# block 1

`config.mk`:
```
export PLATFORM = sky130hd
export DESIGN_NAME = issue_queue_flat
export DESIGN_NICKNAME = d
export VERILOG_FILES = /design/src/rtl/issue_queue_pkg.sv /design/src/rtl/issue_queue_if.sv /design/src/rtl/issue_queue_fifo.sv /design/src/rtl/issue_queue.sv /design/src/flat_wrapper.sv
export SDC_FILE = /design/constraint.sdc
export NUM_CORES = 1
export LEC_CHECK = 0
export ABC_AREA = 1
export CAP_MARGIN = 20
export CORE_MARGIN = 5
export CORE_UTILIZATION = 60
export DETAILED_ROUTE_END_ITERATION = 16
export PLACE_DENSITY_LB_ADDON = 0.08
export SYNTH_ARGS = -nofsm -noshare
export SYNTH_HDL_FRONTEND = slang
export SYNTH_HIERARCHICAL = 1
export SYNTH_SLANG_ARGS = --single-unit
```
`constraint.sdc`:
```
create_clock -name clk -period 7.2 [get_ports clk]
set_input_delay 0.72 -clock clk [delete_from_list [all_inputs] [get_ports clk]]
set_output_delay 0.72 -clock clk [all_outputs]
set_load 0.02 [all_outputs]
```
`src/rtl/issue_queue_pkg.sv`:
```
`default_nettype none
// ============================================================================
// Module   : issue_queue_pkg
// Purpose  : Shared unit codes, field widths, queue entry layout, FSM states.
// Revision : 1.0
// ============================================================================
package issue_queue_pkg;

  localparam int REG_W  = 6;
  localparam int WORD_W = 32;

  localparam logic [2:0] UNIT_LW  = 3'b000;
  localparam logic [2:0] UNIT_SW  = 3'b001;
  localparam logic [2:0] UNIT_ADD = 3'b010;
  localparam logic [2:0] UNIT_MUL = 3'b011;
  localparam logic [2:0] UNIT_MV  = 3'b100;

  typedef struct packed {
    logic [2:0]        unit;
    logic              hasimm;
    logic [REG_W-1:0]  reg1;
    logic [REG_W-1:0]  reg2;
    logic [REG_W-1:0]  reg3;
    logic [WORD_W-1:0] imm;
  } entry_t;

  typedef enum logic [1:0] {
    ST_EMPTY = 2'd0,
    ST_ISSUE = 2'd1,
    ST_RETRY = 2'd2
  } state_t;

  function automatic logic unit_legal(input logic [2:0] unit);
    return unit <= UNIT_MV;
  endfunction

endpackage
`default_nettype wire

```
`src/rtl/issue_queue_if.sv`:
```
`default_nettype none
// ============================================================================
// Module   : issue_queue_if
// Purpose  : Decode-side push port, RS issue port and status of the issue
//            queue. ISSUE_STATS_EN adds the saturating statistics outputs.
// Revision : 1.0
// ============================================================================
interface issue_queue_if #(parameter int DEPTH = 8);

  localparam int CNT_W = $clog2(DEPTH) + 1;

  logic                                flush;
  logic                                in_valid;
  logic                                in_ready;
  logic [2:0]                          in_unit;
  logic [issue_queue_pkg::REG_W-1:0]   in_reg1;
  logic [issue_queue_pkg::REG_W-1:0]   in_reg2;
  logic [issue_queue_pkg::REG_W-1:0]   in_reg3;
  logic                                in_hasimm;
  logic [issue_queue_pkg::WORD_W-1:0]  in_imm;

  logic [2:0]                          unit;
  logic [issue_queue_pkg::REG_W-1:0]   reg1;
  logic [issue_queue_pkg::REG_W-1:0]   reg2;
  logic [issue_queue_pkg::REG_W-1:0]   reg3;
  logic                                hasimm;
  logic [issue_queue_pkg::WORD_W-1:0]  imm;
  logic                                enable;
  logic                                out;
  logic                                illegal;
  logic [CNT_W-1:0]                    count;
`ifdef ISSUE_STATS_EN
  logic [31:0]                         stat_issued;
  logic [31:0]                         stat_rejects;
  logic [31:0]                         stat_stall;
`endif

  modport master (
    output flush, in_valid, in_unit, in_reg1, in_reg2, in_reg3, in_hasimm, in_imm, out,
    input  in_ready, unit, reg1, reg2, reg3, hasimm, imm, enable, illegal, count
`ifdef ISSUE_STATS_EN
    , input stat_issued, stat_rejects, stat_stall
`endif
  );

  modport slave (
    input  flush, in_valid, in_unit, in_reg1, in_reg2, in_reg3, in_hasimm, in_imm, out,
    output in_ready, unit, reg1, reg2, reg3, hasimm, imm, enable, illegal, count
`ifdef ISSUE_STATS_EN
    , output stat_issued, stat_rejects, stat_stall
`endif
  );

endinterface
`default_nettype wire

```
`src/rtl/issue_queue_fifo.sv`:
```
`default_nettype none
// ============================================================================
// Module   : issue_fifo
// Purpose  : Synchronous FIFO of queue entries with count/full/empty and a
//            peek at the entry behind the head.
// Revision : 1.0
// ============================================================================
module issue_fifo
  import issue_queue_pkg::*;
#(
  parameter int DEPTH = 8,
  parameter int CNT_W = $clog2(DEPTH) + 1
) (
  input  logic             clk,
  input  logic             rst,
  input  logic             clr,
  input  logic             push,
  input  entry_t           wdata,
  input  logic             pop,
  output entry_t           head,
  output entry_t           next_head,
  output logic [CNT_W-1:0] count,
  output logic             full,
  output logic             empty
);

  localparam int PTR_W = $clog2(DEPTH);

  entry_t           mem_q [DEPTH];
  logic [PTR_W-1:0] wr_ptr_q, wr_ptr_d;
  logic [PTR_W-1:0] rd_ptr_q, rd_ptr_d;
  logic [CNT_W-1:0] count_q, count_d;
  logic             do_push, do_pop;

  assign full    = (count_q == CNT_W'(DEPTH));
  assign empty   = (count_q == '0);
  assign do_push = push && !full && !clr;
  assign do_pop  = pop && !empty && !clr;

  always_comb begin
    wr_ptr_d = wr_ptr_q + PTR_W'(do_push);
    rd_ptr_d = rd_ptr_q + PTR_W'(do_pop);
    count_d  = count_q + CNT_W'(do_push) - CNT_W'(do_pop);
    if (clr) begin
      wr_ptr_d = '0;
      rd_ptr_d = '0;
      count_d  = '0;
    end
  end

  always_ff @(posedge clk or posedge rst) begin
    if (rst) begin
      wr_ptr_q <= '0;
      rd_ptr_q <= '0;
      count_q  <= '0;
    end else begin
      wr_ptr_q <= wr_ptr_d;
      rd_ptr_q <= rd_ptr_d;
      count_q  <= count_d;
    end
  end

  // Storage needs no reset: count gates every read of it.
  always_ff @(posedge clk) begin
    if (do_push) begin
      mem_q[wr_ptr_q] <= wdata;
    end
  end

  assign head      = mem_q[rd_ptr_q];
  assign next_head = mem_q[rd_ptr_q + PTR_W'(1)];
  assign count     = count_q;

endmodule
`default_nettype wire

```
`src/rtl/issue_queue.sv`:
```
`default_nettype none
// ============================================================================
// Module   : issue_queue
// Purpose  : In-order issue front end to RS: FIFO, issue/retry FSM with
//            back-off, illegal-unit filter. ISSUE_STATS_EN adds counters.
// Revision : 1.0
// ============================================================================
module issue_queue
  import issue_queue_pkg::*;
#(
  parameter int DEPTH   = 8,
  parameter int BACKOFF = 2
) (
  input  logic          clk,
  input  logic          rst,
  issue_queue_if.slave  q
);

  localparam int CNT_W = $clog2(DEPTH) + 1;
  localparam int BO_W  = $clog2(BACKOFF + 1);

  entry_t           in_entry, head, next_head, follow;
  entry_t           fields_q, fields_d;
  state_t           state_q, state_d;
  logic             enable_q, enable_d;
  logic             illegal_q, illegal_d;
  logic [BO_W-1:0]  bo_q, bo_d;
  logic             push, pop, full, empty, remain;
  logic [CNT_W-1:0] count;

  assign in_entry = '{unit: q.in_unit, hasimm: q.in_hasimm, reg1: q.in_reg1,
                      reg2: q.in_reg2, reg3: q.in_reg3, imm: q.in_imm};
  assign push     = q.in_valid && !full;

  issue_fifo #(.DEPTH(DEPTH), .CNT_W(CNT_W)) u_fifo (
    .clk       (clk),
    .rst       (rst),
    .clr       (q.flush),
    .push      (push),
    .wdata     (in_entry),
    .pop       (pop),
    .head      (head),
    .next_head (next_head),
    .count     (count),
    .full      (full),
    .empty     (empty)
  );

  // After an accept the next head is the second entry, or the entry being
  // pushed this very cycle when only one was stored.
  assign remain = (count > CNT_W'(1)) || push;
  assign follow = (count > CNT_W'(1)) ? next_head : in_entry;

  always_comb begin
    state_d   = state_q;
    enable_d  = 1'b0;
    illegal_d = 1'b0;
    fields_d  = fields_q;
    bo_d      = bo_q;
    pop       = 1'b0;
    if (q.flush) begin
      state_d = ST_EMPTY;
      bo_d    = '0;
    end else begin
      case (state_q)
        ST_EMPTY: begin
          if (!empty) begin
            if (!unit_legal(head.unit)) begin
              pop       = 1'b1;
              illegal_d = 1'b1;
            end else begin
              state_d  = ST_ISSUE;
              enable_d = 1'b1;
              fields_d = head;
            end
          end
        end
        ST_ISSUE: begin
          if (q.out) begin
            pop = 1'b1;
            // An illegal follower is left for EMPTY to discard.
            if (remain && unit_legal(follow.unit)) begin
              enable_d = 1'b1;
              fields_d = follow;
            end else begin
              state_d = ST_EMPTY;
            end
          end else begin
            state_d = ST_RETRY;
            bo_d    = BO_W'(BACKOFF);
          end
        end
        ST_RETRY: begin
          bo_d = bo_q - BO_W'(1);
          if (bo_q == BO_W'(1)) begin
            state_d  = ST_ISSUE;
            enable_d = 1'b1;
          end
        end
        default: state_d = ST_EMPTY;
      endcase
    end
  end

  always_ff @(posedge clk or posedge rst) begin
    if (rst) begin
      state_q   <= ST_EMPTY;
      enable_q  <= 1'b0;
      illegal_q <= 1'b0;
      fields_q  <= '0;
      bo_q      <= '0;
    end else begin
      state_q   <= state_d;
      enable_q  <= enable_d;
      illegal_q <= illegal_d;
      fields_q  <= fields_d;
      bo_q      <= bo_d;
    end
  end

  assign q.in_ready = !full;
  assign q.unit     = fields_q.unit;
  assign q.hasimm   = fields_q.hasimm;
  assign q.reg1     = fields_q.reg1;
  assign q.reg2     = fields_q.reg2;
  assign q.reg3     = fields_q.reg3;
  assign q.imm      = fields_q.imm;
  assign q.enable   = enable_q;
  assign q.illegal  = illegal_q;
  assign q.count    = count;

`ifdef ISSUE_STATS_EN
  logic [31:0] issued_q, issued_d, rejects_q, rejects_d, stall_q, stall_d;

  always_comb begin
    issued_d  = issued_q;
    rejects_d = rejects_q;
    stall_d   = stall_q;
    if (enable_q && q.out && (issued_q != '1))   issued_d  = issued_q + 32'd1;
    if (enable_q && !q.out && (rejects_q != '1)) rejects_d = rejects_q + 32'd1;
    if ((state_q == ST_RETRY) && (stall_q != '1)) stall_d  = stall_q + 32'd1;
  end

  always_ff @(posedge clk or posedge rst) begin
    if (rst) begin
      issued_q  <= '0;
      rejects_q <= '0;
      stall_q   <= '0;
    end else begin
      issued_q  <= issued_d;
      rejects_q <= rejects_d;
      stall_q   <= stall_d;
    end
  end

  assign q.stat_issued  = issued_q;
  assign q.stat_rejects = rejects_q;
  assign q.stat_stall   = stall_q;
`endif

endmodule
`default_nettype wire

```
`src/flat_wrapper.sv`:
```
// flat-port wrapper written by rule: the top's interface ports become plain ports
module issue_queue_flat import issue_queue_pkg::*;
#(
  parameter int DEPTH   = 8,
  parameter int BACKOFF = 2
)
  (clk, rst, q_flush, q_in_valid, q_in_unit, q_in_reg1, q_in_reg2, q_in_reg3, q_in_hasimm, q_in_imm, q_out, q_in_ready, q_unit, q_reg1, q_reg2, q_reg3, q_hasimm, q_imm, q_enable, q_illegal, q_count);
  issue_queue_if #(.DEPTH(DEPTH)) q_i ();
  input  logic clk;
  input  logic rst;
  input wire logic [$bits(q_i.flush)-1:0] q_flush;
  input wire logic [$bits(q_i.in_valid)-1:0] q_in_valid;
  input wire logic [$bits(q_i.in_unit)-1:0] q_in_unit;
  input wire logic [$bits(q_i.in_reg1)-1:0] q_in_reg1;
  input wire logic [$bits(q_i.in_reg2)-1:0] q_in_reg2;
  input wire logic [$bits(q_i.in_reg3)-1:0] q_in_reg3;
  input wire logic [$bits(q_i.in_hasimm)-1:0] q_in_hasimm;
  input wire logic [$bits(q_i.in_imm)-1:0] q_in_imm;
  input wire logic [$bits(q_i.out)-1:0] q_out;
  output wire logic [$bits(q_i.in_ready)-1:0] q_in_ready;
  output wire logic [$bits(q_i.unit)-1:0] q_unit;
  output wire logic [$bits(q_i.reg1)-1:0] q_reg1;
  output wire logic [$bits(q_i.reg2)-1:0] q_reg2;
  output wire logic [$bits(q_i.reg3)-1:0] q_reg3;
  output wire logic [$bits(q_i.hasimm)-1:0] q_hasimm;
  output wire logic [$bits(q_i.imm)-1:0] q_imm;
  output wire logic [$bits(q_i.enable)-1:0] q_enable;
  output wire logic [$bits(q_i.illegal)-1:0] q_illegal;
  output wire logic [$bits(q_i.count)-1:0] q_count;
  assign q_i.flush = q_flush;
  assign q_i.in_valid = q_in_valid;
  assign q_i.in_unit = q_in_unit;
  assign q_i.in_reg1 = q_in_reg1;
  assign q_i.in_reg2 = q_in_reg2;
  assign q_i.in_reg3 = q_in_reg3;
  assign q_i.in_hasimm = q_in_hasimm;
  assign q_i.in_imm = q_in_imm;
  assign q_i.out = q_out;
  assign q_in_ready = q_i.in_ready;
  assign q_unit = q_i.unit;
  assign q_reg1 = q_i.reg1;
  assign q_reg2 = q_i.reg2;
  assign q_reg3 = q_i.reg3;
  assign q_hasimm = q_i.hasimm;
  assign q_imm = q_i.imm;
  assign q_enable = q_i.enable;
  assign q_illegal = q_i.illegal;
  assign q_count = q_i.count;
  issue_queue #(.DEPTH(DEPTH), .BACKOFF(BACKOFF)) u_core (.clk(clk), .rst(rst), .q(q_i));
endmodule
```
### Zoomed window, block 1

The bar under the picture is 10 microns long. Window x 147 to 187, y 36 to 76 microns. Cells in grey, sequential cells in the stronger grey; small squares are vias.
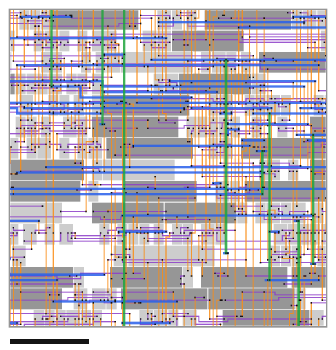
Key: metal 3 = blue; metal 1 = purple; metal 2 = orange; metal 4 = green
149 logic cells have their middle in the window. Netlist names of flops here include `u_core/u_fifo/mem_q` (16), `u_core/q.reg3` (5). Sequential cells in the window: 22. Most frequent: nand2_1 (70), nand3_1 (23), edfxtp_1 (16).

### Routing congestion, block 1

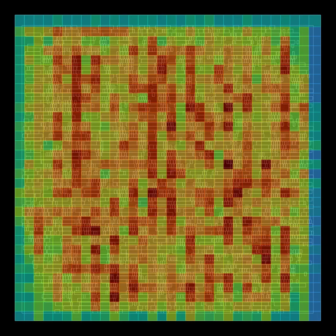
busiest grt layer: met2
total track usage: 0.3004
Routed WL per cell: 18.51 microns
met1 Use GR: 0.4072
grt met2 use: 0.4989

==> impl_metrics.ini <==
; flow metrics
[status]
status = complete, no violations

[route]
detail-route-antenna-nets = 0
dr_wl_met2_microns = 36030
initialDrtViolationCount = 2731
drt-pass1-iter-count = 6
via_per_inst = 5.640

[yosys]
ys_sh_aoi = 0.02240
top_logic_kind = simple AND/OR/NAND/NOR gates
syn-num-nets = 3546
simple_gate_area_frac = 0.3248
syn_inst = 3474
top_area_frac = 0.4789
synth-edff-count = 432
ys_sh_xor = 0.001663

[cells_and_area]
seq_area_sq_um = 14730
drive_gt1_frac = 0.04413
top_register = u_core/u_fifo/mem_q
fin_util = 0.6839
comb_cells = 2303
buf_share = 0.05083
diodes = 1
final_nets = 3561
comb_area_sq_um = 9682
comb-cell-share = 0.3188
stdcell_area_sq_um = 30370

[setup_path]
path_depth = 13
crit_path_end_kind = flop
cp_max_fo = 64
r2r_start = u_core/u_fifo/rd_ptr_q[1]$_DFF_PP0_
cp-start-kind = flop
critPathSlowestCell = dfrtp_4
endpoint = u_core/q.reg2[5]$_DFFE_PP0P_
path_delay_family = buffers and inverters
crit_top_cell = nand2_1
critPathKind = reg2reg
critPathLaunch = u_core/u_fifo/rd_ptr_q[1]$_DFF_PP0_

[grt]
grt_pass1_vias = 22276
antenna_found_initial = 2
grt_max_degree = 124

[clock_tree]
root_buffer = clkbuf_16
clk_latency_ns = 0.60
numCtsBuffers = 54
cts-resized-gates = 0
h-tree-depth = 2
postCtsSetupRepairBufs = 0
clock_path_buffers = 3

[power_and_ir_drop]
power_frac_comb = 0.271
maxPowerGroup = sequential cells
clk-power_uw = 2910
seq_power_share = 0.402

[floorplanning]
core_util_floorplan = 0.6099
core_area_sq_um = 44410

[sta]
fin_crit_ns = 5.436
tightest_slew_ns = 1.177
rsz0062_at_grt = false
maxSlewViolCount = 0
skew_ns = 0.01312
hold_viol = 0
fmax_ghz = 0.1840

[place]
placed_area_sq_um = 28420
gp_congestion = 0.8298
placed_cells = 4023

[run]
tool_warnings = 36
### Metal 1, block 1

The bar under the picture is 50 microns long. Supply wires on this layer in grey.
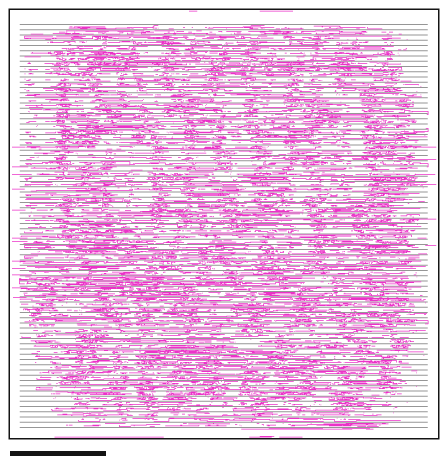
The wires run mostly horizontal. 3290 nets have wire on it. The layer holds 39% of the routed length. The layer carries 30.0 mm of wire.


# block 2

$ cat config.mk
export PLATFORM = sky130hd
export DESIGN_NAME = mips_multicycle_ctrl_flat
export DESIGN_NICKNAME = d
export VERILOG_FILES = /design/src/rtl/mips_multicycle_ctrl_if.sv /design/src/rtl/mips_multicycle_ctrl.sv /design/src/flat_wrapper.sv
export SDC_FILE = /design/constraint.sdc
export NUM_CORES = 1
export LEC_CHECK = 0
export CORE_AREA = 2 2 86 55
export DETAILED_ROUTE_END_ITERATION = 7
export DIE_AREA = 0 0 88 57
export PLACE_DENSITY = 0.83
export SYNTH_ARGS = -nofsm -noshare
export SYNTH_HDL_FRONTEND = slang
export SYNTH_SLANG_ARGS = --single-unit
$ cat constraint.sdc
create_clock -name clk -period 2.5 [get_ports clk]
set_clock_uncertainty 0.15 [all_clocks]
set_input_delay 0.75 -clock clk [delete_from_list [all_inputs] [get_ports clk]]
set_output_delay 0.75 -clock clk [all_outputs]
set_load 0.03 [all_outputs]
$ cat src/rtl/mips_multicycle_ctrl_if.sv
// Sequencing bus between the multicycle controller (master) and the MIPS datapath (slave).
// No storage: pure signal bundle, latency n/a.
// Backpressure is carried by mem_ready from the memory side of the datapath.
interface mips_multicycle_ctrl_if #(
    parameter int CNT_W = 32
);
    logic [5:0]       opcode;
    logic             overflow_error;
    logic             mem_ready;
    logic             pc_en;
    logic [1:0]       pc_src;
    logic             ir_en;
    logic             iord;
    logic             memRead;
    logic             memWrite;
    logic             regWrite;
    logic             branch_en;
    logic             trap;
    logic [1:0]       exc_code;
    logic [2:0]       state;
    logic [CNT_W-1:0] retired;

    modport master (
        input  opcode, overflow_error, mem_ready,
        output pc_en, pc_src, ir_en, iord, memRead, memWrite, regWrite,
               branch_en, trap, exc_code, state, retired
    );

    modport slave (
        output opcode, overflow_error, mem_ready,
        input  pc_en, pc_src, ir_en, iord, memRead, memWrite, regWrite,
               branch_en, trap, exc_code, state, retired
    );
endinterface

$ cat src/rtl/mips_multicycle_ctrl.sv
// Multicycle MIPS sequencer FETCH/DECODE/EXEC/MEM/WB/TRAP; optional MIPS_CTRL_OVF_TRAP_EN traps on WB overflow.
// Latency (mem_ready high): R/addi 4, lw 5, sw 4, beq 3, j 3, illegal 3 cycles to trap; outputs combinational.
// Backpressure: holds in FETCH/MEM with request asserted while mem_ready is low.
module mips_multicycle_ctrl #(
    parameter logic [31:0] VECTOR = 32'h0000_0080,
    parameter int          CNT_W  = 32
) (
    input logic                    clk,
    input logic                    reset,
    mips_multicycle_ctrl_if.master cp
);
    typedef enum logic [2:0] {
        S_FETCH  = 3'd0,
        S_DECODE = 3'd1,
        S_EXEC   = 3'd2,
        S_MEM    = 3'd3,
        S_WB     = 3'd4,
        S_TRAP   = 3'd5
    } state_t;

    localparam logic [5:0] OP_RTYPE = 6'h00;
    localparam logic [5:0] OP_ADDI  = 6'h08;
    localparam logic [5:0] OP_LW    = 6'h23;
    localparam logic [5:0] OP_SW    = 6'h2B;
    localparam logic [5:0] OP_BEQ   = 6'h04;
    localparam logic [5:0] OP_J     = 6'h02;

    // The datapath muxes VECTOR into the PC; a misaligned vector would fetch garbage.
    if (VECTOR[1:0] != 2'b00) begin : g_vector_chk
        $error("VECTOR must be word aligned");
    end

    state_t           state_q, state_d;
    logic [CNT_W-1:0] retired_q;
    logic [1:0]       exc_q, exc_d;
    logic             retire;
    logic             legal;
    logic             ovf_trap;

    logic             pc_en, ir_en, iord, mem_read, mem_write, reg_write, branch_en, trap;
    logic [1:0]       pc_src;

    assign legal = (cp.opcode == OP_RTYPE) || (cp.opcode == OP_ADDI) ||
                   (cp.opcode == OP_LW)    || (cp.opcode == OP_SW)   ||
                   (cp.opcode == OP_BEQ)   || (cp.opcode == OP_J);

`ifdef MIPS_CTRL_OVF_TRAP_EN
    assign ovf_trap = cp.overflow_error &&
                      ((cp.opcode == OP_RTYPE) || (cp.opcode == OP_ADDI));
`else
    logic unused_ovf;
    assign unused_ovf = cp.overflow_error;
    assign ovf_trap   = 1'b0;
`endif

    always_ff @(posedge clk or negedge reset) begin
        if (!reset) begin
            state_q   <= S_FETCH;
            retired_q <= '0;
            exc_q     <= 2'd0;
        end else begin
            state_q <= state_d;
            exc_q   <= exc_d;
            if (retire) begin
                retired_q <= retired_q + {{(CNT_W-1){1'b0}}, 1'b1};
            end
        end
    end

    always_comb begin
        state_d   = S_FETCH;
        exc_d     = exc_q;
        retire    = 1'b0;
        pc_en     = 1'b0;
        pc_src    = 2'd0;
        ir_en     = 1'b0;
        iord      = 1'b0;
        mem_read  = 1'b0;
        mem_write = 1'b0;
        reg_write = 1'b0;
        branch_en = 1'b0;
        trap      = 1'b0;
        case (state_q)
            S_FETCH: begin
                mem_read = 1'b1;
                if (cp.mem_ready) begin
                    ir_en   = 1'b1;
                    pc_en   = 1'b1;
                    state_d = S_DECODE;
                end else begin
                    state_d = S_FETCH;
                end
            end
            S_DECODE: begin
                if (legal) begin
                    state_d = S_EXEC;
                end else begin
                    state_d = S_TRAP;
                    exc_d   = 2'd1;
                end
            end
            S_EXEC: begin
                case (cp.opcode)
                    OP_RTYPE, OP_ADDI: state_d = S_WB;
                    OP_LW, OP_SW:      state_d = S_MEM;
                    OP_BEQ: begin
                        branch_en = 1'b1;
                        pc_src    = 2'd1;
                        retire    = 1'b1;
                    end
                    OP_J: begin
                        pc_en  = 1'b1;
                        pc_src = 2'd2;
                        retire = 1'b1;
                    end
                    default: state_d = S_FETCH;
                endcase
            end
            S_MEM: begin
                iord = 1'b1;
                if (cp.opcode == OP_LW) begin
                    mem_read = 1'b1;
                    state_d  = cp.mem_ready ? S_WB : S_MEM;
                end else if (cp.opcode == OP_SW) begin
                    mem_write = 1'b1;
                    retire    = cp.mem_ready;
                    state_d   = cp.mem_ready ? S_FETCH : S_MEM;
                end
            end
            S_WB: begin
                if (ovf_trap) begin
                    state_d = S_TRAP;
                    exc_d   = 2'd2;
                end else begin
                    reg_write = 1'b1;
                    retire    = 1'b1;
                end
            end
            S_TRAP: begin
                trap   = 1'b1;
                pc_en  = 1'b1;
                pc_src = 2'd3;
            end
            default: state_d = S_FETCH;
        endcase
    end

    // Strobes are gated by reset so an abort cannot leak a write after the reset edge.
    assign cp.pc_en     = reset & pc_en;
    assign cp.pc_src    = reset ? pc_src : 2'd0;
    assign cp.ir_en     = reset & ir_en;
    assign cp.iord      = reset & iord;
    assign cp.memRead   = reset & mem_read;
    assign cp.memWrite  = reset & mem_write;
    assign cp.regWrite  = reset & reg_write;
    assign cp.branch_en = reset & branch_en;
    assign cp.trap      = reset & trap;
    assign cp.exc_code  = exc_q;
    assign cp.state     = state_q;
    assign cp.retired   = retired_q;
endmodule

$ cat src/flat_wrapper.sv
// flat-port wrapper written by rule: the top's interface ports become plain ports
module mips_multicycle_ctrl_flat 
#(
    parameter logic [31:0] VECTOR = 32'h0000_0080,
    parameter int          CNT_W  = 32
)
  (clk, reset, cp_opcode, cp_overflow_error, cp_mem_ready, cp_pc_en, cp_pc_src, cp_ir_en, cp_iord, cp_memRead, cp_memWrite, cp_regWrite, cp_branch_en, cp_trap, cp_exc_code, cp_state, cp_retired);
  mips_multicycle_ctrl_if #(.CNT_W(CNT_W)) cp_i ();
  input logic clk;
  input logic reset;
  input wire logic [$bits(cp_i.opcode)-1:0] cp_opcode;
  input wire logic [$bits(cp_i.overflow_error)-1:0] cp_overflow_error;
  input wire logic [$bits(cp_i.mem_ready)-1:0] cp_mem_ready;
  output wire logic [$bits(cp_i.pc_en)-1:0] cp_pc_en;
  output wire logic [$bits(cp_i.pc_src)-1:0] cp_pc_src;
  output wire logic [$bits(cp_i.ir_en)-1:0] cp_ir_en;
  output wire logic [$bits(cp_i.iord)-1:0] cp_iord;
  output wire logic [$bits(cp_i.memRead)-1:0] cp_memRead;
  output wire logic [$bits(cp_i.memWrite)-1:0] cp_memWrite;
  output wire logic [$bits(cp_i.regWrite)-1:0] cp_regWrite;
  output wire logic [$bits(cp_i.branch_en)-1:0] cp_branch_en;
  output wire logic [$bits(cp_i.trap)-1:0] cp_trap;
  output wire logic [$bits(cp_i.exc_code)-1:0] cp_exc_code;
  output wire logic [$bits(cp_i.state)-1:0] cp_state;
  output wire logic [$bits(cp_i.retired)-1:0] cp_retired;
  assign cp_i.opcode = cp_opcode;
  assign cp_i.overflow_error = cp_overflow_error;
  assign cp_i.mem_ready = cp_mem_ready;
  assign cp_pc_en = cp_i.pc_en;
  assign cp_pc_src = cp_i.pc_src;
  assign cp_ir_en = cp_i.ir_en;
  assign cp_iord = cp_i.iord;
  assign cp_memRead = cp_i.memRead;
  assign cp_memWrite = cp_i.memWrite;
  assign cp_regWrite = cp_i.regWrite;
  assign cp_branch_en = cp_i.branch_en;
  assign cp_trap = cp_i.trap;
  assign cp_exc_code = cp_i.exc_code;
  assign cp_state = cp_i.state;
  assign cp_retired = cp_i.retired;
  mips_multicycle_ctrl #(.VECTOR(VECTOR), .CNT_W(CNT_W)) u_core (.clk(clk), .reset(reset), .cp(cp_i));
endmodule
==> impl_metrics.ini <==
; flow metrics
[status]
status = complete, but fails checks
violations = negative setup slack

[cells_and_area]
final_nets = 280
seq_area_sq_um = 903.4
nFillCells = 313
largestClassByArea = multi-input combinational cells
comb_area_sq_um = 1085
largest_reg_flops = 32
buf_share = 0.2610
seq_share = 0.3054
clkCellAreaFrac = 0.03638
signal_buffers = 82
final_cell_mix = clkdlybuf4s50_1 (35), dfrtp_1 (34), buf_4 (26)
num-nonclk-inverters = 3

[yosys]
ff_type = dfrtp_1
ys.flops = 36
ys_sh_aoi = 0.05898
synth_cell_types = 40
synth-adder-area-share = 0.01180

[clock_tree]
h-tree-depth = 2
clock_path_buffers = 2
numCtsBuffers = 5
clkTransAtPathRegs_ns = 0.07
cts-resized-gates = 50
root_buffer = clkbuf_8

[place]
placed_cells = 320

[setup_path]
critPathLaunch = cp_opcode[0]
arrival_ns = 1.75
path_delay_family = simple AND/OR/NAND/NOR gates
regToRegEndpoint = u_core.cp.retired[16]$_DFFE_PN0P_
slowest_delay_ns = 0.27
reg2reg_slack_ns = 0.15
endpoint = cp_pc_en
critPathKind = in2out

[grt]
grt_overflow_total = 0
grt_max_degree = 16
grt_use_met1 = 0.3374
grt_pass1_vias = 1673
gr-max-usage-layer = met1

[sta]
setup_viol = 5
fmax_ghz = 0.3772
maxSlewViolCount = 0
postLayoutSetupSlackWorst_ns = -0.1509
whs_ns = 0.3194
rsz0062_at_grt = true

[route]
detail-route-antenna-nets = 0
met1_length_microns = 2462
initialDrtViolationCount = 136
vias = 1742
via_per_inst = 5.231

[floorplanning]
die_w_microns = 88
nWellTaps = 63
floorplan.die_area_sq_um = 5016
core_area_sq_um = 4303
rows = 19

[power_and_ir_drop]
p_sw_uw = 733.9
power_frac_comb = 0.384
comb_power_uw = 770
finalPower_uw = 2005
p_seq_uw = 735
ir_drop_mv = 0.5379
clk-power_uw = 500
### The metal 3 layer, block 2

The bar under the picture is 20 microns long. Cells faint in the background.
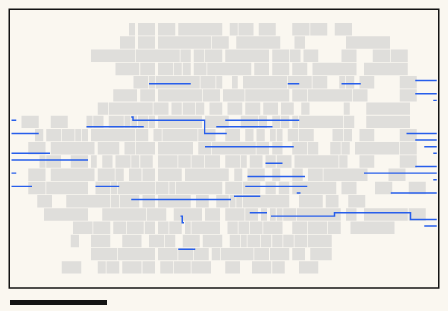
The wires run mostly horizontal. The longest straight run is 20.2 microns. The layer carries 279 microns of wire.

### Gate families picked out, block 2

The bar under the picture is 20 microns long.
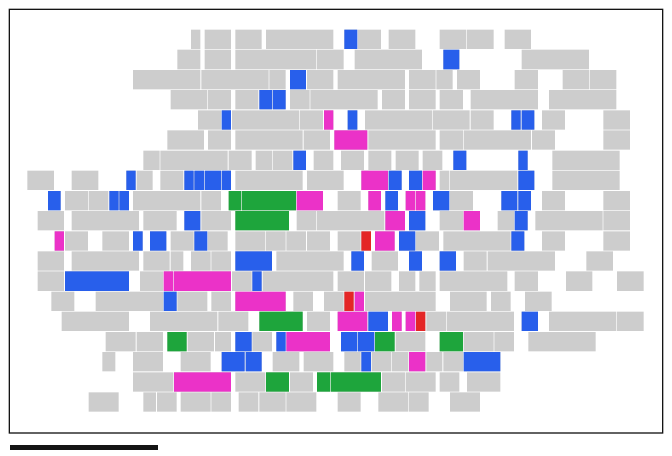
Key: inv cells = red [cells 3, most used inv_1]; aoi and oai cells = green [cells 10, most used a211oi_4]; nand cells = blue [cells 52, most used nand3_1]; nor cells = magenta [cells 22, most used nor2_1, where centre]
Top cell excl fill/tap: clkdlybuf4s50_1
Comb/total area: 0.3668
Non-Filler Instances: 333

### Power grid, block 2

Pins as bars on the die edge.
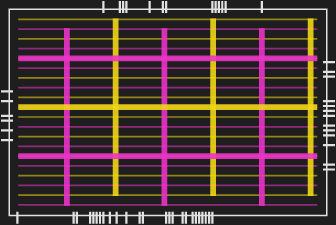
Key: VSS = magenta; VDD = yellow
20 met1 rails follow the rows. 3 straps on met5. 6 straps on met4. The core has 19 rows.


# block 3

### Zoomed window, block 3

The bar under the picture is 10 microns long. Window x 81 to 121, y 14 to 54 microns. Cells in grey, sequential cells in the stronger grey; small squares are vias.
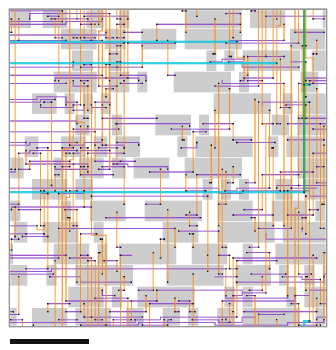
### Metal 1, block 3

The bar under the picture is 50 microns long. Supply wires on this layer in grey.
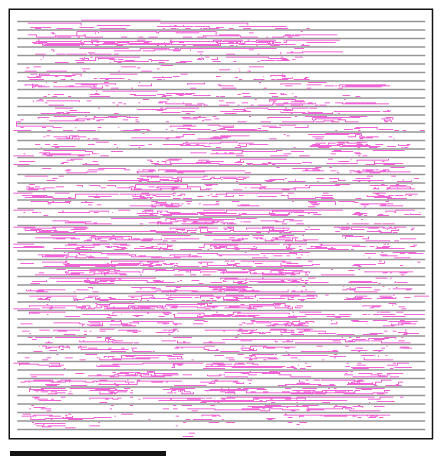
### The metal 3 layer, block 3

The bar under the picture is 50 microns long. Cells faint in the background.
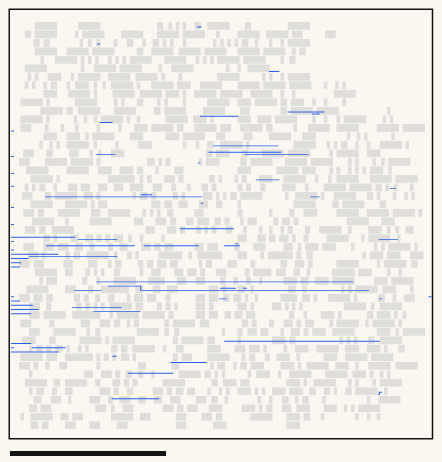
$ cat config.mk
export PLATFORM = sky130hd
export DESIGN_NAME = mid_square_rng_stream
export DESIGN_NICKNAME = d
export VERILOG_FILES = /design/src/rtl/mid_square_rng_stream.sv
export SDC_FILE = /design/constraint.sdc
export NUM_CORES = 1
export LEC_CHECK = 0
export CELL_PAD_IN_SITES_DETAIL_PLACEMENT = 1
export CELL_PAD_IN_SITES_GLOBAL_PLACEMENT = 1
export CORE_AREA = 2 2 133 135
export CTS_CLUSTER_DIAMETER = 80
export DETAILED_ROUTE_END_ITERATION = 8
export DIE_AREA = 0 0 135 137
export HOLD_SLACK_MARGIN = 0.08
export PLACE_DENSITY_LB_ADDON = 0.1
export SYNTH_ARGS = -nofsm -noshare
export SYNTH_HDL_FRONTEND = slang
export SYNTH_SLANG_ARGS = --single-unit
$ cat constraint.sdc
create_clock -name clk_i -period 17.9 [get_ports clk_i]
set_clock_uncertainty 0.15 [all_clocks]
set_input_delay 1.79 -clock clk_i [delete_from_list [all_inputs] [get_ports clk_i]]
set_output_delay 1.79 -clock clk_i [all_outputs]
set_load 0.01 [all_outputs]
$ cat src/rtl/mid_square_rng_stream.sv
// Parametrised mid-square random number generator with an optional Weyl sequence.
// Output is a valid/ready stream; degenerate states are auto-reseeded in plain mode.
module mid_square_rng_stream #(
  parameter int unsigned          WIDTH        = 16,
  parameter logic [WIDTH-1:0]     DEFAULT_SEED = 16'h5678,
  parameter int unsigned          MODE         = 0,
  parameter logic [2*WIDTH-1:0]   WEYL_STEP    = 32'hB5AD4ECB
) (
  input  logic             clk_i,
  input  logic             rst_ni,
  input  logic             enable_i,
  input  logic             seed_load_i,
  input  logic [WIDTH-1:0] seed_in_i,
  output logic [WIDTH-1:0] rand_out_o,
  output logic             out_valid_o,
  input  logic             out_ready_i,
  output logic [7:0]       reseed_cnt_o
);

  localparam int unsigned MidLo = WIDTH / 2;

  typedef enum logic [0:0] {StIdle, StValid} state_e;

  state_e               state_q, state_d;
  logic [WIDTH-1:0]     cur_q, cur_d;
  logic [2*WIDTH-1:0]   weyl_q, weyl_d;
  logic [7:0]           reseed_q, reseed_d;

  logic [2*WIDTH-1:0]   cur_ext;
  logic [2*WIDTH-1:0]   weyl_nxt;
  logic [2*WIDTH-1:0]   sq;
  logic [WIDTH-1:0]     mid;
  logic                 degen;
  logic                 handshake;

  // Next-value datapath.
  always_comb begin
    cur_ext  = {{WIDTH{1'b0}}, cur_q};
    weyl_nxt = weyl_q + WEYL_STEP;
    sq       = cur_ext * cur_ext;
    if (MODE != 0) begin
      sq = sq + weyl_nxt;
    end
    mid   = sq[MidLo +: WIDTH];
    degen = (MODE == 0) && ((mid == '0) || (mid == cur_q));
  end

  assign handshake = (state_q == StValid) && out_ready_i;

  always_comb begin
    state_d  = state_q;
    cur_d    = cur_q;
    weyl_d   = weyl_q;
    reseed_d = reseed_q;
    if (seed_load_i) begin
      // Load wins over advance; a coincident handshake still took the old value.
      cur_d   = (seed_in_i == '0) ? DEFAULT_SEED : seed_in_i;
      weyl_d  = '0;
      state_d = StIdle;
    end else begin
      unique case (state_q)
        StIdle: begin
          if (enable_i) begin
            state_d = StValid;
          end
        end
        StValid: begin
          if (handshake) begin
            if (degen) begin
              cur_d = DEFAULT_SEED;
              if (reseed_q != 8'hFF) begin
                reseed_d = reseed_q + 8'd1;
              end
            end else begin
              cur_d = mid;
            end
            if (MODE != 0) begin
              weyl_d = weyl_nxt;
            end
            state_d = enable_i ? StValid : StIdle;
          end
        end
        default: state_d = StIdle;
      endcase
    end
  end

  always_ff @(posedge clk_i) begin
    if (!rst_ni) begin
      state_q  <= StIdle;
      cur_q    <= DEFAULT_SEED;
      weyl_q   <= '0;
      reseed_q <= 8'd0;
    end else begin
      state_q  <= state_d;
      cur_q    <= cur_d;
      weyl_q   <= weyl_d;
      reseed_q <= reseed_d;
    end
  end

  assign rand_out_o   = cur_q;
  assign out_valid_o  = (state_q == StValid);
  assign reseed_cnt_o = reseed_q;

endmodule

==> impl_metrics.ini <==
; flow metrics
[floorplanning]
floorplan.die_area_sq_um = 18500
rows = 48
core_area_sq_um = 17060
nWellTaps = 225
core_util_floorplan = 0.4409

[route]
via_per_inst = 5.367
dr_wl_met2_microns = 10930
drt-pass1-iter-count = 4

[setup_path]
slowest_delay_ns = 0.98
reg2reg_slack_ns = 9.60
crit_top_cell = fa_1
path_delay_family = adder cells
critPathLaunch = rand_out_o[1]$_SDFFE_PN0P_
regToRegEndpoint = rand_out_o[10]$_SDFFE_PN1P_
r2r_start = rand_out_o[1]$_SDFFE_PN0P_
crit_path_end_kind = flop
cp-start-kind = flop

[yosys]
synth_cell_types = 72
ys.flops = 25
simple_gate_area_frac = 0.1799
syn-num-nets = 1081
synthTopCellsByCount = inv_1 (157), fa_1 (144), nand2_1 (96)
top_cell = inv_1
synth.cell_area_sq_um = 7520
yosys_area_sq_um = 7520

[cells_and_area]
clkCellAreaFrac = 0.01019
final_cell_mix = inv_1 (157), fa_1 (144), nand2_1 (96)
seq_area_sq_um = 500.5
ff_count = 25
signal_buffers = 55
areaGrowthSynthToFinish_pct = 9.368
comb_area_sq_um = 6243
nClkBuffers = 3
comb-cell-share = 0.7592
final_nets = 1098

[sta]
fin_crit_sh = 0.4635
fmax_ghz = 0.1205
setup_tns_ns = 0

[status]
status = complete, no violations

[worst_hold_path]
hold_class = reg2reg
hold_depth = 2

[clock_tree]
h-tree-depth = 1
numCtsBuffers = 3
cts_sinks = 25

[grt]
track_usage = 0.2404
grt_overflow_total = 0

[place]
gp_congestion = 0.8345
portBuffers = 45
placed_area_sq_um = 8140
About 'Zoomed window' of block 3:
Key: metal 1 = purple; metal 4 = green; metal 3 = cyan; metal 2 = orange
Sequential cells in the window: 0. 94 logic cells have their middle in the window. Most frequent: inv_1 (22), ha_1 (18), fa_1 (17).

About 'Metal 1' of block 3:
The layer holds 42% of the routed length. The layer carries 8630 microns of wire. 1016 nets have wire on it. The longest straight run is 39.6 microns. The wires run mostly horizontal.
final WL: 20750 microns
Via Count: 5850
met1 Use GR: 0.3018

About 'The metal 3 layer' of block 3:
The longest straight run is 81.9 microns. 46 nets have wire on it. The wires run mostly horizontal. The layer carries 698 microns of wire.


# block 4

### Routing congestion, block 4

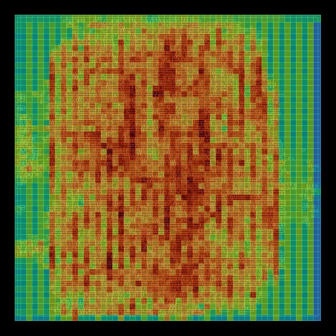
### Zoomed window, block 4

The bar under the picture is 10 microns long. Window x 256 to 296, y 72 to 112 microns. Cells in grey, sequential cells in the stronger grey; small squares are vias.
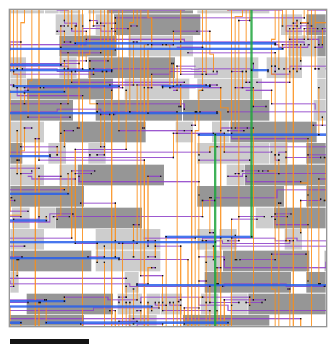
===== src/rtl/alu_operand_stage.sv =====
// Operand-fetch / writeback pipeline wrapped around the combinational alu.
// Optional feature macro: ALU_OPERAND_STAGE_FWD_EN (bypass from alu_out instead of a one-cycle stall).
module alu_operand_stage #(
    parameter int unsigned WIDTH = 32,
    localparam int unsigned REG_AW = 5,
    localparam int unsigned FN_W = 6,
    localparam int unsigned IMM_W = 16
) (
    input  logic              clk,
    input  logic              rst_n,
    input  logic              in_valid,
    output logic              in_ready,
    input  logic [FN_W-1:0]   in_alufn,
    input  logic [REG_AW-1:0] in_ra,
    input  logic [REG_AW-1:0] in_rb,
    input  logic [REG_AW-1:0] in_rc,
    input  logic              in_imm_sel,
    input  logic [IMM_W-1:0]  in_imm,
    output logic [WIDTH-1:0]  alu_a,
    output logic [WIDTH-1:0]  alu_b,
    output logic [FN_W-1:0]   alu_fn,
    input  logic [WIDTH-1:0]  alu_out,
    input  logic              alu_z,
    input  logic              alu_v,
    input  logic              alu_n,
    output logic              wb_valid,
    output logic [REG_AW-1:0] wb_rc,
    output logic [WIDTH-1:0]  wb_data,
    output logic              flag_z,
    output logic              flag_v,
    output logic              flag_n
);

    localparam int unsigned NUM_REGS = 32;
    localparam logic [REG_AW-1:0] ZERO_REG = REG_AW'(31);

    logic [WIDTH-1:0]  rf [NUM_REGS];
    logic              ex_valid;
    logic [REG_AW-1:0] ex_rc;

    logic              wr_en_c;
    logic              fire_c;
    logic [WIDTH-1:0]  rd_a_c;
    logic [WIDTH-1:0]  rd_b_c;
    logic [WIDTH-1:0]  opnd_b_c;

    assign wr_en_c = ex_valid && (ex_rc != ZERO_REG);
    assign fire_c  = in_valid && in_ready;

    // Read ports: R31 reads zero; a same-edge writeback is visible (write-through).
    always_comb begin
        rd_a_c = '0;
        rd_b_c = '0;
        if (in_ra != ZERO_REG) begin
            rd_a_c = (wr_en_c && (in_ra == ex_rc)) ? alu_out : rf[in_ra];
        end
        if (in_rb != ZERO_REG) begin
            rd_b_c = (wr_en_c && (in_rb == ex_rc)) ? alu_out : rf[in_rb];
        end
    end

    assign opnd_b_c = in_imm_sel ? WIDTH'($signed(in_imm)) : rd_b_c;

`ifdef ALU_OPERAND_STAGE_FWD_EN
    // The write-through path doubles as the bypass, so issue never stalls.
    assign in_ready = rst_n;
`else
    logic hazard_c;

    // Dependent source on the instruction in execute: hold it off for one cycle.
    assign hazard_c = in_valid && wr_en_c &&
                      ((in_ra == ex_rc) || (!in_imm_sel && (in_rb == ex_rc)));
    assign in_ready = rst_n && !hazard_c;
`endif

    // Stage 1: issue operands to the alu.
    always_ff @(posedge clk) begin
        if (!rst_n) begin
            alu_a    <= '0;
            alu_b    <= '0;
            alu_fn   <= '0;
            ex_rc    <= '0;
            ex_valid <= 1'b0;
        end else begin
            ex_valid <= fire_c;
            if (fire_c) begin
                alu_a  <= rd_a_c;
                alu_b  <= opnd_b_c;
                alu_fn <= in_alufn;
                ex_rc  <= in_rc;
            end
        end
    end

    // Stage 2: capture result and flags.
    always_ff @(posedge clk) begin
        if (!rst_n) begin
            wb_valid <= 1'b0;
            wb_rc    <= '0;
            wb_data  <= '0;
            flag_z   <= 1'b0;
            flag_v   <= 1'b0;
            flag_n   <= 1'b0;
        end else begin
            wb_valid <= ex_valid;
            if (ex_valid) begin
                wb_rc   <= ex_rc;
                wb_data <= alu_out;
                flag_z  <= alu_z;
                flag_v  <= alu_v;
                flag_n  <= alu_n;
            end
        end
    end

    // Register file write port; R31 is never written.
    always_ff @(posedge clk) begin
        if (!rst_n) begin
            for (int i = 0; i < int'(NUM_REGS); i++) begin
                rf[i] <= '0;
            end
        end else if (wr_en_c) begin
            rf[ex_rc] <= alu_out;
        end
    end

endmodule


===== config.mk =====
export PLATFORM = sky130hd
export DESIGN_NAME = alu_operand_stage
export DESIGN_NICKNAME = d
export VERILOG_FILES = /design/src/rtl/alu_operand_stage.sv
export SDC_FILE = /design/constraint.sdc
export NUM_CORES = 2
export LEC_CHECK = 0
export CAP_MARGIN = 15
export CORE_MARGIN = 3
export CORE_UTILIZATION = 45
export CTS_CLUSTER_SIZE = 8
export DETAILED_ROUTE_END_ITERATION = 8
export HOLD_SLACK_MARGIN = 0.08
export PLACE_DENSITY = 0.66
export SYNTH_ARGS = -nofsm -noshare
export SYNTH_HDL_FRONTEND = slang
export SYNTH_SLANG_ARGS = --single-unit

===== constraint.sdc =====
create_clock -name clk -period 7.4 [get_ports clk]
set_input_delay 0.74 -clock clk [delete_from_list [all_inputs] [get_ports clk]]
set_output_delay 0.74 -clock clk [all_outputs]
set_load 0.02 [all_outputs]

==> impl_metrics.ini <==
; flow metrics
[status]
status = complete, no violations

[cells_and_area]
largestClassByArea = sequential cells
clkCellAreaFrac = 0.06845
stdcell_area_sq_um = 67530
seq_share = 0.4901
num-nonclk-inverters = 4
nClkBuffers = 277

[yosys]
ys_sh_xor = 0.001489
yosys_cells = 4145
ys_sh_aoi = 0.06581
yosys_area_sq_um = 58800
syn_inst = 4145

[setup_path]
path_depth = 5
critPathLaunch = ex_rc[4]$_SDFFE_PN0P_
critPathKind = reg2out
crit_path_end_kind = primary output

[grt]
grt_overflow_total = 0
track_usage = 0.2958
grt_pass1_wl_microns = 286500

[place]
placed_area_sq_um = 62730

[route]
drt-pass1-iter-count = 5
detail-route-antenna-nets = 0

[sta]
max-slew-margin-rel = 0.1400
tightest_slew_ns = 1.289
postLayoutSetupSlackWorst_ns = 2.871
rsz0062_at_grt = false

[clock_tree]
clkTransAtPathRegs_ns = 0.05
clock_path_buffers = 3

[floorplanning]
nWellTaps = 1742

[power_and_ir_drop]
finalPower_uw = 16110
comb_power_uw = 1740

[worst_hold_path]
hold_end = alu_fn[5]$_SDFFE_PN0P_
About 'Routing congestion' of block 4:
Finished Core Util: 0.5208
grt met2 use: 0.4460

About 'Zoomed window' of block 4:
Key: metal 3 = blue; metal 1 = purple; metal 2 = orange; metal 4 = green
61 logic cells have their middle in the window. Netlist names of flops here include `rf` (21), `alu_a` (1). Sequential cells in the window: 22. Most frequent: edfxtp_1 (21), and2_1 (19), mux4_2 (8).


# block 5

### Zoomed window, block 5

The bar under the picture is 10 microns long. Window x 112 to 152, y 24 to 64 microns. Cells in grey, sequential cells in the stronger grey; small squares are vias.
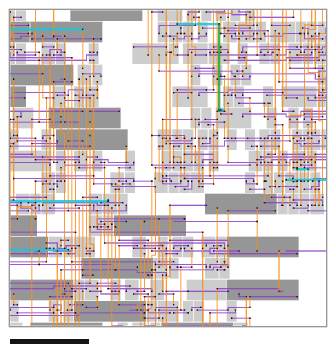
### Routing congestion, block 5

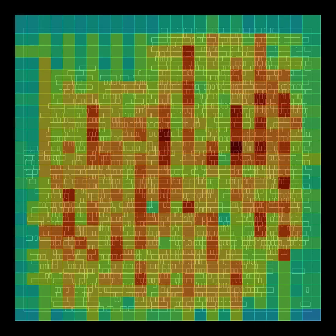
### Gate families picked out, block 5

The bar under the picture is 50 microns long.
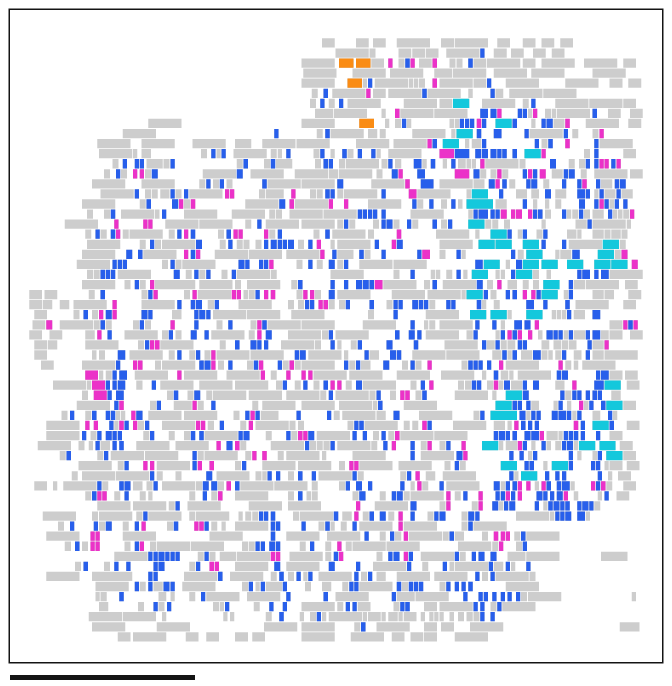
### src/rtl/vend_pkg.sv
// Shared definitions for the vending transaction stage: FSM state encoding
// and the credit-width helper used to size the credit accumulator.
package vend_pkg;

   // Transaction phases of the controller
   typedef enum logic [1:0] {
      ST_IDLE     = 2'd0,
      ST_COLLECT  = 2'd1,
      ST_DISPENSE = 2'd2,
      ST_CHANGE   = 2'd3
   } vend_state_t;

   // Credit carries one extra bit over a single price/coin so that an
   // overpayment by up to one coin can be represented without wrapping.
   function automatic int credit_width(input int price_w);
      return price_w + 1;
   endfunction

endpackage

### src/rtl/vend_price_table.sv
// Writable price table: NUM_ITEMS registers of PRICE_WIDTH bits each.
// Synchronous write, combinational read. Out-of-range writes are dropped and
// out-of-range reads return 0, which the controller treats as "item disabled".
module vend_price_table
   import vend_pkg::*;
#(
   parameter int NUM_ITEMS       = 16,
   parameter int ITEM_ADDR_WIDTH = 10,
   parameter int PRICE_WIDTH     = 12
) (
   input  logic                       clk,
   input  logic                       rstn,
   input  logic                       i_wr_en,
   input  logic [ITEM_ADDR_WIDTH-1:0] i_wr_addr,
   input  logic [PRICE_WIDTH-1:0]     i_wr_data,
   input  logic [ITEM_ADDR_WIDTH-1:0] i_rd_addr,
   output logic [PRICE_WIDTH-1:0]     o_rd_data
);

   localparam int IDX_W = (NUM_ITEMS > 1) ? $clog2(NUM_ITEMS) : 1;
   localparam logic [ITEM_ADDR_WIDTH-1:0] LP_DEPTH = ITEM_ADDR_WIDTH'(NUM_ITEMS);

   logic [PRICE_WIDTH-1:0] r_mem [NUM_ITEMS];
   logic                   w_wr_ok;
   logic                   w_rd_ok;

   assign w_wr_ok = i_wr_en && (i_wr_addr < LP_DEPTH);
   assign w_rd_ok = (i_rd_addr < LP_DEPTH);

   // Price storage: cleared on reset, one entry updated per write strobe
   always_ff @(posedge clk or negedge rstn) begin
      if (!rstn) begin
         for (int i = 0; i < NUM_ITEMS; i++) begin
            r_mem[i] <= '0;
         end
      end else if (w_wr_ok) begin
         r_mem[i_wr_addr[IDX_W-1:0]] <= i_wr_data;
      end
   end

   // Lookup of the currently presented item; invalid addresses read as price 0
   always_comb begin
      o_rd_data = '0;
      if (w_rd_ok) begin
         o_rd_data = r_mem[i_rd_addr[IDX_W-1:0]];
      end
   end

endmodule

### src/rtl/vend_controller.sv
// Vending transaction stage. Takes the registered item selection, looks up
// its price, accumulates coin credit, issues a ready/valid dispense request
// and finally a one-cycle change/refund pulse.
// Optional feature: define VEND_TIMEOUT_EN to abort a stalled COLLECT phase
// after TIMEOUT_CYCLES consecutive cycles without a coin.
module vend_controller
   import vend_pkg::*;
#(
   parameter int ITEM_ADDR_WIDTH = 10,
   parameter int NUM_ITEMS       = 16,
   parameter int PRICE_WIDTH     = 12,
   parameter int TIMEOUT_CYCLES  = 1000
) (
   input  logic                       clk,
   input  logic                       rstn,
   input  logic [ITEM_ADDR_WIDTH-1:0] item_selected,
   input  logic                       selection_valid,
   input  logic                       price_wr_en,
   input  logic [ITEM_ADDR_WIDTH-1:0] price_wr_addr,
   input  logic [PRICE_WIDTH-1:0]     price_wr_data,
   input  logic                       coin_valid,
   input  logic [PRICE_WIDTH-1:0]     coin_value,
   input  logic                       cancel,
   input  logic                       dispense_ready,
   output logic                       dispense_valid,
   output logic [ITEM_ADDR_WIDTH-1:0] dispense_item,
   output logic                       change_valid,
   output logic [PRICE_WIDTH:0]       change_amount,
   output logic                       invalid_item,
   output logic                       busy,
   output logic                       timeout
);

   localparam int CW = credit_width(PRICE_WIDTH);

   vend_state_t                r_state;
   logic [ITEM_ADDR_WIDTH-1:0] r_item;
   logic [PRICE_WIDTH-1:0]     r_price;
   logic [CW-1:0]              r_credit;

   logic [PRICE_WIDTH-1:0]     w_rd_price;
   logic [CW-1:0]              w_sum;
   logic [CW-1:0]              w_excess;
   logic                       w_timeout_hit;
   logic                       w_abort;
   logic                       w_paid;

   // Saturating credit add: an overflow clamps to all-ones instead of wrapping
   function automatic logic [CW-1:0] sat_add(input logic [CW-1:0] a,
                                             input logic [PRICE_WIDTH-1:0] b);
      logic [CW:0] full;
      full = {1'b0, a} + {2'b00, b};
      if (full[CW]) begin
         return '1;
      end
      return full[CW-1:0];
   endfunction

   vend_price_table #(
      .NUM_ITEMS       (NUM_ITEMS),
      .ITEM_ADDR_WIDTH (ITEM_ADDR_WIDTH),
      .PRICE_WIDTH     (PRICE_WIDTH)
   ) u_price_table (
      .clk       (clk),
      .rstn      (rstn),
      .i_wr_en   (price_wr_en),
      .i_wr_addr (price_wr_addr),
      .i_wr_data (price_wr_data),
      .i_rd_addr (item_selected),
      .o_rd_data (w_rd_price)
   );

   // Credit after this cycle's coin (if any), and leftover once the item is paid
   assign w_sum    = coin_valid ? sat_add(r_credit, coin_value) : r_credit;
   assign w_excess = r_credit - {1'b0, r_price};
   assign w_paid   = (w_sum >= {1'b0, r_price});

`ifdef VEND_TIMEOUT_EN
   localparam int TW = $clog2(TIMEOUT_CYCLES + 1);

   logic [TW-1:0] r_to_cnt;

   // The final coinless cycle of the allowed window triggers the abort
   assign w_timeout_hit = (r_state == ST_COLLECT) && !coin_valid &&
                          (r_to_cnt == TW'(TIMEOUT_CYCLES - 1));

   // Counts consecutive coinless COLLECT cycles; held at 0 outside COLLECT so
   // every entry into COLLECT starts a fresh window
   always_ff @(posedge clk or negedge rstn) begin
      if (!rstn) begin
         r_to_cnt <= '0;
      end else if ((r_state != ST_COLLECT) || coin_valid) begin
         r_to_cnt <= '0;
      end else if (!w_timeout_hit) begin
         r_to_cnt <= r_to_cnt + TW'(1);
      end
   end
`else
   // No counter: this compile-time comparison is always false, so COLLECT
   // waits indefinitely and the timeout output stays 0
   assign w_timeout_hit = (TIMEOUT_CYCLES < 0);
`endif

   // A timeout abort behaves exactly like a customer cancel
   assign w_abort = (r_state == ST_COLLECT) && (cancel || w_timeout_hit);

   // Transaction FSM with registered outputs; pulses default low every cycle
   always_ff @(posedge clk or negedge rstn) begin
      if (!rstn) begin
         r_state        <= ST_IDLE;
         r_item         <= '0;
         r_price        <= '0;
         r_credit       <= '0;
         dispense_valid <= 1'b0;
         dispense_item  <= '0;
         change_valid   <= 1'b0;
         change_amount  <= '0;
         invalid_item   <= 1'b0;
         busy           <= 1'b0;
         timeout        <= 1'b0;
      end else begin
         invalid_item  <= 1'b0;
         timeout       <= 1'b0;
         change_valid  <= 1'b0;
         change_amount <= '0;

         case (r_state)
            ST_IDLE: begin
               // Disabled and out-of-range items both read as price 0
               if (selection_valid) begin
                  if (w_rd_price == '0) begin
                     invalid_item <= 1'b1;
                  end else begin
                     r_item   <= item_selected;
                     r_price  <= w_rd_price;
                     r_credit <= '0;
                     r_state  <= ST_COLLECT;
                     busy     <= 1'b1;
                  end
               end
            end

            ST_COLLECT: begin
               timeout <= w_timeout_hit;
               if (w_abort) begin
                  r_credit <= '0;
                  if (w_sum != '0) begin
                     change_valid  <= 1'b1;
                     change_amount <= w_sum;
                     r_state       <= ST_CHANGE;
                  end else begin
                     r_state <= ST_IDLE;
                     busy    <= 1'b0;
                  end
               end else if (w_paid) begin
                  r_credit       <= w_sum;
                  dispense_valid <= 1'b1;
                  dispense_item  <= r_item;
                  r_state        <= ST_DISPENSE;
               end else begin
                  r_credit <= w_sum;
               end
            end

            ST_DISPENSE: begin
               // dispense_valid is high for the whole of this state
               if (dispense_ready) begin
                  dispense_valid <= 1'b0;
                  r_credit       <= '0;
                  if (w_excess != '0) begin
                     change_valid  <= 1'b1;
                     change_amount <= w_excess;
                     r_state       <= ST_CHANGE;
                  end else begin
                     r_state <= ST_IDLE;
                     busy    <= 1'b0;
                  end
               end
            end

            ST_CHANGE: begin
               r_state <= ST_IDLE;
               busy    <= 1'b0;
            end

            default: begin
               r_state <= ST_IDLE;
               busy    <= 1'b0;
            end
         endcase
      end
   end

endmodule
### config.mk
export PLATFORM = sky130hd
export DESIGN_NAME = vend_controller
export DESIGN_NICKNAME = d
export VERILOG_FILES = /design/src/rtl/vend_pkg.sv /design/src/rtl/vend_price_table.sv /design/src/rtl/vend_controller.sv
export SDC_FILE = /design/constraint.sdc
export NUM_CORES = 1
export LEC_CHECK = 0
export ABC_AREA = 1
export CORE_MARGIN = 5
export CORE_UTILIZATION = 49
export CTS_CLUSTER_SIZE = 16
export DETAILED_ROUTE_END_ITERATION = 7
export HOLD_SLACK_MARGIN = 0.12
export PLACE_DENSITY_LB_ADDON = 0.3
export SYNTH_ARGS = -nofsm -noshare
export SYNTH_HDL_FRONTEND = slang
export SYNTH_SLANG_ARGS = --single-unit
### constraint.sdc
create_clock -name clk -period 8.5 [get_ports clk]
set_input_delay 1.7 -clock clk [delete_from_list [all_inputs] [get_ports clk]]
set_output_delay 1.7 -clock clk [all_outputs]
set_load 0.02 [all_outputs]
==> impl_metrics.ini <==
; flow metrics
[cells_and_area]
comb_cells = 1275
top_register = u_price_table.r_mem
final_nets = 1869
diodes = 0
clkCellAreaFrac = 0.06186
reg_top3 = u_price_table.r_mem x192, change_amount x13, r_credit x13
num-nonclk-inverters = 131
buf_share = 0.05482
seq_share = 0.4189
ff_count = 256
areaGrowthSynthToFinish_pct = 13.00
stdcell_area_sq_um = 15290
comb_area_sq_um = 6145

[route]
met1_length_microns = 15840
drt_wl_total_microns = 35840
met3_wirelength_microns = 1877
vias = 11684
dr_wl_met2_microns = 17360
wl_per_cell_microns = 16.53
drt-pass1-iter-count = 5

[floorplanning]
die_h_microns = 176.2
core_util_floorplan = 0.4994
nWellTaps = 372
core_area_sq_um = 27100

[setup_path]
arrival_ns = 5.54
r2r_cells = 24
critPathKind = in2reg
critPathSlowestCell = fa_1

[power_and_ir_drop]
p_seq_uw = 1420
power_frac_clock = 0.291
comb_power_uw = 1570
ir_drop_mv = 0.1503
seq_power_share = 0.337
p_leak_uw = 0.007374
finalPower_uw = 4231

[yosys]
ys.flops = 256
yosys_cells = 1761
syn-num-nets = 1854
yosys.area.top_type = dfrtp_1
syn_avg_cell_area_sq_um = 7.685
synthTopCellsByCount = nand2_1 (515), o21ai_0 (279), dfrtp_1 (256)
ys_sh_xor = 0.007766
top_area_frac = 0.4734
synth_cell_types = 46

[clock_tree]
postCtsSetupRepairBufs = 0
numCtsBuffers = 28
root_buffer = clkbuf_16
clock_path_buffers = 3

[sta]
whs_ns = 0.4791
maxSlewViolCount = 0
fmax_ghz = 0.1954
fin_crit_ns = 5.118
setup_viol = 0

[place]
placed_cells = 2118
portBuffers = 77
post-place-ws_ns = 2.850
hpwl_microns = 23430

[status]
status = complete, no violations

[run]
maxCapViolCount = 0

[grt]
grt_use_met1 = 0.3110

[worst_hold_path]
hold_depth = 2
## Picture notes: 'Zoomed window' of block 5
Key: metal 3 = cyan; metal 1 = purple; metal 2 = orange; metal 4 = green
Most frequent: nand2_1 (55), nor2_1 (21), o21ai_0 (17). 151 logic cells have their middle in the window. Netlist names of flops here include `u_price_table.r_mem` (12), `r_credit` (1). Sequential cells in the window: 13.

## Picture notes: 'Routing congestion' of block 5
met3 Use GR: 0.02998
total track usage: 0.2295

## Picture notes: 'Gate families picked out' of block 5
Key: nand cells = blue [cells 638, most used nand2_1, where all over the die]; nor cells = magenta [cells 194, most used nor2_1]; mux cells = orange [cells 4, most used mux2_2, where top centre]; fa/ha/maj cells = cyan [cells 42, most used ha_1]
Non-Filler Instances: 2168
Comb/total area: 0.4018
Top cell excl fill/tap: nand2_1


# block 6

### Zoomed window, block 6

The bar under the picture is 10 microns long. Window x 75 to 115, y 27 to 67 microns. Cells in grey, sequential cells in the stronger grey; small squares are vias.
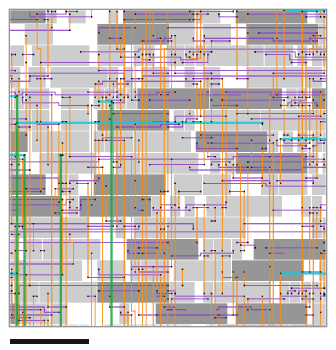
### Gate families picked out, block 6

The bar under the picture is 50 microns long.
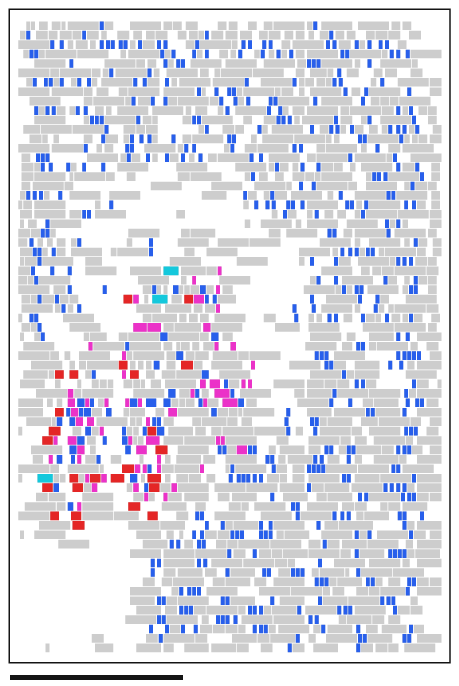
[config.mk]
export PLATFORM = sky130hd
export DESIGN_NAME = facto_initiator
export DESIGN_NICKNAME = d
export VERILOG_FILES = /design/src/rtl/facto_pkg.sv /design/src/rtl/facto_bus_beat.sv /design/src/rtl/facto_initiator.sv
export SDC_FILE = /design/constraint.sdc
export NUM_CORES = 1
export LEC_CHECK = 0
export CAP_MARGIN = 20
export CORE_ASPECT_RATIO = 1.5
export CORE_MARGIN = 2
export CORE_UTILIZATION = 46
export DETAILED_ROUTE_END_ITERATION = 6
export PLACE_DENSITY = 0.8
export SLEW_MARGIN = 20
export SYNTH_ARGS = -nofsm -noshare
export SYNTH_HDL_FRONTEND = slang
export SYNTH_SLANG_ARGS = --single-unit
[constraint.sdc]
create_clock -name clk -period 2.5 [get_ports clk]
set_input_delay 0.25 -clock clk [delete_from_list [all_inputs] [get_ports clk]]
set_output_delay 0.25 -clock clk [all_outputs]
set_load 0.1 [all_outputs]
[src/rtl/facto_pkg.sv]
// Shared definitions for the factorial-accelerator initiator: register map,
// OPDONE status bits and the sequencing FSM state encoding.
package facto_pkg;

    localparam logic [7:0] OFS_OPSTART  = 8'h00;
    localparam logic [7:0] OFS_OPCLEAR  = 8'h08;
    localparam logic [7:0] OFS_OPDONE   = 8'h10;
    localparam logic [7:0] OFS_INTREN   = 8'h18;
    localparam logic [7:0] OFS_OPERAND  = 8'h20;
    localparam logic [7:0] OFS_RESULT_H = 8'h28;
    localparam logic [7:0] OFS_RESULT_L = 8'h30;

    localparam int unsigned DONE_BIT = 0;
    localparam int unsigned BUSY_BIT = 1;

    typedef enum logic [3:0] {
        ST_IDLE,
        ST_W_OPND,
        ST_W_INTR,
        ST_W_START,
        ST_WAIT_INT,
        ST_POLL,
        ST_POLL_WT,
        ST_GAP,
        ST_R_H,
        ST_R_H_WT,
        ST_R_L,
        ST_R_L_WT,
        ST_W_CLR,
        ST_W_UNCLR,
        ST_W_INTR_OFF,
        ST_RESP
    } facto_state_e;

endpackage

[src/rtl/facto_bus_beat.sv]
// Bus beat engine: turns a held beat request into a single granted m_sel beat
// and flags the cycle in which read data is present on m_din.
module facto_bus_beat
    import facto_pkg::*;
#(
    parameter logic [15:0] BASE_ADDR = 16'h0000
) (
    input  logic        clk,
    input  logic        reset_n,
    input  logic        bus_req,
    input  logic        beat_go,
    input  logic        beat_wr,
    input  logic [7:0]  beat_ofs,
    input  logic [63:0] beat_wdata,
    output logic        beat_done,
    output logic        beat_rvalid,
    output logic [63:0] beat_rdata,
    output logic        m_req,
    input  logic        m_grant,
    output logic        m_sel,
    output logic        m_wr,
    output logic [15:0] m_addr,
    output logic [63:0] m_dout,
    input  logic [63:0] m_din
);

    logic rd_pend_q;

    always_ff @(posedge clk or negedge reset_n) begin
        if (!reset_n) begin
            rd_pend_q <= 1'b0;
        end else begin
            rd_pend_q <= beat_done & ~beat_wr;
        end
    end

    // Address/data are held for as long as the FSM holds beat_go, so a stalled
    // grant leaves them stable; only m_sel depends on the grant.
    always_comb begin
        m_req       = bus_req;
        m_sel       = beat_go & m_grant;
        beat_done   = beat_go & m_grant;
        m_wr        = beat_go & beat_wr;
        m_addr      = beat_go ? (BASE_ADDR + {8'h00, beat_ofs}) : '0;
        m_dout      = beat_go ? beat_wdata : '0;
        beat_rvalid = rd_pend_q;
        beat_rdata  = m_din;
    end

endmodule

[src/rtl/facto_initiator.sv]
// Bus master running one factorial job on the accelerator: program, poll, read, clear.
// Define FACTO_INITIATOR_INTR_EN to wait on the intr input instead of timed OPDONE polling.
module facto_initiator
    import facto_pkg::*;
#(
    parameter logic [15:0] BASE_ADDR = 16'h0000,
    parameter int unsigned POLL_GAP  = 4,
    parameter int unsigned POLL_MAX  = 1024
) (
    input  logic         clk,
    input  logic         reset_n,
    input  logic         cmd_valid,
    output logic         cmd_ready,
    input  logic [63:0]  cmd_operand,
    output logic         rsp_valid,
    input  logic         rsp_ready,
    output logic [127:0] rsp_result,
    output logic         rsp_err,
`ifdef FACTO_INITIATOR_INTR_EN
    input  logic         intr,
`endif
    output logic         m_req,
    input  logic         m_grant,
    output logic         m_sel,
    output logic         m_wr,
    output logic [15:0]  m_addr,
    output logic [63:0]  m_dout,
    input  logic [63:0]  m_din
);

    localparam int unsigned POLL_CAP   = (POLL_MAX > 65535) ? 65535 : POLL_MAX;
    localparam logic [15:0] POLL_LIMIT = 16'(POLL_CAP);
    localparam logic [15:0] GAP_LAST   = (POLL_GAP > 0) ? 16'(POLL_GAP - 1) : 16'h0000;
`ifdef FACTO_INITIATOR_INTR_EN
    localparam logic [31:0] WAIT_LIMIT = 32'(POLL_MAX * (POLL_GAP + 1));
`endif

    facto_state_e state_q, state_d;
    logic [63:0]  operand_q, operand_d;
    logic [127:0] result_q, result_d;
    logic         err_q, err_d;
    logic [15:0]  poll_cnt_q, poll_cnt_d;
    logic [15:0]  gap_cnt_q, gap_cnt_d;
`ifdef FACTO_INITIATOR_INTR_EN
    logic [31:0]  wait_cnt_q, wait_cnt_d;
`endif

    logic         bus_req;
    logic         beat_go;
    logic         beat_wr;
    logic [7:0]   beat_ofs;
    logic [63:0]  beat_wdata;
    logic         beat_done;
    logic         beat_rvalid;
    logic [63:0]  beat_rdata;

    facto_bus_beat #(
        .BASE_ADDR (BASE_ADDR)
    ) u_beat (
        .clk         (clk),
        .reset_n     (reset_n),
        .bus_req     (bus_req),
        .beat_go     (beat_go),
        .beat_wr     (beat_wr),
        .beat_ofs    (beat_ofs),
        .beat_wdata  (beat_wdata),
        .beat_done   (beat_done),
        .beat_rvalid (beat_rvalid),
        .beat_rdata  (beat_rdata),
        .m_req       (m_req),
        .m_grant     (m_grant),
        .m_sel       (m_sel),
        .m_wr        (m_wr),
        .m_addr      (m_addr),
        .m_dout      (m_dout),
        .m_din       (m_din)
    );

    always_ff @(posedge clk or negedge reset_n) begin
        if (!reset_n) begin
            state_q <= ST_IDLE;
        end else begin
            state_q <= state_d;
        end
    end

    always_ff @(posedge clk or negedge reset_n) begin
        if (!reset_n) begin
            operand_q  <= '0;
            result_q   <= '0;
            err_q      <= 1'b0;
            poll_cnt_q <= '0;
            gap_cnt_q  <= '0;
`ifdef FACTO_INITIATOR_INTR_EN
            wait_cnt_q <= '0;
`endif
        end else begin
            operand_q  <= operand_d;
            result_q   <= result_d;
            err_q      <= err_d;
            poll_cnt_q <= poll_cnt_d;
            gap_cnt_q  <= gap_cnt_d;
`ifdef FACTO_INITIATOR_INTR_EN
            wait_cnt_q <= wait_cnt_d;
`endif
        end
    end

    always_comb begin
        state_d    = state_q;
        operand_d  = operand_q;
        result_d   = result_q;
        err_d      = err_q;
        poll_cnt_d = poll_cnt_q;
        gap_cnt_d  = gap_cnt_q;
`ifdef FACTO_INITIATOR_INTR_EN
        wait_cnt_d = wait_cnt_q;
`endif
        case (state_q)
            ST_IDLE: begin
                // Result is cleared per job so a timeout returns zero.
                if (cmd_valid) begin
                    operand_d  = cmd_operand;
                    result_d   = '0;
                    err_d      = 1'b0;
                    poll_cnt_d = '0;
                    gap_cnt_d  = '0;
`ifdef FACTO_INITIATOR_INTR_EN
                    wait_cnt_d = '0;
`endif
                    state_d    = ST_W_OPND;
                end
            end
            ST_W_OPND: begin
                if (beat_done) begin
`ifdef FACTO_INITIATOR_INTR_EN
                    state_d = ST_W_INTR;
`else
                    state_d = ST_W_START;
`endif
                end
            end
            ST_W_INTR: begin
                if (beat_done) state_d = ST_W_START;
            end
            ST_W_START: begin
                if (beat_done) begin
`ifdef FACTO_INITIATOR_INTR_EN
                    state_d = ST_WAIT_INT;
`else
                    state_d = ST_POLL;
`endif
                end
            end
`ifdef FACTO_INITIATOR_INTR_EN
            ST_WAIT_INT: begin
                if (intr) begin
                    state_d = ST_POLL;
                end else if (wait_cnt_q == WAIT_LIMIT) begin
                    err_d   = 1'b1;
                    state_d = ST_W_CLR;
                end else begin
                    wait_cnt_d = wait_cnt_q + 32'd1;
                end
            end
`endif
            ST_POLL: begin
                if (beat_done) begin
                    if (poll_cnt_q != 16'hFFFF) poll_cnt_d = poll_cnt_q + 16'd1;
                    state_d = ST_POLL_WT;
                end
            end
            ST_POLL_WT: begin
                if (beat_rvalid) begin
                    if (beat_rdata[DONE_BIT]) begin
                        state_d = ST_R_H;
`ifdef FACTO_INITIATOR_INTR_EN
                    end else begin
                        state_d = ST_WAIT_INT;
                    end
`else
                    end else if (poll_cnt_q == POLL_LIMIT) begin
                        err_d   = 1'b1;
                        state_d = ST_W_CLR;
                    end else if (POLL_GAP == 0) begin
                        state_d = ST_POLL;
                    end else begin
                        gap_cnt_d = '0;
                        state_d   = ST_GAP;
                    end
`endif
                end
            end
            ST_GAP: begin
                if (gap_cnt_q == GAP_LAST) begin
                    state_d = ST_POLL;
                end else begin
                    gap_cnt_d = gap_cnt_q + 16'd1;
                end
            end
            ST_R_H: begin
                if (beat_done) state_d = ST_R_H_WT;
            end
            ST_R_H_WT: begin
                if (beat_rvalid) begin
                    result_d[127:64] = beat_rdata;
                    state_d          = ST_R_L;
                end
            end
            ST_R_L: begin
                if (beat_done) state_d = ST_R_L_WT;
            end
            ST_R_L_WT: begin
                if (beat_rvalid) begin
                    result_d[63:0] = beat_rdata;
                    state_d        = ST_W_CLR;
                end
            end
            ST_W_CLR: begin
                if (beat_done) state_d = ST_W_UNCLR;
            end
            ST_W_UNCLR: begin
                if (beat_done) begin
`ifdef FACTO_INITIATOR_INTR_EN
                    state_d = ST_W_INTR_OFF;
`else
                    state_d = ST_RESP;
`endif
                end
            end
            ST_W_INTR_OFF: begin
                if (beat_done) state_d = ST_RESP;
            end
            ST_RESP: begin
                if (rsp_ready) state_d = ST_IDLE;
            end
            default: state_d = ST_IDLE;
        endcase
    end

    always_comb begin
        bus_req    = 1'b0;
        beat_go    = 1'b0;
        beat_wr    = 1'b0;
        beat_ofs   = '0;
        beat_wdata = '0;
        cmd_ready  = (state_q == ST_IDLE);
        rsp_valid  = (state_q == ST_RESP);
        rsp_result = result_q;
        rsp_err    = err_q;
        case (state_q)
            ST_W_OPND: begin
                bus_req    = 1'b1;
                beat_go    = 1'b1;
                beat_wr    = 1'b1;
                beat_ofs   = OFS_OPERAND;
                beat_wdata = operand_q;
            end
            ST_W_INTR: begin
                bus_req    = 1'b1;
                beat_go    = 1'b1;
                beat_wr    = 1'b1;
                beat_ofs   = OFS_INTREN;
                beat_wdata = 64'd1;
            end
            ST_W_START: begin
                bus_req    = 1'b1;
                beat_go    = 1'b1;
                beat_wr    = 1'b1;
                beat_ofs   = OFS_OPSTART;
                beat_wdata = 64'd1;
            end
            ST_POLL: begin
                bus_req  = 1'b1;
                beat_go  = 1'b1;
                beat_ofs = OFS_OPDONE;
            end
            ST_R_H: begin
                bus_req  = 1'b1;
                beat_go  = 1'b1;
                beat_ofs = OFS_RESULT_H;
            end
            ST_R_L: begin
                bus_req  = 1'b1;
                beat_go  = 1'b1;
                beat_ofs = OFS_RESULT_L;
            end
            ST_POLL_WT, ST_R_H_WT, ST_R_L_WT: begin
                bus_req = 1'b1;
            end
            ST_W_CLR: begin
                bus_req    = 1'b1;
                beat_go    = 1'b1;
                beat_wr    = 1'b1;
                beat_ofs   = OFS_OPCLEAR;
                beat_wdata = 64'd1;
            end
            ST_W_UNCLR: begin
                bus_req    = 1'b1;
                beat_go    = 1'b1;
                beat_wr    = 1'b1;
                beat_ofs   = OFS_OPCLEAR;
                beat_wdata = 64'd0;
            end
            ST_W_INTR_OFF: begin
                bus_req    = 1'b1;
                beat_go    = 1'b1;
                beat_wr    = 1'b1;
                beat_ofs   = OFS_INTREN;
                beat_wdata = 64'd0;
            end
            default: begin
                bus_req = 1'b0;
            end
        endcase
    end

endmodule

==> impl_metrics.ini <==
; flow metrics
[setup_path]
crit_top_cell = buf_12
path_delay_family = buffers and inverters
critPathSlowestCell = dfrtp_1
r2r_cells = 9

[cells_and_area]
layout_top_cell = nand2_1
comb_area_sq_um = 4298
nFillCells = 1702
largestClassByArea = sequential cells
largest_reg_flops = 128
seq_area_sq_um = 5756
buf_share = 0.2714

[grt]
track_usage = 0.2590

[route]
met3_wirelength_microns = 1718
detail-route-antenna-nets = 0
via_per_inst = 5.290
remaining_drc_errors = 0

[place]
hpwl_microns = 22120
portBuffers = 333
placed_area_sq_um = 14410

[power_and_ir_drop]
finalPower_uw = 17760
seq_power_share = 0.305

[sta]
fin_crit_ns = 2.479
tightest_slew_ns = 0.6502
setup_tns_ns = 0
max-slew-margin-rel = 0.5666
hold_viol = 0
skew_ns = 0.01125

[floorplanning]
die_h_microns = 188.1
nWellTaps = 276
die_w_microns = 126.8

[clock_tree]
clk_latency_ns = 0.51
cts-resized-gates = 11
clkTransAtPathRegs_ns = 0.06
clock_path_buffers = 3
postCtsHoldBufs = 1

[yosys]
ys_sh_aoi = 0.1183
top_logic_kind = simple AND/OR/NAND/NOR gates
ys.flops = 230
ys_sh_xor = 0.01011
synthTopCellsByArea = dfrtp_1 (55%), nand2_1 (17%), o21ai_0 (4.8%)
synth.cell_area_sq_um = 10400
async_flop_share = 1.000
yosys.area.top_type = dfrtp_1
yosys.stat.seqShare = 0.5535

[run]
maxCapViolCount = 0

[status]
status = complete, no violations
About 'Zoomed window' of block 6:
Key: metal 2 = orange; metal 3 = cyan; metal 4 = green; metal 1 = purple
Netlist names of flops here include `operand_q` (18). Most frequent: nand2_1 (52), dfrtp_1 (18), clkdlybuf4s50_1 (15). Sequential cells in the window: 18. 123 logic cells have their middle in the window.

About 'Gate families picked out' of block 6:
Key: fa/ha/maj cells = cyan [cells 3, most used ha_1]; nor cells = magenta [cells 59, most used nor2_1]; nand cells = blue [cells 497, most used nand2_1, where all over the die]; non-inverting ao/oa cells = red [cells 25]


# block 7

### Zoomed window, block 7

The bar under the picture is 10 microns long. Window x 50 to 90, y 3 to 43 microns. Cells in grey, sequential cells in the stronger grey; small squares are vias.
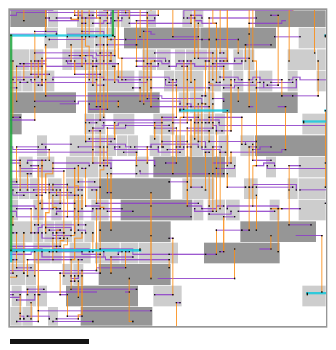
### Gate families picked out, block 7

The bar under the picture is 20 microns long.
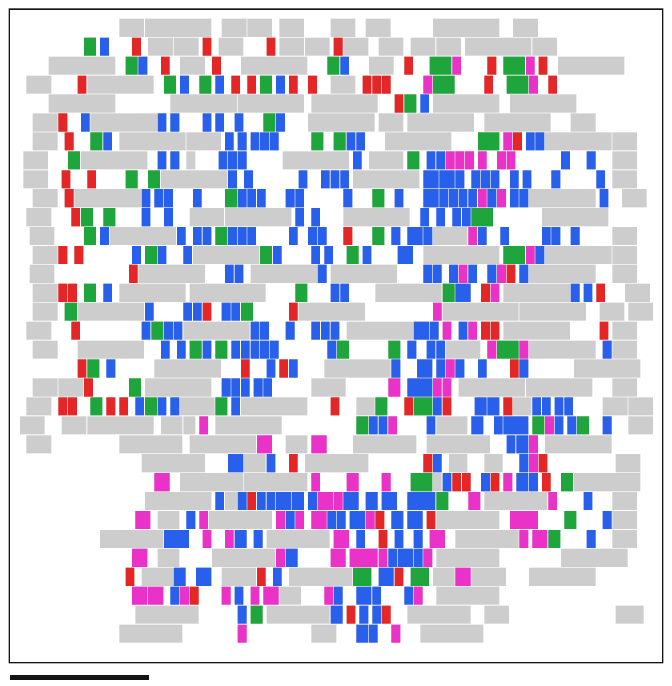
--- src/rtl/seg_scan_pkg.sv ---
// Shared constants, state encoding and helpers for the six-digit display scanner.
package seg_scan_pkg;

    localparam logic [7:0] SEG_OFF    = 8'hff;
    localparam logic [5:0] AN_OFF     = 6'h3f;
    localparam int         NUM_DIGITS = 6;

    // Digit positions on the shared bus, in scan order.
    localparam logic [2:0] DIG_ONES  = 3'd0;
    localparam logic [2:0] DIG_TENS  = 3'd1;
    localparam logic [2:0] DIG_BONES = 3'd2;
    localparam logic [2:0] DIG_BTENS = 3'd3;
    localparam logic [2:0] DIG_AONES = 3'd4;
    localparam logic [2:0] DIG_ATENS = 3'd5;

    // Scanner states: idle, blanking gap at slot start, driving one digit.
    typedef enum logic [1:0] {
        S_IDLE  = 2'd0,
        S_BLANK = 2'd1,
        S_DRIVE = 2'd2
    } scan_state_t;

    // Active-low anode vector with only digit d enabled.
    function automatic logic [5:0] digit_anode(input logic [2:0] d);
        return ~(6'b000001 << d);
    endfunction

endpackage

--- src/rtl/seg_scan_timer.sv ---
// Per-slot cycle counter; flags the end of the blanking gap and the end of the slot.
module seg_scan_timer #(
    parameter int PRESCALE = 50000,
    parameter int BLANK    = 16
) (
    input  logic clk,
    input  logic rst_n,
    input  logic clear,
    output logic blank_end,
    output logic slot_end
);

    localparam int CNT_W = $clog2(PRESCALE);
    localparam logic [CNT_W-1:0] BLANK_LAST = CNT_W'(BLANK - 1);
    localparam logic [CNT_W-1:0] SLOT_LAST  = CNT_W'(PRESCALE - 1);

    logic [CNT_W-1:0] cnt;

    // Count through the slot, restarting at slot end or while the scanner is idle.
    always_ff @(posedge clk or negedge rst_n) begin
        if (!rst_n) begin
            cnt <= '0;
        end else if (clear || slot_end) begin
            cnt <= '0;
        end else begin
            cnt <= cnt + CNT_W'(1);
        end
    end

    assign blank_end = (cnt == BLANK_LAST);
    assign slot_end  = (cnt == SLOT_LAST);

endmodule

--- src/rtl/seg_scan_mux.sv ---
// Six-digit seven-segment scanner: one digit per slot, blank gap first,
// patterns latched once per frame so a frame is never torn.
module seg_scan_mux
    import seg_scan_pkg::*;
#(
    parameter int PRESCALE = 50000,
    parameter int BLANK    = 16
) (
    input  logic       clk,
    input  logic       rst_n,
    input  logic       en,
    input  logic [7:0] ones,
    input  logic [7:0] tens,
    input  logic [7:0] Bones,
    input  logic [7:0] Btens,
    input  logic [7:0] Aones,
    input  logic [7:0] Atens,
    output logic [7:0] seg,
    output logic [5:0] an,
    output logic       frame_done
);

    scan_state_t state;
    logic [2:0]  d;
    logic [7:0]  pattern [NUM_DIGITS];
    logic [7:0]  shadow  [NUM_DIGITS];
    logic        blank_end;
    logic        slot_end;

    // Present the inputs as an array indexed by digit position.
    assign pattern[DIG_ONES]  = ones;
    assign pattern[DIG_TENS]  = tens;
    assign pattern[DIG_BONES] = Bones;
    assign pattern[DIG_BTENS] = Btens;
    assign pattern[DIG_AONES] = Aones;
    assign pattern[DIG_ATENS] = Atens;

    seg_scan_timer #(
        .PRESCALE (PRESCALE),
        .BLANK    (BLANK)
    ) u_timer (
        .clk       (clk),
        .rst_n     (rst_n),
        .clear     (state == S_IDLE),
        .blank_end (blank_end),
        .slot_end  (slot_end)
    );

    // Scan FSM with registered outputs; shadow copies refresh only at frame boundaries.
    always_ff @(posedge clk or negedge rst_n) begin
        if (!rst_n) begin
            state      <= S_IDLE;
            seg        <= SEG_OFF;
            an         <= AN_OFF;
            frame_done <= 1'b0;
            d          <= DIG_ONES;
            for (int i = 0; i < NUM_DIGITS; i++) begin
                shadow[i] <= SEG_OFF;
            end
        end else begin
            frame_done <= 1'b0;
            if (!en) begin
                state <= S_IDLE;
                seg   <= SEG_OFF;
                an    <= AN_OFF;
                d     <= DIG_ONES;
            end else begin
                case (state)
                    S_IDLE: begin
                        for (int i = 0; i < NUM_DIGITS; i++) begin
                            shadow[i] <= pattern[i];
                        end
                        d     <= DIG_ONES;
                        seg   <= SEG_OFF;
                        an    <= AN_OFF;
                        state <= S_BLANK;
                    end
                    S_BLANK: begin
                        if (blank_end) begin
                            seg   <= shadow[d];
                            an    <= digit_anode(d);
                            state <= S_DRIVE;
                        end
                    end
                    S_DRIVE: begin
                        if (slot_end) begin
                            seg   <= SEG_OFF;
                            an    <= AN_OFF;
                            state <= S_BLANK;
                            if (d == DIG_ATENS) begin
                                d          <= DIG_ONES;
                                frame_done <= 1'b1;
                                for (int i = 0; i < NUM_DIGITS; i++) begin
                                    shadow[i] <= pattern[i];
                                end
                            end else begin
                                d <= d + 3'd1;
                            end
                        end
                    end
                    default: begin
                        state <= S_IDLE;
                        seg   <= SEG_OFF;
                        an    <= AN_OFF;
                        d     <= DIG_ONES;
                    end
                endcase
            end
        end
    end

endmodule

--- config.mk ---
export PLATFORM = sky130hd
export DESIGN_NAME = seg_scan_mux
export DESIGN_NICKNAME = d
export VERILOG_FILES = /design/src/rtl/seg_scan_pkg.sv /design/src/rtl/seg_scan_timer.sv /design/src/rtl/seg_scan_mux.sv
export SDC_FILE = /design/constraint.sdc
export NUM_CORES = 1
export LEC_CHECK = 0
export ABC_AREA = 1
export CORE_UTILIZATION = 52
export DETAILED_ROUTE_END_ITERATION = 6
export PLACE_DENSITY = 0.75
export SLEW_MARGIN = 25
export SYNTH_ARGS = -nofsm -noshare
export SYNTH_HDL_FRONTEND = slang
export SYNTH_HIERARCHICAL = 1
export SYNTH_SLANG_ARGS = --single-unit
export TNS_END_PERCENT = 10
--- constraint.sdc ---
create_clock -name clk -period 4.05 [get_ports clk]
set_clock_uncertainty 0.1 [all_clocks]
set_input_delay 1.0125 -clock clk [delete_from_list [all_inputs] [get_ports clk]]
set_output_delay 1.0125 -clock clk [all_outputs]
set_load 0.05 [all_outputs]
==> impl_metrics.ini <==
; flow metrics
[route]
drt-pass1-iter-count = 5
initialDrtViolationCount = 260
remaining_drc_errors = 0

[power_and_ir_drop]
p_int_uw = 2196
p_leak_uw = 0.002485
p_sw_uw = 1293

[yosys]
yosys.area.top_type = dfstp_2
yosys_warnings = 6
top_area_frac = 0.3727

[clock_tree]
clock_path_buffers = 2

[setup_path]
critPathKind = reg2out
cp.buffers_inverters = 1
path_delay_family = buffers and inverters
endpoint = an[2]

[grt]
track_usage = 0.2327
grt_overflow_total = 0

[status]
status = complete, no violations

[cells_and_area]
num-nonclk-inverters = 72
buf_share = 0.1284
signal_buffers = 68

[place]
portBuffers = 65
Notes on 'Zoomed window' of block 7 above:
Key: metal 3 = cyan; metal 4 = green; metal 2 = orange; metal 1 = purple
Most frequent: nand2_1 (36), nor2_1 (16), inv_1 (12). 135 logic cells have their middle in the window. Netlist names of flops here include `an` (6), `u_timer/cnt` (4), `d` (2). Sequential cells in the window: 16.

Notes on 'Gate families picked out' of block 7 above:
Key: inv cells = red [cells 72, most used inv_1, where all over the die]; nand cells = blue [cells 242, most used nand2_1]; nor cells = magenta [cells 73, most used nor2_1]; aoi and oai cells = green [cells 61, most used o21ai_0, where all over the die]
Top cell excl fill/tap: nand2_1
Comb/total area: 0.3363
Non-Filler Instances: 731


# block 8

--- config.mk ---
export PLATFORM = sky130hd
export DESIGN_NAME = ro_freq_meter
export DESIGN_NICKNAME = d
export VERILOG_FILES = /design/src/rtl/ro_freq_meter.sv
export SDC_FILE = /design/constraint.sdc
export NUM_CORES = 1
export LEC_CHECK = 0
export CAP_MARGIN = 25
export CORE_MARGIN = 3
export CORE_UTILIZATION = 53
export CTS_BUF_LIST = sky130_fd_sc_hd__clkbuf_8
export CTS_CLUSTER_SIZE = 40
export DETAILED_ROUTE_END_ITERATION = 10
export HOLD_SLACK_MARGIN = 0.15
export PLACE_DENSITY = 0.74
export SLEW_MARGIN = 15
export SYNTH_ARGS = -nofsm -noshare
export SYNTH_HDL_FRONTEND = slang
export SYNTH_SLANG_ARGS = --single-unit
--- constraint.sdc ---
create_clock -name clk -period 5.5 [get_ports clk]
set_input_delay 0.825 -clock clk [delete_from_list [all_inputs] [get_ports clk]]
set_output_delay 0.825 -clock clk [all_outputs]
set_load 0.01 [all_outputs]
--- src/rtl/ro_freq_meter.sv ---
// Ring-oscillator frequency meter: counts synchronized RO rising edges over a 2^N clk window.
// Optional RO_MEAS_CONTINUOUS_EN: back-to-back windows while start is held, done pulses per window.
module ro_freq_meter #(
  parameter int CNT_W       = 24,
  parameter int SYNC_STAGES = 2,
  parameter int WIN_MIN     = 4
) (
  input  logic             clk,
  input  logic             rst_n,
  input  logic             ro_in,
  input  logic             start,
  input  logic [3:0]       win_log2,
  input  logic [1:0]       rd_sel,
  output logic             busy,
  output logic             done,
  output logic             overflow,
  output logic [CNT_W-1:0] result,
  output logic [7:0]       byte_out
);

  typedef enum logic [1:0] {IDLE, SETTLE, COUNT, DONE} state_t;

  localparam logic [3:0]  WIN_MIN_L = 4'(WIN_MIN);
  localparam logic [15:0] SET_LAST  = 16'(SYNC_STAGES - 1);

  state_t                 state_q, state_d;
  logic [SYNC_STAGES-1:0] sync_q, sync_d;
  logic                   prev_q, prev_d;
  logic [3:0]             win_n_q, win_n_d;
  logic [15:0]            win_cnt_q, win_cnt_d;
  logic [CNT_W-1:0]       edge_cnt_q, edge_cnt_d;
  logic                   ovf_int_q, ovf_int_d;
  logic [CNT_W-1:0]       result_q, result_d;
  logic                   overflow_q, overflow_d;
  logic                   busy_q, busy_d;
  logic                   done_q, done_d;

  logic                   ro_edge;
  logic                   cnt_max;
  logic [CNT_W-1:0]       cnt_next;
  logic                   ovf_next;
  logic [15:0]            win_last;
  logic [3:0]             win_clamp;
  logic [23:0]            res_ext;

  always_comb begin
    sync_d    = {sync_q[SYNC_STAGES-2:0], ro_in};
    prev_d    = sync_q[SYNC_STAGES-1];
    ro_edge   = sync_q[SYNC_STAGES-1] & ~prev_q;
    cnt_max   = (edge_cnt_q == {CNT_W{1'b1}});
    cnt_next  = (ro_edge && !cnt_max) ? edge_cnt_q + CNT_W'(1) : edge_cnt_q;
    ovf_next  = ovf_int_q | (ro_edge & cnt_max);
    win_last  = (16'd1 << win_n_q) - 16'd1;
    win_clamp = (win_log2 < WIN_MIN_L) ? WIN_MIN_L : win_log2;

    state_d    = state_q;
    win_n_d    = win_n_q;
    win_cnt_d  = win_cnt_q;
    edge_cnt_d = edge_cnt_q;
    ovf_int_d  = ovf_int_q;
    result_d   = result_q;
    overflow_d = overflow_q;
    busy_d     = busy_q;
    done_d     = done_q;

    case (state_q)
      IDLE, DONE: begin
        if (state_q == IDLE) done_d = 1'b0;
        if (start) begin
          state_d    = SETTLE;
          win_n_d    = win_clamp;
          win_cnt_d  = '0;
          edge_cnt_d = '0;
          ovf_int_d  = 1'b0;
          busy_d     = 1'b1;
          done_d     = 1'b0;
        end
      end
      // Settle lets stale synchronizer contents drain before counting.
      SETTLE: begin
        win_cnt_d = win_cnt_q + 16'd1;
        if (win_cnt_q == SET_LAST) begin
          state_d   = COUNT;
          win_cnt_d = '0;
        end
      end
      COUNT: begin
        edge_cnt_d = cnt_next;
        ovf_int_d  = ovf_next;
        win_cnt_d  = win_cnt_q + 16'd1;
        busy_d     = 1'b1;
        done_d     = 1'b0;
        if (win_cnt_q == win_last) begin
          result_d   = cnt_next;
          overflow_d = ovf_next;
          edge_cnt_d = '0;
          ovf_int_d  = 1'b0;
          win_cnt_d  = '0;
          busy_d     = 1'b0;
          done_d     = 1'b1;
`ifdef RO_MEAS_CONTINUOUS_EN
          state_d    = start ? COUNT : IDLE;
`else
          state_d    = DONE;
`endif
        end
      end
      default: state_d = IDLE;
    endcase
  end

  always_ff @(posedge clk or negedge rst_n) begin
    if (!rst_n) begin
      state_q    <= IDLE;
      sync_q     <= '0;
      prev_q     <= 1'b0;
      win_n_q    <= WIN_MIN_L;
      win_cnt_q  <= '0;
      edge_cnt_q <= '0;
      ovf_int_q  <= 1'b0;
      result_q   <= '0;
      overflow_q <= 1'b0;
      busy_q     <= 1'b0;
      done_q     <= 1'b0;
    end else begin
      state_q    <= state_d;
      sync_q     <= sync_d;
      prev_q     <= prev_d;
      win_n_q    <= win_n_d;
      win_cnt_q  <= win_cnt_d;
      edge_cnt_q <= edge_cnt_d;
      ovf_int_q  <= ovf_int_d;
      result_q   <= result_d;
      overflow_q <= overflow_d;
      busy_q     <= busy_d;
      done_q     <= done_d;
    end
  end

  // Zero-extend so bytes beyond CNT_W read back as 0.
  always_comb begin
    res_ext = '0;
    res_ext[CNT_W-1:0] = result_q;
    case (rd_sel)
      2'd0:    byte_out = res_ext[7:0];
      2'd1:    byte_out = res_ext[15:8];
      2'd2:    byte_out = res_ext[23:16];
      default: byte_out = {busy_q, done_q, overflow_q, 5'b0};
    endcase
  end

  assign busy     = busy_q;
  assign done     = done_q;
  assign overflow = overflow_q;
  assign result   = result_q;

endmodule

### Zoomed window, block 8

The bar under the picture is 10 microns long. Window x 58 to 98, y 6 to 46 microns. Cells in grey, sequential cells in the stronger grey; small squares are vias.
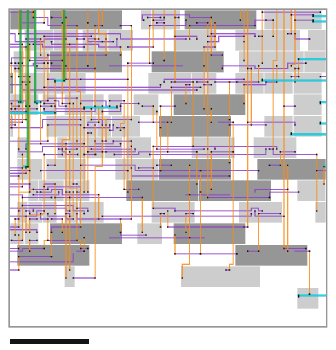
Key: metal 4 = green; metal 3 = cyan; metal 2 = orange; metal 1 = purple
81 logic cells have their middle in the window. Netlist names of flops here include `result` (7), `edge_cnt_q` (5). Most frequent: dfrtp_1 (14), clkdlybuf4s50_1 (11). Sequential cells in the window: 14.

==> impl_metrics.ini <==
; flow metrics
[yosys]
synth.cell_area_sq_um = 5054
yosys.area.top_type = dfrtp_1
yosys_area_sq_um = 5054

[setup_path]
arrival_ns = 4.28
reg2reg_slack_ns = 1.41
path_delay_family = simple AND/OR/NAND/NOR gates
cp.required_ns = 5.69

[clock_tree]
clock_path_buffers = 2
numCtsBuffers = 9
postCtsHoldBufs = 0

[floorplanning]
core_area_sq_um = 9240

[power_and_ir_drop]
finalPower_uw = 1882
maxPowerGroup = sequential cells
power_frac_comb = 0.357
seq_power_share = 0.375
clk-power_uw = 505

[sta]
fmax_ghz = 0.2444
postLayoutSetupSlackWorst_ns = 1.409

[cells_and_area]
finalNonFillerCells = 692
drive_gt1_frac = 0.1314
num-nonclk-inverters = 23
seq_share = 0.3337

[status]
status = complete, no violations
### Routing congestion, block 8

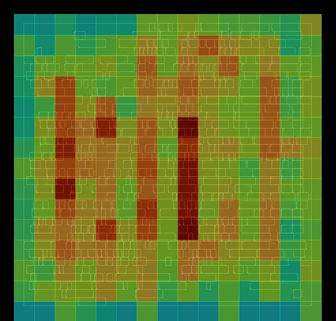
total track usage: 0.2239
met1 Use GR: 0.3032
busiest grt layer: met2
Finished Core Util: 0.6253


# block 9

$ cat src/rtl/regfile_rr_arbiter.sv
// Round-robin arbiter/sequencer sharing one single-port register array among NREQ requesters.
// Define ARB_FIXED_PRIO_EN to give requester 0 absolute priority over a round-robin of the rest.
module regfile_rr_arbiter #(
    parameter int NREQ = 4,
    parameter int AW   = 5,
    parameter int DW   = 8
) (
    input  logic                 clk,
    input  logic                 rst_n,
    input  logic [NREQ-1:0]      req,
    input  logic [NREQ-1:0]      req_we,
    input  logic [NREQ*AW-1:0]   req_addr,
    input  logic [NREQ*DW-1:0]   req_wdata,
    output logic [NREQ-1:0]      gnt,
    output logic [NREQ-1:0]      ack,
    output logic [DW-1:0]        rdata,
    output logic                 mem_en,
    output logic                 mem_we,
    output logic [AW-1:0]        mem_addr,
    output logic [DW-1:0]        mem_wdata,
    input  logic [DW-1:0]        mem_rdata
);

    localparam int IW = (NREQ > 1) ? $clog2(NREQ) : 1;

    localparam logic [1:0] IDLE  = 2'd0;
    localparam logic [1:0] ISSUE = 2'd1;
    localparam logic [1:0] RESP  = 2'd2;

    logic [1:0]    state;
    logic [IW-1:0] last;
    logic [IW-1:0] win;
    logic          win_vld;
    logic          win_upd;
    logic          we_lat;
    logic [DW-1:0] rdata_q;

    // Position k steps after base within the rotating group [lo, NREQ-1].
    function automatic logic [IW-1:0] rr_pos(input logic [IW-1:0] base, input int k, input int lo);
        int span;
        int pos;
        span = NREQ - lo;
        pos  = lo + ((int'(base) - lo + k) % span);
        return pos[IW-1:0];
    endfunction

    always_comb begin
        win     = '0;
        win_vld = 1'b0;
        win_upd = 1'b0;
`ifdef ARB_FIXED_PRIO_EN
        if (req[0]) begin
            win_vld = 1'b1;
        end else begin
            for (int k = 1; k < NREQ; k++) begin
                if (!win_vld && req[rr_pos(last, k, 1)]) begin
                    win     = rr_pos(last, k, 1);
                    win_vld = 1'b1;
                    win_upd = 1'b1;
                end
            end
        end
`else
        for (int k = 1; k <= NREQ; k++) begin
            if (!win_vld && req[rr_pos(last, k, 0)]) begin
                win     = rr_pos(last, k, 0);
                win_vld = 1'b1;
                win_upd = 1'b1;
            end
        end
`endif
    end

    always_ff @(posedge clk or negedge rst_n) begin
        if (!rst_n) begin
            state     <= IDLE;
            last      <= IW'(NREQ - 1);
            gnt       <= '0;
            ack       <= '0;
            mem_en    <= 1'b0;
            mem_we    <= 1'b0;
            mem_addr  <= '0;
            mem_wdata <= '0;
            we_lat    <= 1'b0;
            rdata_q   <= '0;
        end else begin
            ack <= '0;
            case (state)
                IDLE: begin
                    if (win_vld) begin
                        gnt       <= NREQ'(1) << win;
                        we_lat    <= req_we[win];
                        mem_en    <= 1'b1;
                        mem_we    <= req_we[win];
                        mem_addr  <= req_addr[int'(win)*AW +: AW];
                        mem_wdata <= req_wdata[int'(win)*DW +: DW];
                        if (win_upd) begin
                            last <= win;
                        end
                        state <= ISSUE;
                    end
                end
                ISSUE: begin
                    mem_en <= 1'b0;
                    mem_we <= 1'b0;
                    ack    <= gnt;
                    state  <= RESP;
                end
                RESP: begin
                    if (!we_lat) begin
                        rdata_q <= mem_rdata;
                    end
                    gnt   <= '0;
                    state <= IDLE;
                end
                default: begin
                    state <= IDLE;
                end
            endcase
        end
    end

    // Array data arrives during RESP, so it is forwarded alongside ack and captured for later.
    assign rdata = (state == RESP && !we_lat) ? mem_rdata : rdata_q;

endmodule

$ cat config.mk
export PLATFORM = sky130hd
export DESIGN_NAME = regfile_rr_arbiter
export DESIGN_NICKNAME = d
export VERILOG_FILES = /design/src/rtl/regfile_rr_arbiter.sv
export SDC_FILE = /design/constraint.sdc
export NUM_CORES = 1
export LEC_CHECK = 0
export ABC_AREA = 1
export CAP_MARGIN = 20
export CORE_UTILIZATION = 46
export CTS_CLUSTER_SIZE = 10
export DETAILED_ROUTE_END_ITERATION = 10
export MAX_ROUTING_LAYER = met4
export PLACE_DENSITY = 0.9
export SLEW_MARGIN = 15
export SYNTH_ARGS = -nofsm -noshare
export SYNTH_HDL_FRONTEND = slang
export SYNTH_SLANG_ARGS = --single-unit
$ cat constraint.sdc
create_clock -name clk -period 3.5 [get_ports clk]
set_clock_uncertainty 0.1 [all_clocks]
set_input_delay 0.525 -clock clk [delete_from_list [all_inputs] [get_ports clk]]
set_output_delay 0.525 -clock clk [all_outputs]
set_load 0.1 [all_outputs]
### Routing congestion, block 9

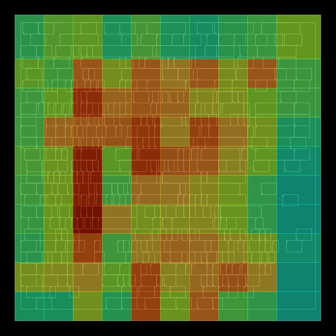
total track usage: 0.2413
Routed WL per cell: 12.44 microns

==> impl_metrics.ini <==
; flow metrics
[status]
status = complete, no violations

[cells_and_area]
finalNonFillerCells = 481
comb-cell-share = 0.3497
ff_count = 36
clkCellAreaFrac = 0.02647
drive_gt1_frac = 0.1208
stdcell_area_sq_um = 3309
largestClassByArea = multi-input combinational cells
layout_top_cell = nand2_1
nClkBuffers = 5

[grt]
grt_overflow_total = 0
met2_usage = 0.3998
grt_pass1_wl_microns = 9494

[sta]
fin_crit_sh = 0.7401
postLayoutSetupSlackWorst_ns = 0.9096

[clock_tree]
h-tree-depth = 2
cts_sinks = 36
postCtsSetupRepairBufs = 0
clkTransAtPathRegs_ns = 0.08
postCtsHoldBufs = 0

[run]
tool_warnings = 26

[route]
vias = 2361
dr_wl_met2_microns = 2929
met3_wirelength_microns = 401
initialDrtViolationCount = 146

[setup_path]
cp-start-kind = input port
critPathKind = in2reg
path_delay_family = simple AND/OR/NAND/NOR gates
r2r_cells = 15
endpoint = we_lat$_DFFE_PN0P_
cp_max_fo = 32
r2r_start = last[0]$_DFFE_PN1P_

[floorplanning]
nWellTaps = 67
core_area_sq_um = 4755
floorplan.die_area_sq_um = 5261

[yosys]
syn_inst = 322
syn_avg_cell_area_sq_um = 7.107
yosys_cells = 322
ys_sh_xor = 0
top_area_frac = 0.3718
simple_gate_area_frac = 0.4418
synthTopCellsByArea = dfrtp_1 (37%), nand2_1 (28%), nand4_1 (7.7%)

[place]
placed_area_sq_um = 3222

# block 10

`src/rtl/ser_tx_pkg.sv`:
```
// Shared types and constants for the serial transmit sequencer.
package ser_tx_pkg;

  typedef enum logic [1:0] {
    IDLE = 2'd0,
    SEND = 2'd1,
    DONE = 2'd2
  } state_t;

  localparam int PAR_NONE = 0;
  localparam int PAR_EVEN = 1;

endpackage

```
`src/rtl/flex_counter.sv`:
```
// Rollover counter: counts 0..rollover_val-1 while enabled, flags the last count combinationally.
// Latency: flag in the same cycle the count reaches rollover_val-1; no backpressure.
module flex_counter #(
  parameter int NUM_CNT_BITS = 4
) (
  input  logic                    clk,
  input  logic                    n_rst,
  input  logic                    clear,
  input  logic                    count_enable,
  input  logic [NUM_CNT_BITS-1:0] rollover_val,
  output logic                    rollover_flag
);

  localparam logic [NUM_CNT_BITS-1:0] ONE = NUM_CNT_BITS'(1);

  logic [NUM_CNT_BITS-1:0] count_q, count_d;

  assign rollover_flag = count_enable && (count_q == (rollover_val - ONE));

  always_comb begin
    count_d = count_q;
    if (clear) begin
      count_d = '0;
    end else if (count_enable) begin
      count_d = rollover_flag ? '0 : (count_q + ONE);
    end
  end

  always_ff @(posedge clk or negedge n_rst) begin
    if (!n_rst) count_q <= '0;
    else        count_q <= count_d;
  end

endmodule

```
`src/rtl/ser_tx_ctrl.sv`:
```
// UART-style transmit sequencer driving load/shift of an external LSB-first shift register.
// Accepts one word per frame; tx_ready only in IDLE, so requesters hold tx_valid until taken.
module ser_tx_ctrl
  import ser_tx_pkg::*;
#(
  parameter  int DATA_BITS    = 8,
  parameter  int CLKS_PER_BIT = 10,
  parameter  int PARITY_EN    = PAR_NONE,
  localparam int FRAME_BITS   = DATA_BITS + 2 + PARITY_EN
) (
  input  logic                  clk,
  input  logic                  n_rst,
  input  logic                  tx_valid,
  input  logic [DATA_BITS-1:0]  tx_data,
  output logic                  tx_ready,
  output logic                  load_enable,
  output logic                  shift_enable,
  output logic [FRAME_BITS-1:0] frame_out,
  output logic                  busy,
  output logic                  tx_done
);

  localparam int CNT_W = $clog2(CLKS_PER_BIT + 1);
  localparam int BIT_W = $clog2(FRAME_BITS + 1);
  localparam logic [CNT_W-1:0] CPB_VAL  = CNT_W'(CLKS_PER_BIT);
  localparam logic [BIT_W-1:0] LAST_BIT = BIT_W'(FRAME_BITS - 1);
  localparam logic [BIT_W-1:0] BIT_ONE  = BIT_W'(1);

  state_t            state_q, state_d;
  logic [BIT_W-1:0]  bit_cnt_q, bit_cnt_d;
  logic              bit_tick;

  // The frame is built straight from tx_data; the SR captures it in the accept cycle.
  generate
    if (PARITY_EN == PAR_EVEN) begin : g_par
      assign frame_out = {1'b1, ^tx_data, tx_data, 1'b0};
    end else begin : g_nopar
      assign frame_out = {1'b1, tx_data, 1'b0};
    end
  endgenerate

  flex_counter #(.NUM_CNT_BITS(CNT_W)) u_bit_timer (
    .clk          (clk),
    .n_rst        (n_rst),
    .clear        (load_enable),
    .count_enable (state_q == SEND),
    .rollover_val (CPB_VAL),
    .rollover_flag(bit_tick)
  );

  assign shift_enable = bit_tick;

  always_comb begin
    state_d     = state_q;
    bit_cnt_d   = bit_cnt_q;
    tx_ready    = 1'b0;
    load_enable = 1'b0;
    busy        = 1'b0;
    tx_done     = 1'b0;
    case (state_q)
      IDLE: begin
        tx_ready = 1'b1;
        if (tx_valid) begin
          load_enable = 1'b1;
          bit_cnt_d   = '0;
          state_d     = SEND;
        end
      end
      SEND: begin
        busy = 1'b1;
        if (bit_tick) begin
          bit_cnt_d = bit_cnt_q + BIT_ONE;
          if (bit_cnt_q == LAST_BIT) state_d = DONE;
        end
      end
      DONE: begin
        busy    = 1'b1;
        tx_done = 1'b1;
        state_d = IDLE;
      end
      default: state_d = IDLE;
    endcase
  end

  always_ff @(posedge clk or negedge n_rst) begin
    if (!n_rst) begin
      state_q   <= IDLE;
      bit_cnt_q <= '0;
    end else begin
      state_q   <= state_d;
      bit_cnt_q <= bit_cnt_d;
    end
  end

endmodule

```
`config.mk`:
```
export PLATFORM = sky130hd
export DESIGN_NAME = ser_tx_ctrl
export DESIGN_NICKNAME = d
export VERILOG_FILES = /design/src/rtl/ser_tx_pkg.sv /design/src/rtl/flex_counter.sv /design/src/rtl/ser_tx_ctrl.sv
export SDC_FILE = /design/constraint.sdc
export NUM_CORES = 1
export LEC_CHECK = 0
export ABC_AREA = 1
export CORE_MARGIN = 1.5
export CORE_UTILIZATION = 45
export DETAILED_ROUTE_END_ITERATION = 16
export GPL_TIMING_DRIVEN = 1
export PLACE_DENSITY = 0.81
export REMOVE_ABC_BUFFERS = 1
export SLEW_MARGIN = 15
export SYNTH_ARGS = -nofsm -noshare
export SYNTH_HDL_FRONTEND = slang
export SYNTH_SLANG_ARGS = --single-unit
```
`constraint.sdc`:
```
create_clock -name clk -period 2.1 [get_ports clk]
set_input_delay 0.42 -clock clk [delete_from_list [all_inputs] [get_ports clk]]
set_output_delay 0.42 -clock clk [all_outputs]
set_load 0.005 [all_outputs]
```
### The metal 3 layer, block 10

The bar under the picture is 10 microns long. Cells faint in the background.
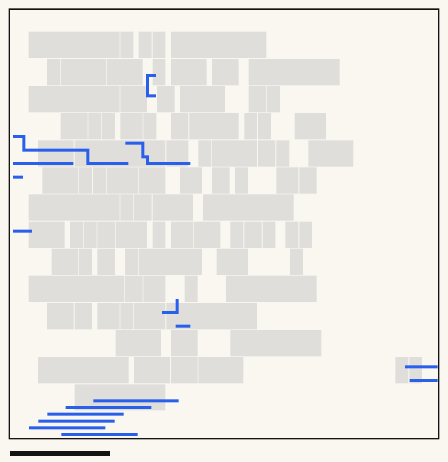
The layer carries 89.0 microns of wire. The layer holds 6.7% of the routed length. The wires run mostly horizontal.

### Metal 1, block 10

The bar under the picture is 10 microns long. Supply wires on this layer in grey.
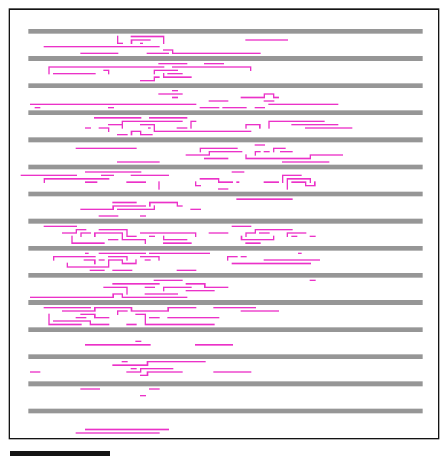
The layer carries 540 microns of wire. The layer holds 41% of the routed length. 90 nets have wire on it. The longest straight run is 16.6 microns.

==> impl_metrics.ini <==
; flow metrics
[status]
status = complete, no violations

[yosys]
yosys_cells = 85
synth-edff-count = 0
synth_cell_types = 18
yosys.stat.seqShare = 0.3484
synthTopCellsByArea = dfrtp_1 (35%), ha_1 (14%), buf_4 (10%)
async_flop_share = 1.000
synth-adder-area-share = 0.1394
ys.flops = 10

[place]
placed_cells = 99
post-place-ws_ns = 0.1291
gp_congestion = 0.7213

[power_and_ir_drop]
seq_power_share = 0.304
maxPowerGroup = combinational logic
ir_drop_mv = 0.6219
finalPower_uw = 866.5
p_leak_uw = 0.0004292
p_per_area_nw_per_um2 = 1011

[sta]
skew_ns = 0.003095
maxSlewViolCount = 0
whs_ns = 0.4628
hold_viol = 0
setup_viol = 0

[cells_and_area]
signal_buffers = 13
diodes = 0
drive_gt1_frac = 0.2935

[route]
maxUsedRoutingLayer = met4

[grt]
gr-max-usage-layer = met2
grt_max_degree = 11
grt_pass1_vias = 557

[setup_path]
cp-start-kind = flop
endpoint = load_enable
arrival_ns = 1.62

[worst_hold_path]
hold_class = in2async

# block 11

===== src/rtl/mem_arbiter_if.sv =====
// Bus bundle between the two requesters, the arbiter and the single-port memory.
// The slave modport is the arbiter's view; master is the requester/memory side.
interface mem_arbiter_if;
  localparam int unsigned DW = 32;

  logic          I_req;
  logic [DW-1:0] I_addr;
  logic          I_ack;
  logic [DW-1:0] I_rdata;
  logic          D_req;
  logic          D_we;
  logic [DW-1:0] D_addr;
  logic [DW-1:0] D_wdata;
  logic          D_ack;
  logic [DW-1:0] D_rdata;
  logic          Err;
  logic [DW-1:0] Address;
  logic [DW-1:0] writeData;
  logic          writeEnable;
  logic [DW-1:0] MemData;

  modport slave (
    input  I_req, I_addr, D_req, D_we, D_addr, D_wdata, MemData,
    output I_ack, I_rdata, D_ack, D_rdata, Err, Address, writeData, writeEnable
  );

  modport master (
    output I_req, I_addr, D_req, D_we, D_addr, D_wdata, MemData,
    input  I_ack, I_rdata, D_ack, D_rdata, Err, Address, writeData, writeEnable
  );
endinterface


===== src/rtl/mem_arbiter.sv =====
// Round-robin arbiter sharing one single-port memory between an instruction
// fetch port and a data port; one transaction in flight, IDLE -> ACCESS -> RESP.
module mem_arbiter #(
  parameter int unsigned MEM_WORDS = 1024
) (
  input logic          Clk,
  input logic          Reset_n,
  mem_arbiter_if.slave bus
);
  localparam int unsigned AW = 32;

  typedef enum logic [1:0] {IDLE, ACCESS, RESP} state_t;

  state_t         state, next_state;
  logic           last_grant;   // 1 = data port won the previous grant
  logic           lat_d;
  logic           lat_oob;
  logic           grant;
  logic           grant_d;
  logic           capture;
  logic [AW-1:0]  sel_addr;
  logic           sel_oob;
  logic [AW-1:0]  cap_data;

  always_ff @(posedge Clk or negedge Reset_n) begin
    if (!Reset_n) state <= IDLE;
    else          state <= next_state;
  end

  // Next state and grant decision; data port wins a tie unless it won last time
  always_comb begin
    next_state = state;
    grant      = 1'b0;
    grant_d    = 1'b0;
    capture    = 1'b0;
    case (state)
      IDLE, RESP: begin
        if (bus.I_req || bus.D_req) begin
          grant      = 1'b1;
          grant_d    = bus.D_req && (!bus.I_req || !last_grant);
          next_state = ACCESS;
        end else begin
          next_state = IDLE;
        end
      end
      ACCESS: begin
        capture    = 1'b1;
        next_state = RESP;
      end
      default: next_state = IDLE;
    endcase
  end

  assign sel_addr = grant_d ? bus.D_addr : bus.I_addr;
  assign sel_oob  = (sel_addr >= AW'(MEM_WORDS));
  assign cap_data = lat_oob ? '0 : bus.MemData;

  // Grant latching, memory strobe, read capture and response pulses
  always_ff @(posedge Clk or negedge Reset_n) begin
    if (!Reset_n) begin
      last_grant      <= 1'b0;
      lat_d           <= 1'b0;
      lat_oob         <= 1'b0;
      bus.Address     <= '0;
      bus.writeData   <= '0;
      bus.writeEnable <= 1'b0;
      bus.I_ack       <= 1'b0;
      bus.D_ack       <= 1'b0;
      bus.Err         <= 1'b0;
      bus.I_rdata     <= '0;
      bus.D_rdata     <= '0;
    end else begin
      bus.writeEnable <= 1'b0;
      bus.I_ack       <= 1'b0;
      bus.D_ack       <= 1'b0;
      bus.Err         <= 1'b0;
      if (grant) begin
        last_grant      <= grant_d;
        lat_d           <= grant_d;
        lat_oob         <= sel_oob;
        bus.Address     <= sel_addr;
        if (grant_d) bus.writeData <= bus.D_wdata;
        bus.writeEnable <= grant_d && bus.D_we && !sel_oob;
      end
      if (capture) begin
        if (lat_d) begin
          bus.D_rdata <= cap_data;
          bus.D_ack   <= 1'b1;
        end else begin
          bus.I_rdata <= cap_data;
          bus.I_ack   <= 1'b1;
        end
        bus.Err <= lat_oob;
      end
    end
  end
endmodule


===== src/flat_wrapper.sv =====
// flat-port wrapper written by rule: the top's interface ports become plain ports
module mem_arbiter_flat 
#(
  parameter int unsigned MEM_WORDS = 1024
)
  (Clk, Reset_n, bus_I_req, bus_I_addr, bus_D_req, bus_D_we, bus_D_addr, bus_D_wdata, bus_MemData, bus_I_ack, bus_I_rdata, bus_D_ack, bus_D_rdata, bus_Err, bus_Address, bus_writeData, bus_writeEnable);
  mem_arbiter_if bus_i ();
  input logic Clk;
  input logic Reset_n;
  input wire logic [$bits(bus_i.I_req)-1:0] bus_I_req;
  input wire logic [$bits(bus_i.I_addr)-1:0] bus_I_addr;
  input wire logic [$bits(bus_i.D_req)-1:0] bus_D_req;
  input wire logic [$bits(bus_i.D_we)-1:0] bus_D_we;
  input wire logic [$bits(bus_i.D_addr)-1:0] bus_D_addr;
  input wire logic [$bits(bus_i.D_wdata)-1:0] bus_D_wdata;
  input wire logic [$bits(bus_i.MemData)-1:0] bus_MemData;
  output wire logic [$bits(bus_i.I_ack)-1:0] bus_I_ack;
  output wire logic [$bits(bus_i.I_rdata)-1:0] bus_I_rdata;
  output wire logic [$bits(bus_i.D_ack)-1:0] bus_D_ack;
  output wire logic [$bits(bus_i.D_rdata)-1:0] bus_D_rdata;
  output wire logic [$bits(bus_i.Err)-1:0] bus_Err;
  output wire logic [$bits(bus_i.Address)-1:0] bus_Address;
  output wire logic [$bits(bus_i.writeData)-1:0] bus_writeData;
  output wire logic [$bits(bus_i.writeEnable)-1:0] bus_writeEnable;
  assign bus_i.I_req = bus_I_req;
  assign bus_i.I_addr = bus_I_addr;
  assign bus_i.D_req = bus_D_req;
  assign bus_i.D_we = bus_D_we;
  assign bus_i.D_addr = bus_D_addr;
  assign bus_i.D_wdata = bus_D_wdata;
  assign bus_i.MemData = bus_MemData;
  assign bus_I_ack = bus_i.I_ack;
  assign bus_I_rdata = bus_i.I_rdata;
  assign bus_D_ack = bus_i.D_ack;
  assign bus_D_rdata = bus_i.D_rdata;
  assign bus_Err = bus_i.Err;
  assign bus_Address = bus_i.Address;
  assign bus_writeData = bus_i.writeData;
  assign bus_writeEnable = bus_i.writeEnable;
  mem_arbiter #(.MEM_WORDS(MEM_WORDS)) u_core (.Clk(Clk), .Reset_n(Reset_n), .bus(bus_i));
endmodule

===== config.mk =====
export PLATFORM = sky130hd
export DESIGN_NAME = mem_arbiter_flat
export DESIGN_NICKNAME = d
export VERILOG_FILES = /design/src/rtl/mem_arbiter_if.sv /design/src/rtl/mem_arbiter.sv /design/src/flat_wrapper.sv
export SDC_FILE = /design/constraint.sdc
export NUM_CORES = 1
export LEC_CHECK = 0
export CAP_MARGIN = 20
export CORE_MARGIN = 5
export CORE_UTILIZATION = 30
export DETAILED_ROUTE_END_ITERATION = 16
export SYNTH_ARGS = -nofsm -noshare
export SYNTH_HDL_FRONTEND = slang
export SYNTH_SLANG_ARGS = --single-unit

===== constraint.sdc =====
create_clock -name Clk -period 1.7 [get_ports Clk]
set_input_delay 0.34 -clock Clk [delete_from_list [all_inputs] [get_ports Clk]]
set_output_delay 0.34 -clock Clk [all_outputs]
set_load 0.01 [all_outputs]

### Zoomed window, block 11

The bar under the picture is 10 microns long. Window x 89 to 129, y 16 to 56 microns. Cells in grey, sequential cells in the stronger grey; small squares are vias.
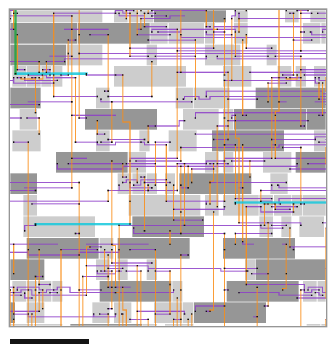
Key: metal 4 = green; metal 3 = cyan; metal 1 = purple; metal 2 = orange
Most frequent: o21ai_0 (23), nand2_1 (21), dfrtp_1 (18). 92 logic cells have their middle in the window. Netlist names of flops here include `u_core.bus.D_rdata` (9), `u_core.bus.I_rdata` (8). Sequential cells in the window: 18.

### Routing congestion, block 11

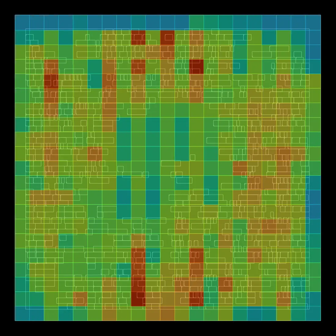
Routed WL per cell: 16.41 microns
busiest grt layer: met2
met3 Use GR: 0.05800

==> impl_metrics.ini <==
; flow metrics
[power_and_ir_drop]
ir_drop_mv = 0.6744
power_frac_clock = 0.284
clk-power_uw = 3400
finalPower_uw = 11950
seq_power_share = 0.385
p_sw_uw = 3539
p_seq_uw = 4600
power_frac_comb = 0.331

[place]
placed_cells = 971
gp_congestion = 0.7906

[clock_tree]
cts_tree = yes
root_buffer = clkbuf_16
clock_path_buffers = 2
cts_sinks = 136
clkTransAtPathRegs_ns = 0.06
numCtsBuffers = 17
postCtsSetupRepairBufs = 0

[route]
initialDrtViolationCount = 213
remaining_drc_errors = 0
maxUsedRoutingLayer = met4
vias = 4496

[setup_path]
r2r_start = u_core.last_grant$_DFFE_PN0P_
arrival_ns = 1.33
cp-start-kind = flop
cp_max_fo = 2
crit_path_end_kind = primary output
endpoint = bus_D_rdata[4]
critPathKind = reg2out
path_depth = 1
cp.required_ns = 1.36

[cells_and_area]
buf_share = 0.3258
seq_share = 0.3724
comb-cell-share = 0.2094
ff_count = 136
nClkBuffers = 18
fin_util = 0.5087
comb_cells = 316
final_cell_mix = clkdlybuf4s50_1 (223), dfrtp_1 (136), nand2_1 (98)
areaGrowthSynthToFinish_pct = 66.51
signal_buffers = 287

[run]
tool_warnings = 26

[floorplanning]
io_pins = 265
core_util_floorplan = 0.3055

[yosys]
synth-edff-count = 0
ff_type = dfrtp_1
ys_sh_mux = 0.1240
ys_sh_aoi = 0.09348
syn_inst = 488
async_flop_share = 1.000
top_area_frac = 0.6202
syn-num-nets = 621
yosys.stat.seqShare = 0.6202
simple_gate_area_frac = 0.1288

[sta]
whs_ns = 0.4209
postLayoutSetupSlackWorst_ns = 0.03129
tightest_slew_ns = 0.4011
hold_viol = 0

[status]
status = complete, no violations

[grt]
grt_use_met1 = 0.1995
grt_overflow_total = 0

# block 12

### Routing congestion, block 12

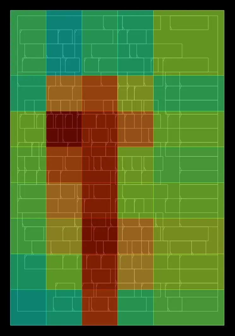
### Gate families picked out, block 12

The bar under the picture is 10 microns long.
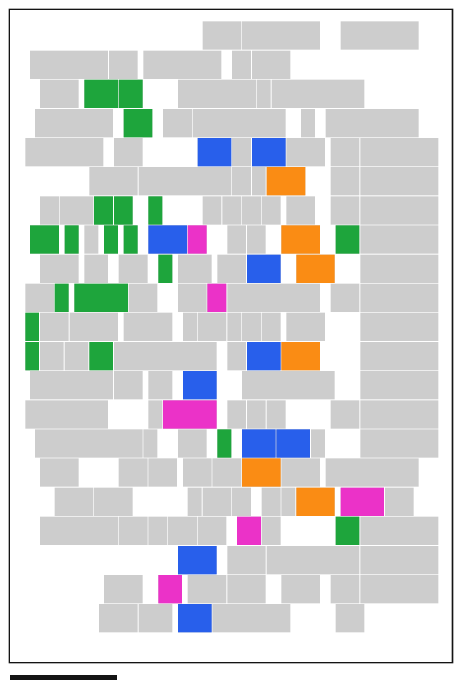
### The metal 3 layer, block 12

The bar under the picture is 10 microns long. Cells faint in the background.
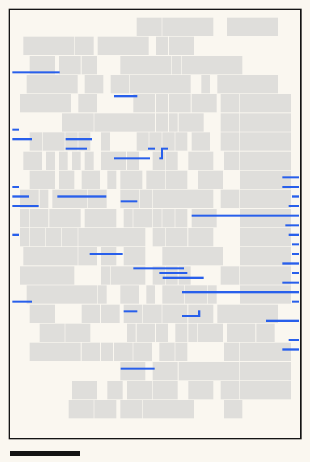
[src/rtl/shift_reg_univ.sv]
// Universal WIDTH-bit register: load, logical/arithmetic shifts, rotates, clear,
// plus a saturating count of shifts since the last load/clear/reset.
module shift_reg_univ #(
   parameter int                 WIDTH     = 8,
   parameter logic [WIDTH-1:0]   RESET_VAL = {WIDTH{1'b0}},
   parameter int                 CNT_W     = 4
) (
   input  logic             clk,
   input  logic             reset,
   input  logic             en,
   input  logic [2:0]       mode,
   input  logic [WIDTH-1:0] d,
   input  logic             sin_l,
   input  logic             sin_r,
   output logic [WIDTH-1:0] q,
   output logic [WIDTH-1:0] q_bar,
   output logic             sout_l,
   output logic             sout_r,
   output logic             zero,
   output logic [CNT_W-1:0] shift_cnt
);

   typedef enum logic [2:0] {
      M_HOLD = 3'b000,
      M_LOAD = 3'b001,
      M_SHL  = 3'b010,
      M_SHR  = 3'b011,
      M_ROL  = 3'b100,
      M_ROR  = 3'b101,
      M_ASR  = 3'b110,
      M_CLR  = 3'b111
   } mode_t;

   localparam logic [CNT_W-1:0] CNT_MAX = {CNT_W{1'b1}};

   mode_t            op;
   logic [WIDTH-1:0] q_nxt;
   logic             is_shift;
   logic             cnt_clr;

   assign op = mode_t'(mode);

   always_comb begin
      q_nxt    = q;
      is_shift = 1'b0;
      cnt_clr  = 1'b0;
      unique case (op)
         M_HOLD: q_nxt = q;
         M_LOAD: begin q_nxt = d; cnt_clr = 1'b1; end
         M_SHL:  begin q_nxt = {q[WIDTH-2:0], sin_r};      is_shift = 1'b1; end
         M_SHR:  begin q_nxt = {sin_l, q[WIDTH-1:1]};      is_shift = 1'b1; end
         M_ROL:  begin q_nxt = {q[WIDTH-2:0], q[WIDTH-1]}; is_shift = 1'b1; end
         M_ROR:  begin q_nxt = {q[0], q[WIDTH-1:1]};       is_shift = 1'b1; end
         M_ASR:  begin q_nxt = {q[WIDTH-1], q[WIDTH-1:1]}; is_shift = 1'b1; end
         M_CLR:  begin q_nxt = '0; cnt_clr = 1'b1; end
         default: q_nxt = q;
      endcase
   end

   always_ff @(posedge clk) begin
      if (!reset) begin
         q         <= RESET_VAL;
         shift_cnt <= '0;
      end else if (en) begin
         q <= q_nxt;
         if (cnt_clr)
            shift_cnt <= '0;
         else if (is_shift && shift_cnt != CNT_MAX)
            shift_cnt <= shift_cnt + 1'b1;
      end
   end

   // Derived outputs are combinational views of q, valid in the same cycle.
   assign q_bar  = ~q;
   assign sout_l = q[WIDTH-1];
   assign sout_r = q[0];
   assign zero   = (q == '0);

endmodule
[config.mk]
export PLATFORM = sky130hd
export DESIGN_NAME = shift_reg_univ
export DESIGN_NICKNAME = d
export VERILOG_FILES = /design/src/rtl/shift_reg_univ.sv
export SDC_FILE = /design/constraint.sdc
export NUM_CORES = 1
export LEC_CHECK = 0
export CORE_ASPECT_RATIO = 1.5
export CORE_UTILIZATION = 43
export DETAILED_ROUTE_END_ITERATION = 10
export PLACE_DENSITY = 0.79
export SYNTH_ARGS = -nofsm -noshare
export SYNTH_HDL_FRONTEND = slang
export SYNTH_SLANG_ARGS = --single-unit
[constraint.sdc]
create_clock -name clk -period 1.8 [get_ports clk]
set_input_delay 0.27 -clock clk [delete_from_list [all_inputs] [get_ports clk]]
set_output_delay 0.27 -clock clk [all_outputs]
set_load 0.1 [all_outputs]
==> impl_metrics.ini <==
; flow metrics
[status]
status = complete, no violations

[route]
drt_wl_total_microns = 2693
maxUsedRoutingLayer = met4
initialDrtViolationCount = 19

[worst_hold_path]
hp-start = shift_cnt[1]$_SDFFE_PN0P_
hold_end = shift_cnt[1]$_SDFFE_PN0P_

[grt]
grt_max_degree = 16
grt_pass1_vias = 1057
grt_overflow_total = 0

[yosys]
top_area_frac = 0.2418
yosys.stat.seqShare = 0.2418
ys_sh_aoi = 0.2972
synth-edff-count = 0
yosys_warnings = 0
synthTopCellsByCount = inv_1 (18), a21oi_1 (13), dfxtp_1 (12)
synth.cell_area_sq_um = 993.5
yosys.area.top_type = dfxtp_1

[place]
post-place-ws_ns = -0.1279
placed_area_sq_um = 1662
placed_cells = 181
hpwl_microns = 2196
gp_congestion = 0.7950

[floorplanning]
core_area_sq_um = 2207
nWellTaps = 23
io_pins = 39
rows = 21
core_util_floorplan = 0.4501

[sta]
setup_tns_ns = 0
fmax_ghz = 0.6132
max-slew-margin-rel = 0.7119
fin_crit_ns = 1.631
hold_viol = 0

[cells_and_area]
final_nets = 181
drive_gt1_frac = 0.3889
stdcell_area_sq_um = 1688
diodes = 0
ff_count = 12
signal_buffers = 48
seq_area_sq_um = 272.8
largestClassByArea = non-clock buffers
num-nonclk-inverters = 18
reg_top3 = q x8, shift_cnt x4

[setup_path]
cp_max_fo = 11
r2r_start = q[0]$_SDFFE_PN0P_
critPathLaunch = mode[1]

[run]
maxCapViolCount = 0
tool_warnings = 27

[clock_tree]
cts_sinks = 12
postCtsHoldBufs = 0
clk_latency_ns = 0.29

[power_and_ir_drop]
swShare = 0.4490
clk-power_uw = 185
power_frac_comb = 0.520
seq_power_share = 0.297
Notes on 'Routing congestion' of block 12 above:
grt met2 use: 0.4688
total track usage: 0.2586
Routed WL per cell: 14.56 microns
busiest grt layer: met2

Notes on 'Gate families picked out' of block 12 above:
Key: nor cells = magenta [cells 6]; nand cells = green [cells 19, most used nand2_1]; mux cells = orange [cells 6, most used mux2i_1]; non-inverting ao/oa cells = blue [cells 10, most used a22o_1]
Top cell excl fill/tap: buf_12
Non-Filler Instances: 185

Notes on 'The metal 3 layer' of block 12 above:
34 nets have wire on it. The layer holds 4.8% of the routed length. The wires run mostly horizontal. The layer carries 129 microns of wire.



## Gallery

Metal 1.
Plate I
The bar under the picture is 50 microns long. Supply wires on this layer in grey.
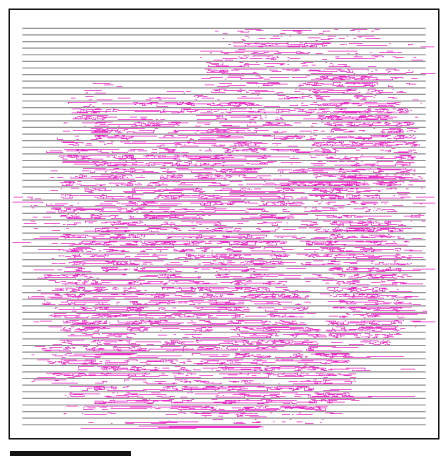
Plate II
The bar under the picture is 100 microns long. Supply wires on this layer in grey.
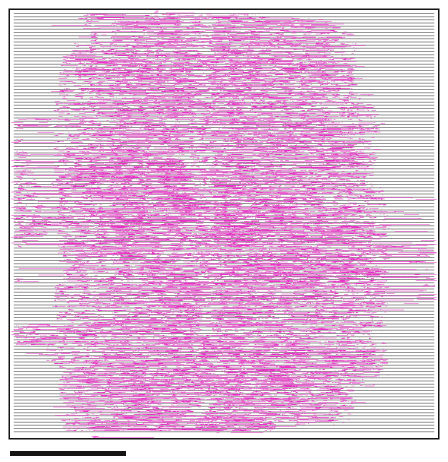
Plate III
The bar under the picture is 20 microns long. Supply wires on this layer in grey.
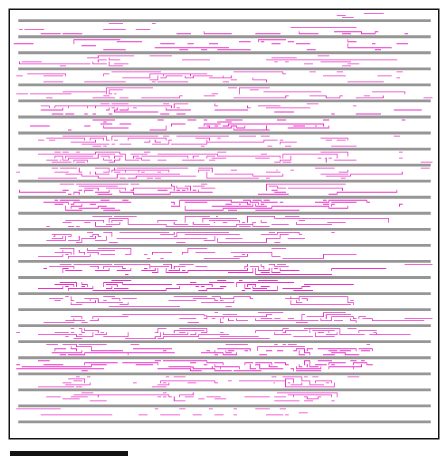
Plate IV
The bar under the picture is 20 microns long. Supply wires on this layer in grey.
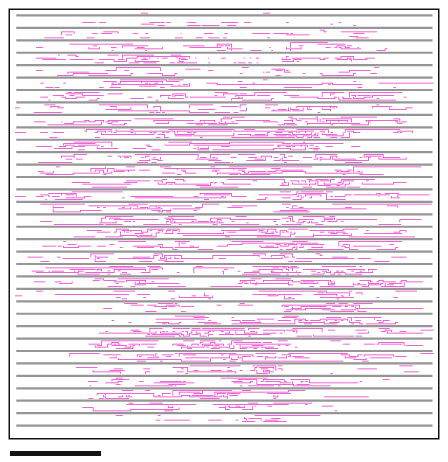
Plate V
The bar under the picture is 50 microns long. Supply wires on this layer in grey.
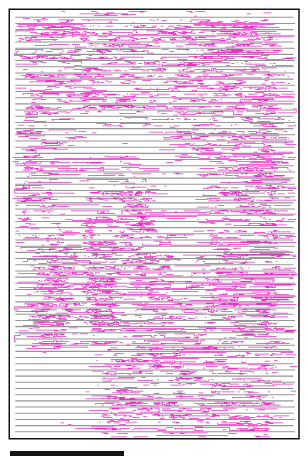
Plate VI
The bar under the picture is 20 microns long. Supply wires on this layer in grey.
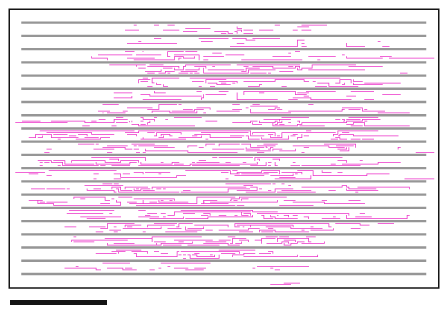
Of these, largest die: Plate II
Plate III comes from block 9.
Plate V comes from block 6.
Plate VI comes from block 2.
Plate I comes from block 5.
Plate IV comes from block 7.
Plate II comes from block 4.


==> layout pictures side by side <==
Metal 1.
panel A
The bar under the picture is 10 microns long. Supply wires on this layer in grey.
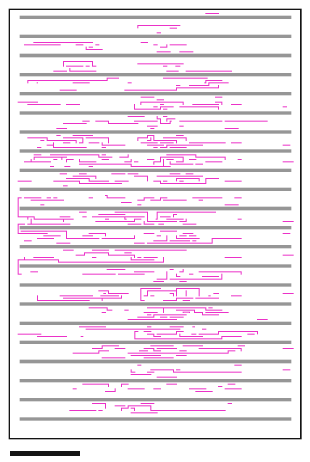
panel B
The bar under the picture is 50 microns long. Supply wires on this layer in grey.
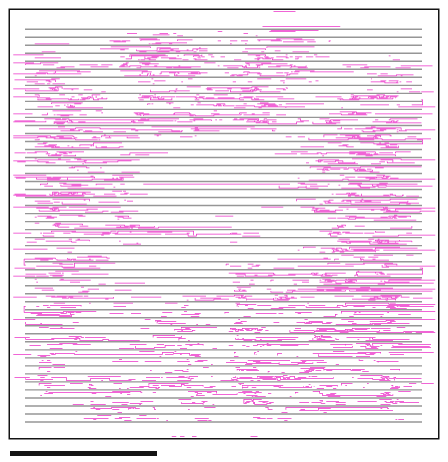
panel C
The bar under the picture is 20 microns long. Supply wires on this layer in grey.
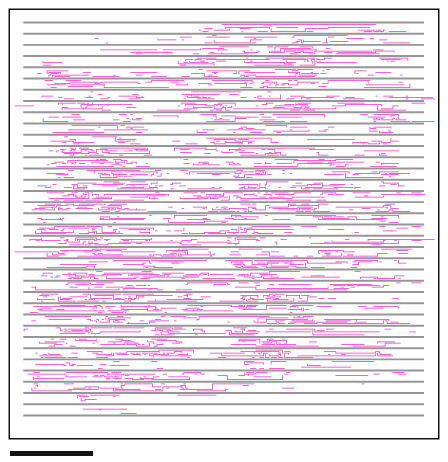
Panel C is block 8.
Panel A is block 12.
Panel B is block 11.
- smallest die: panel A

Key to panel C:
The wires run mostly horizontal. The longest straight run is 37.3 microns. The layer carries 5110 microns of wire.

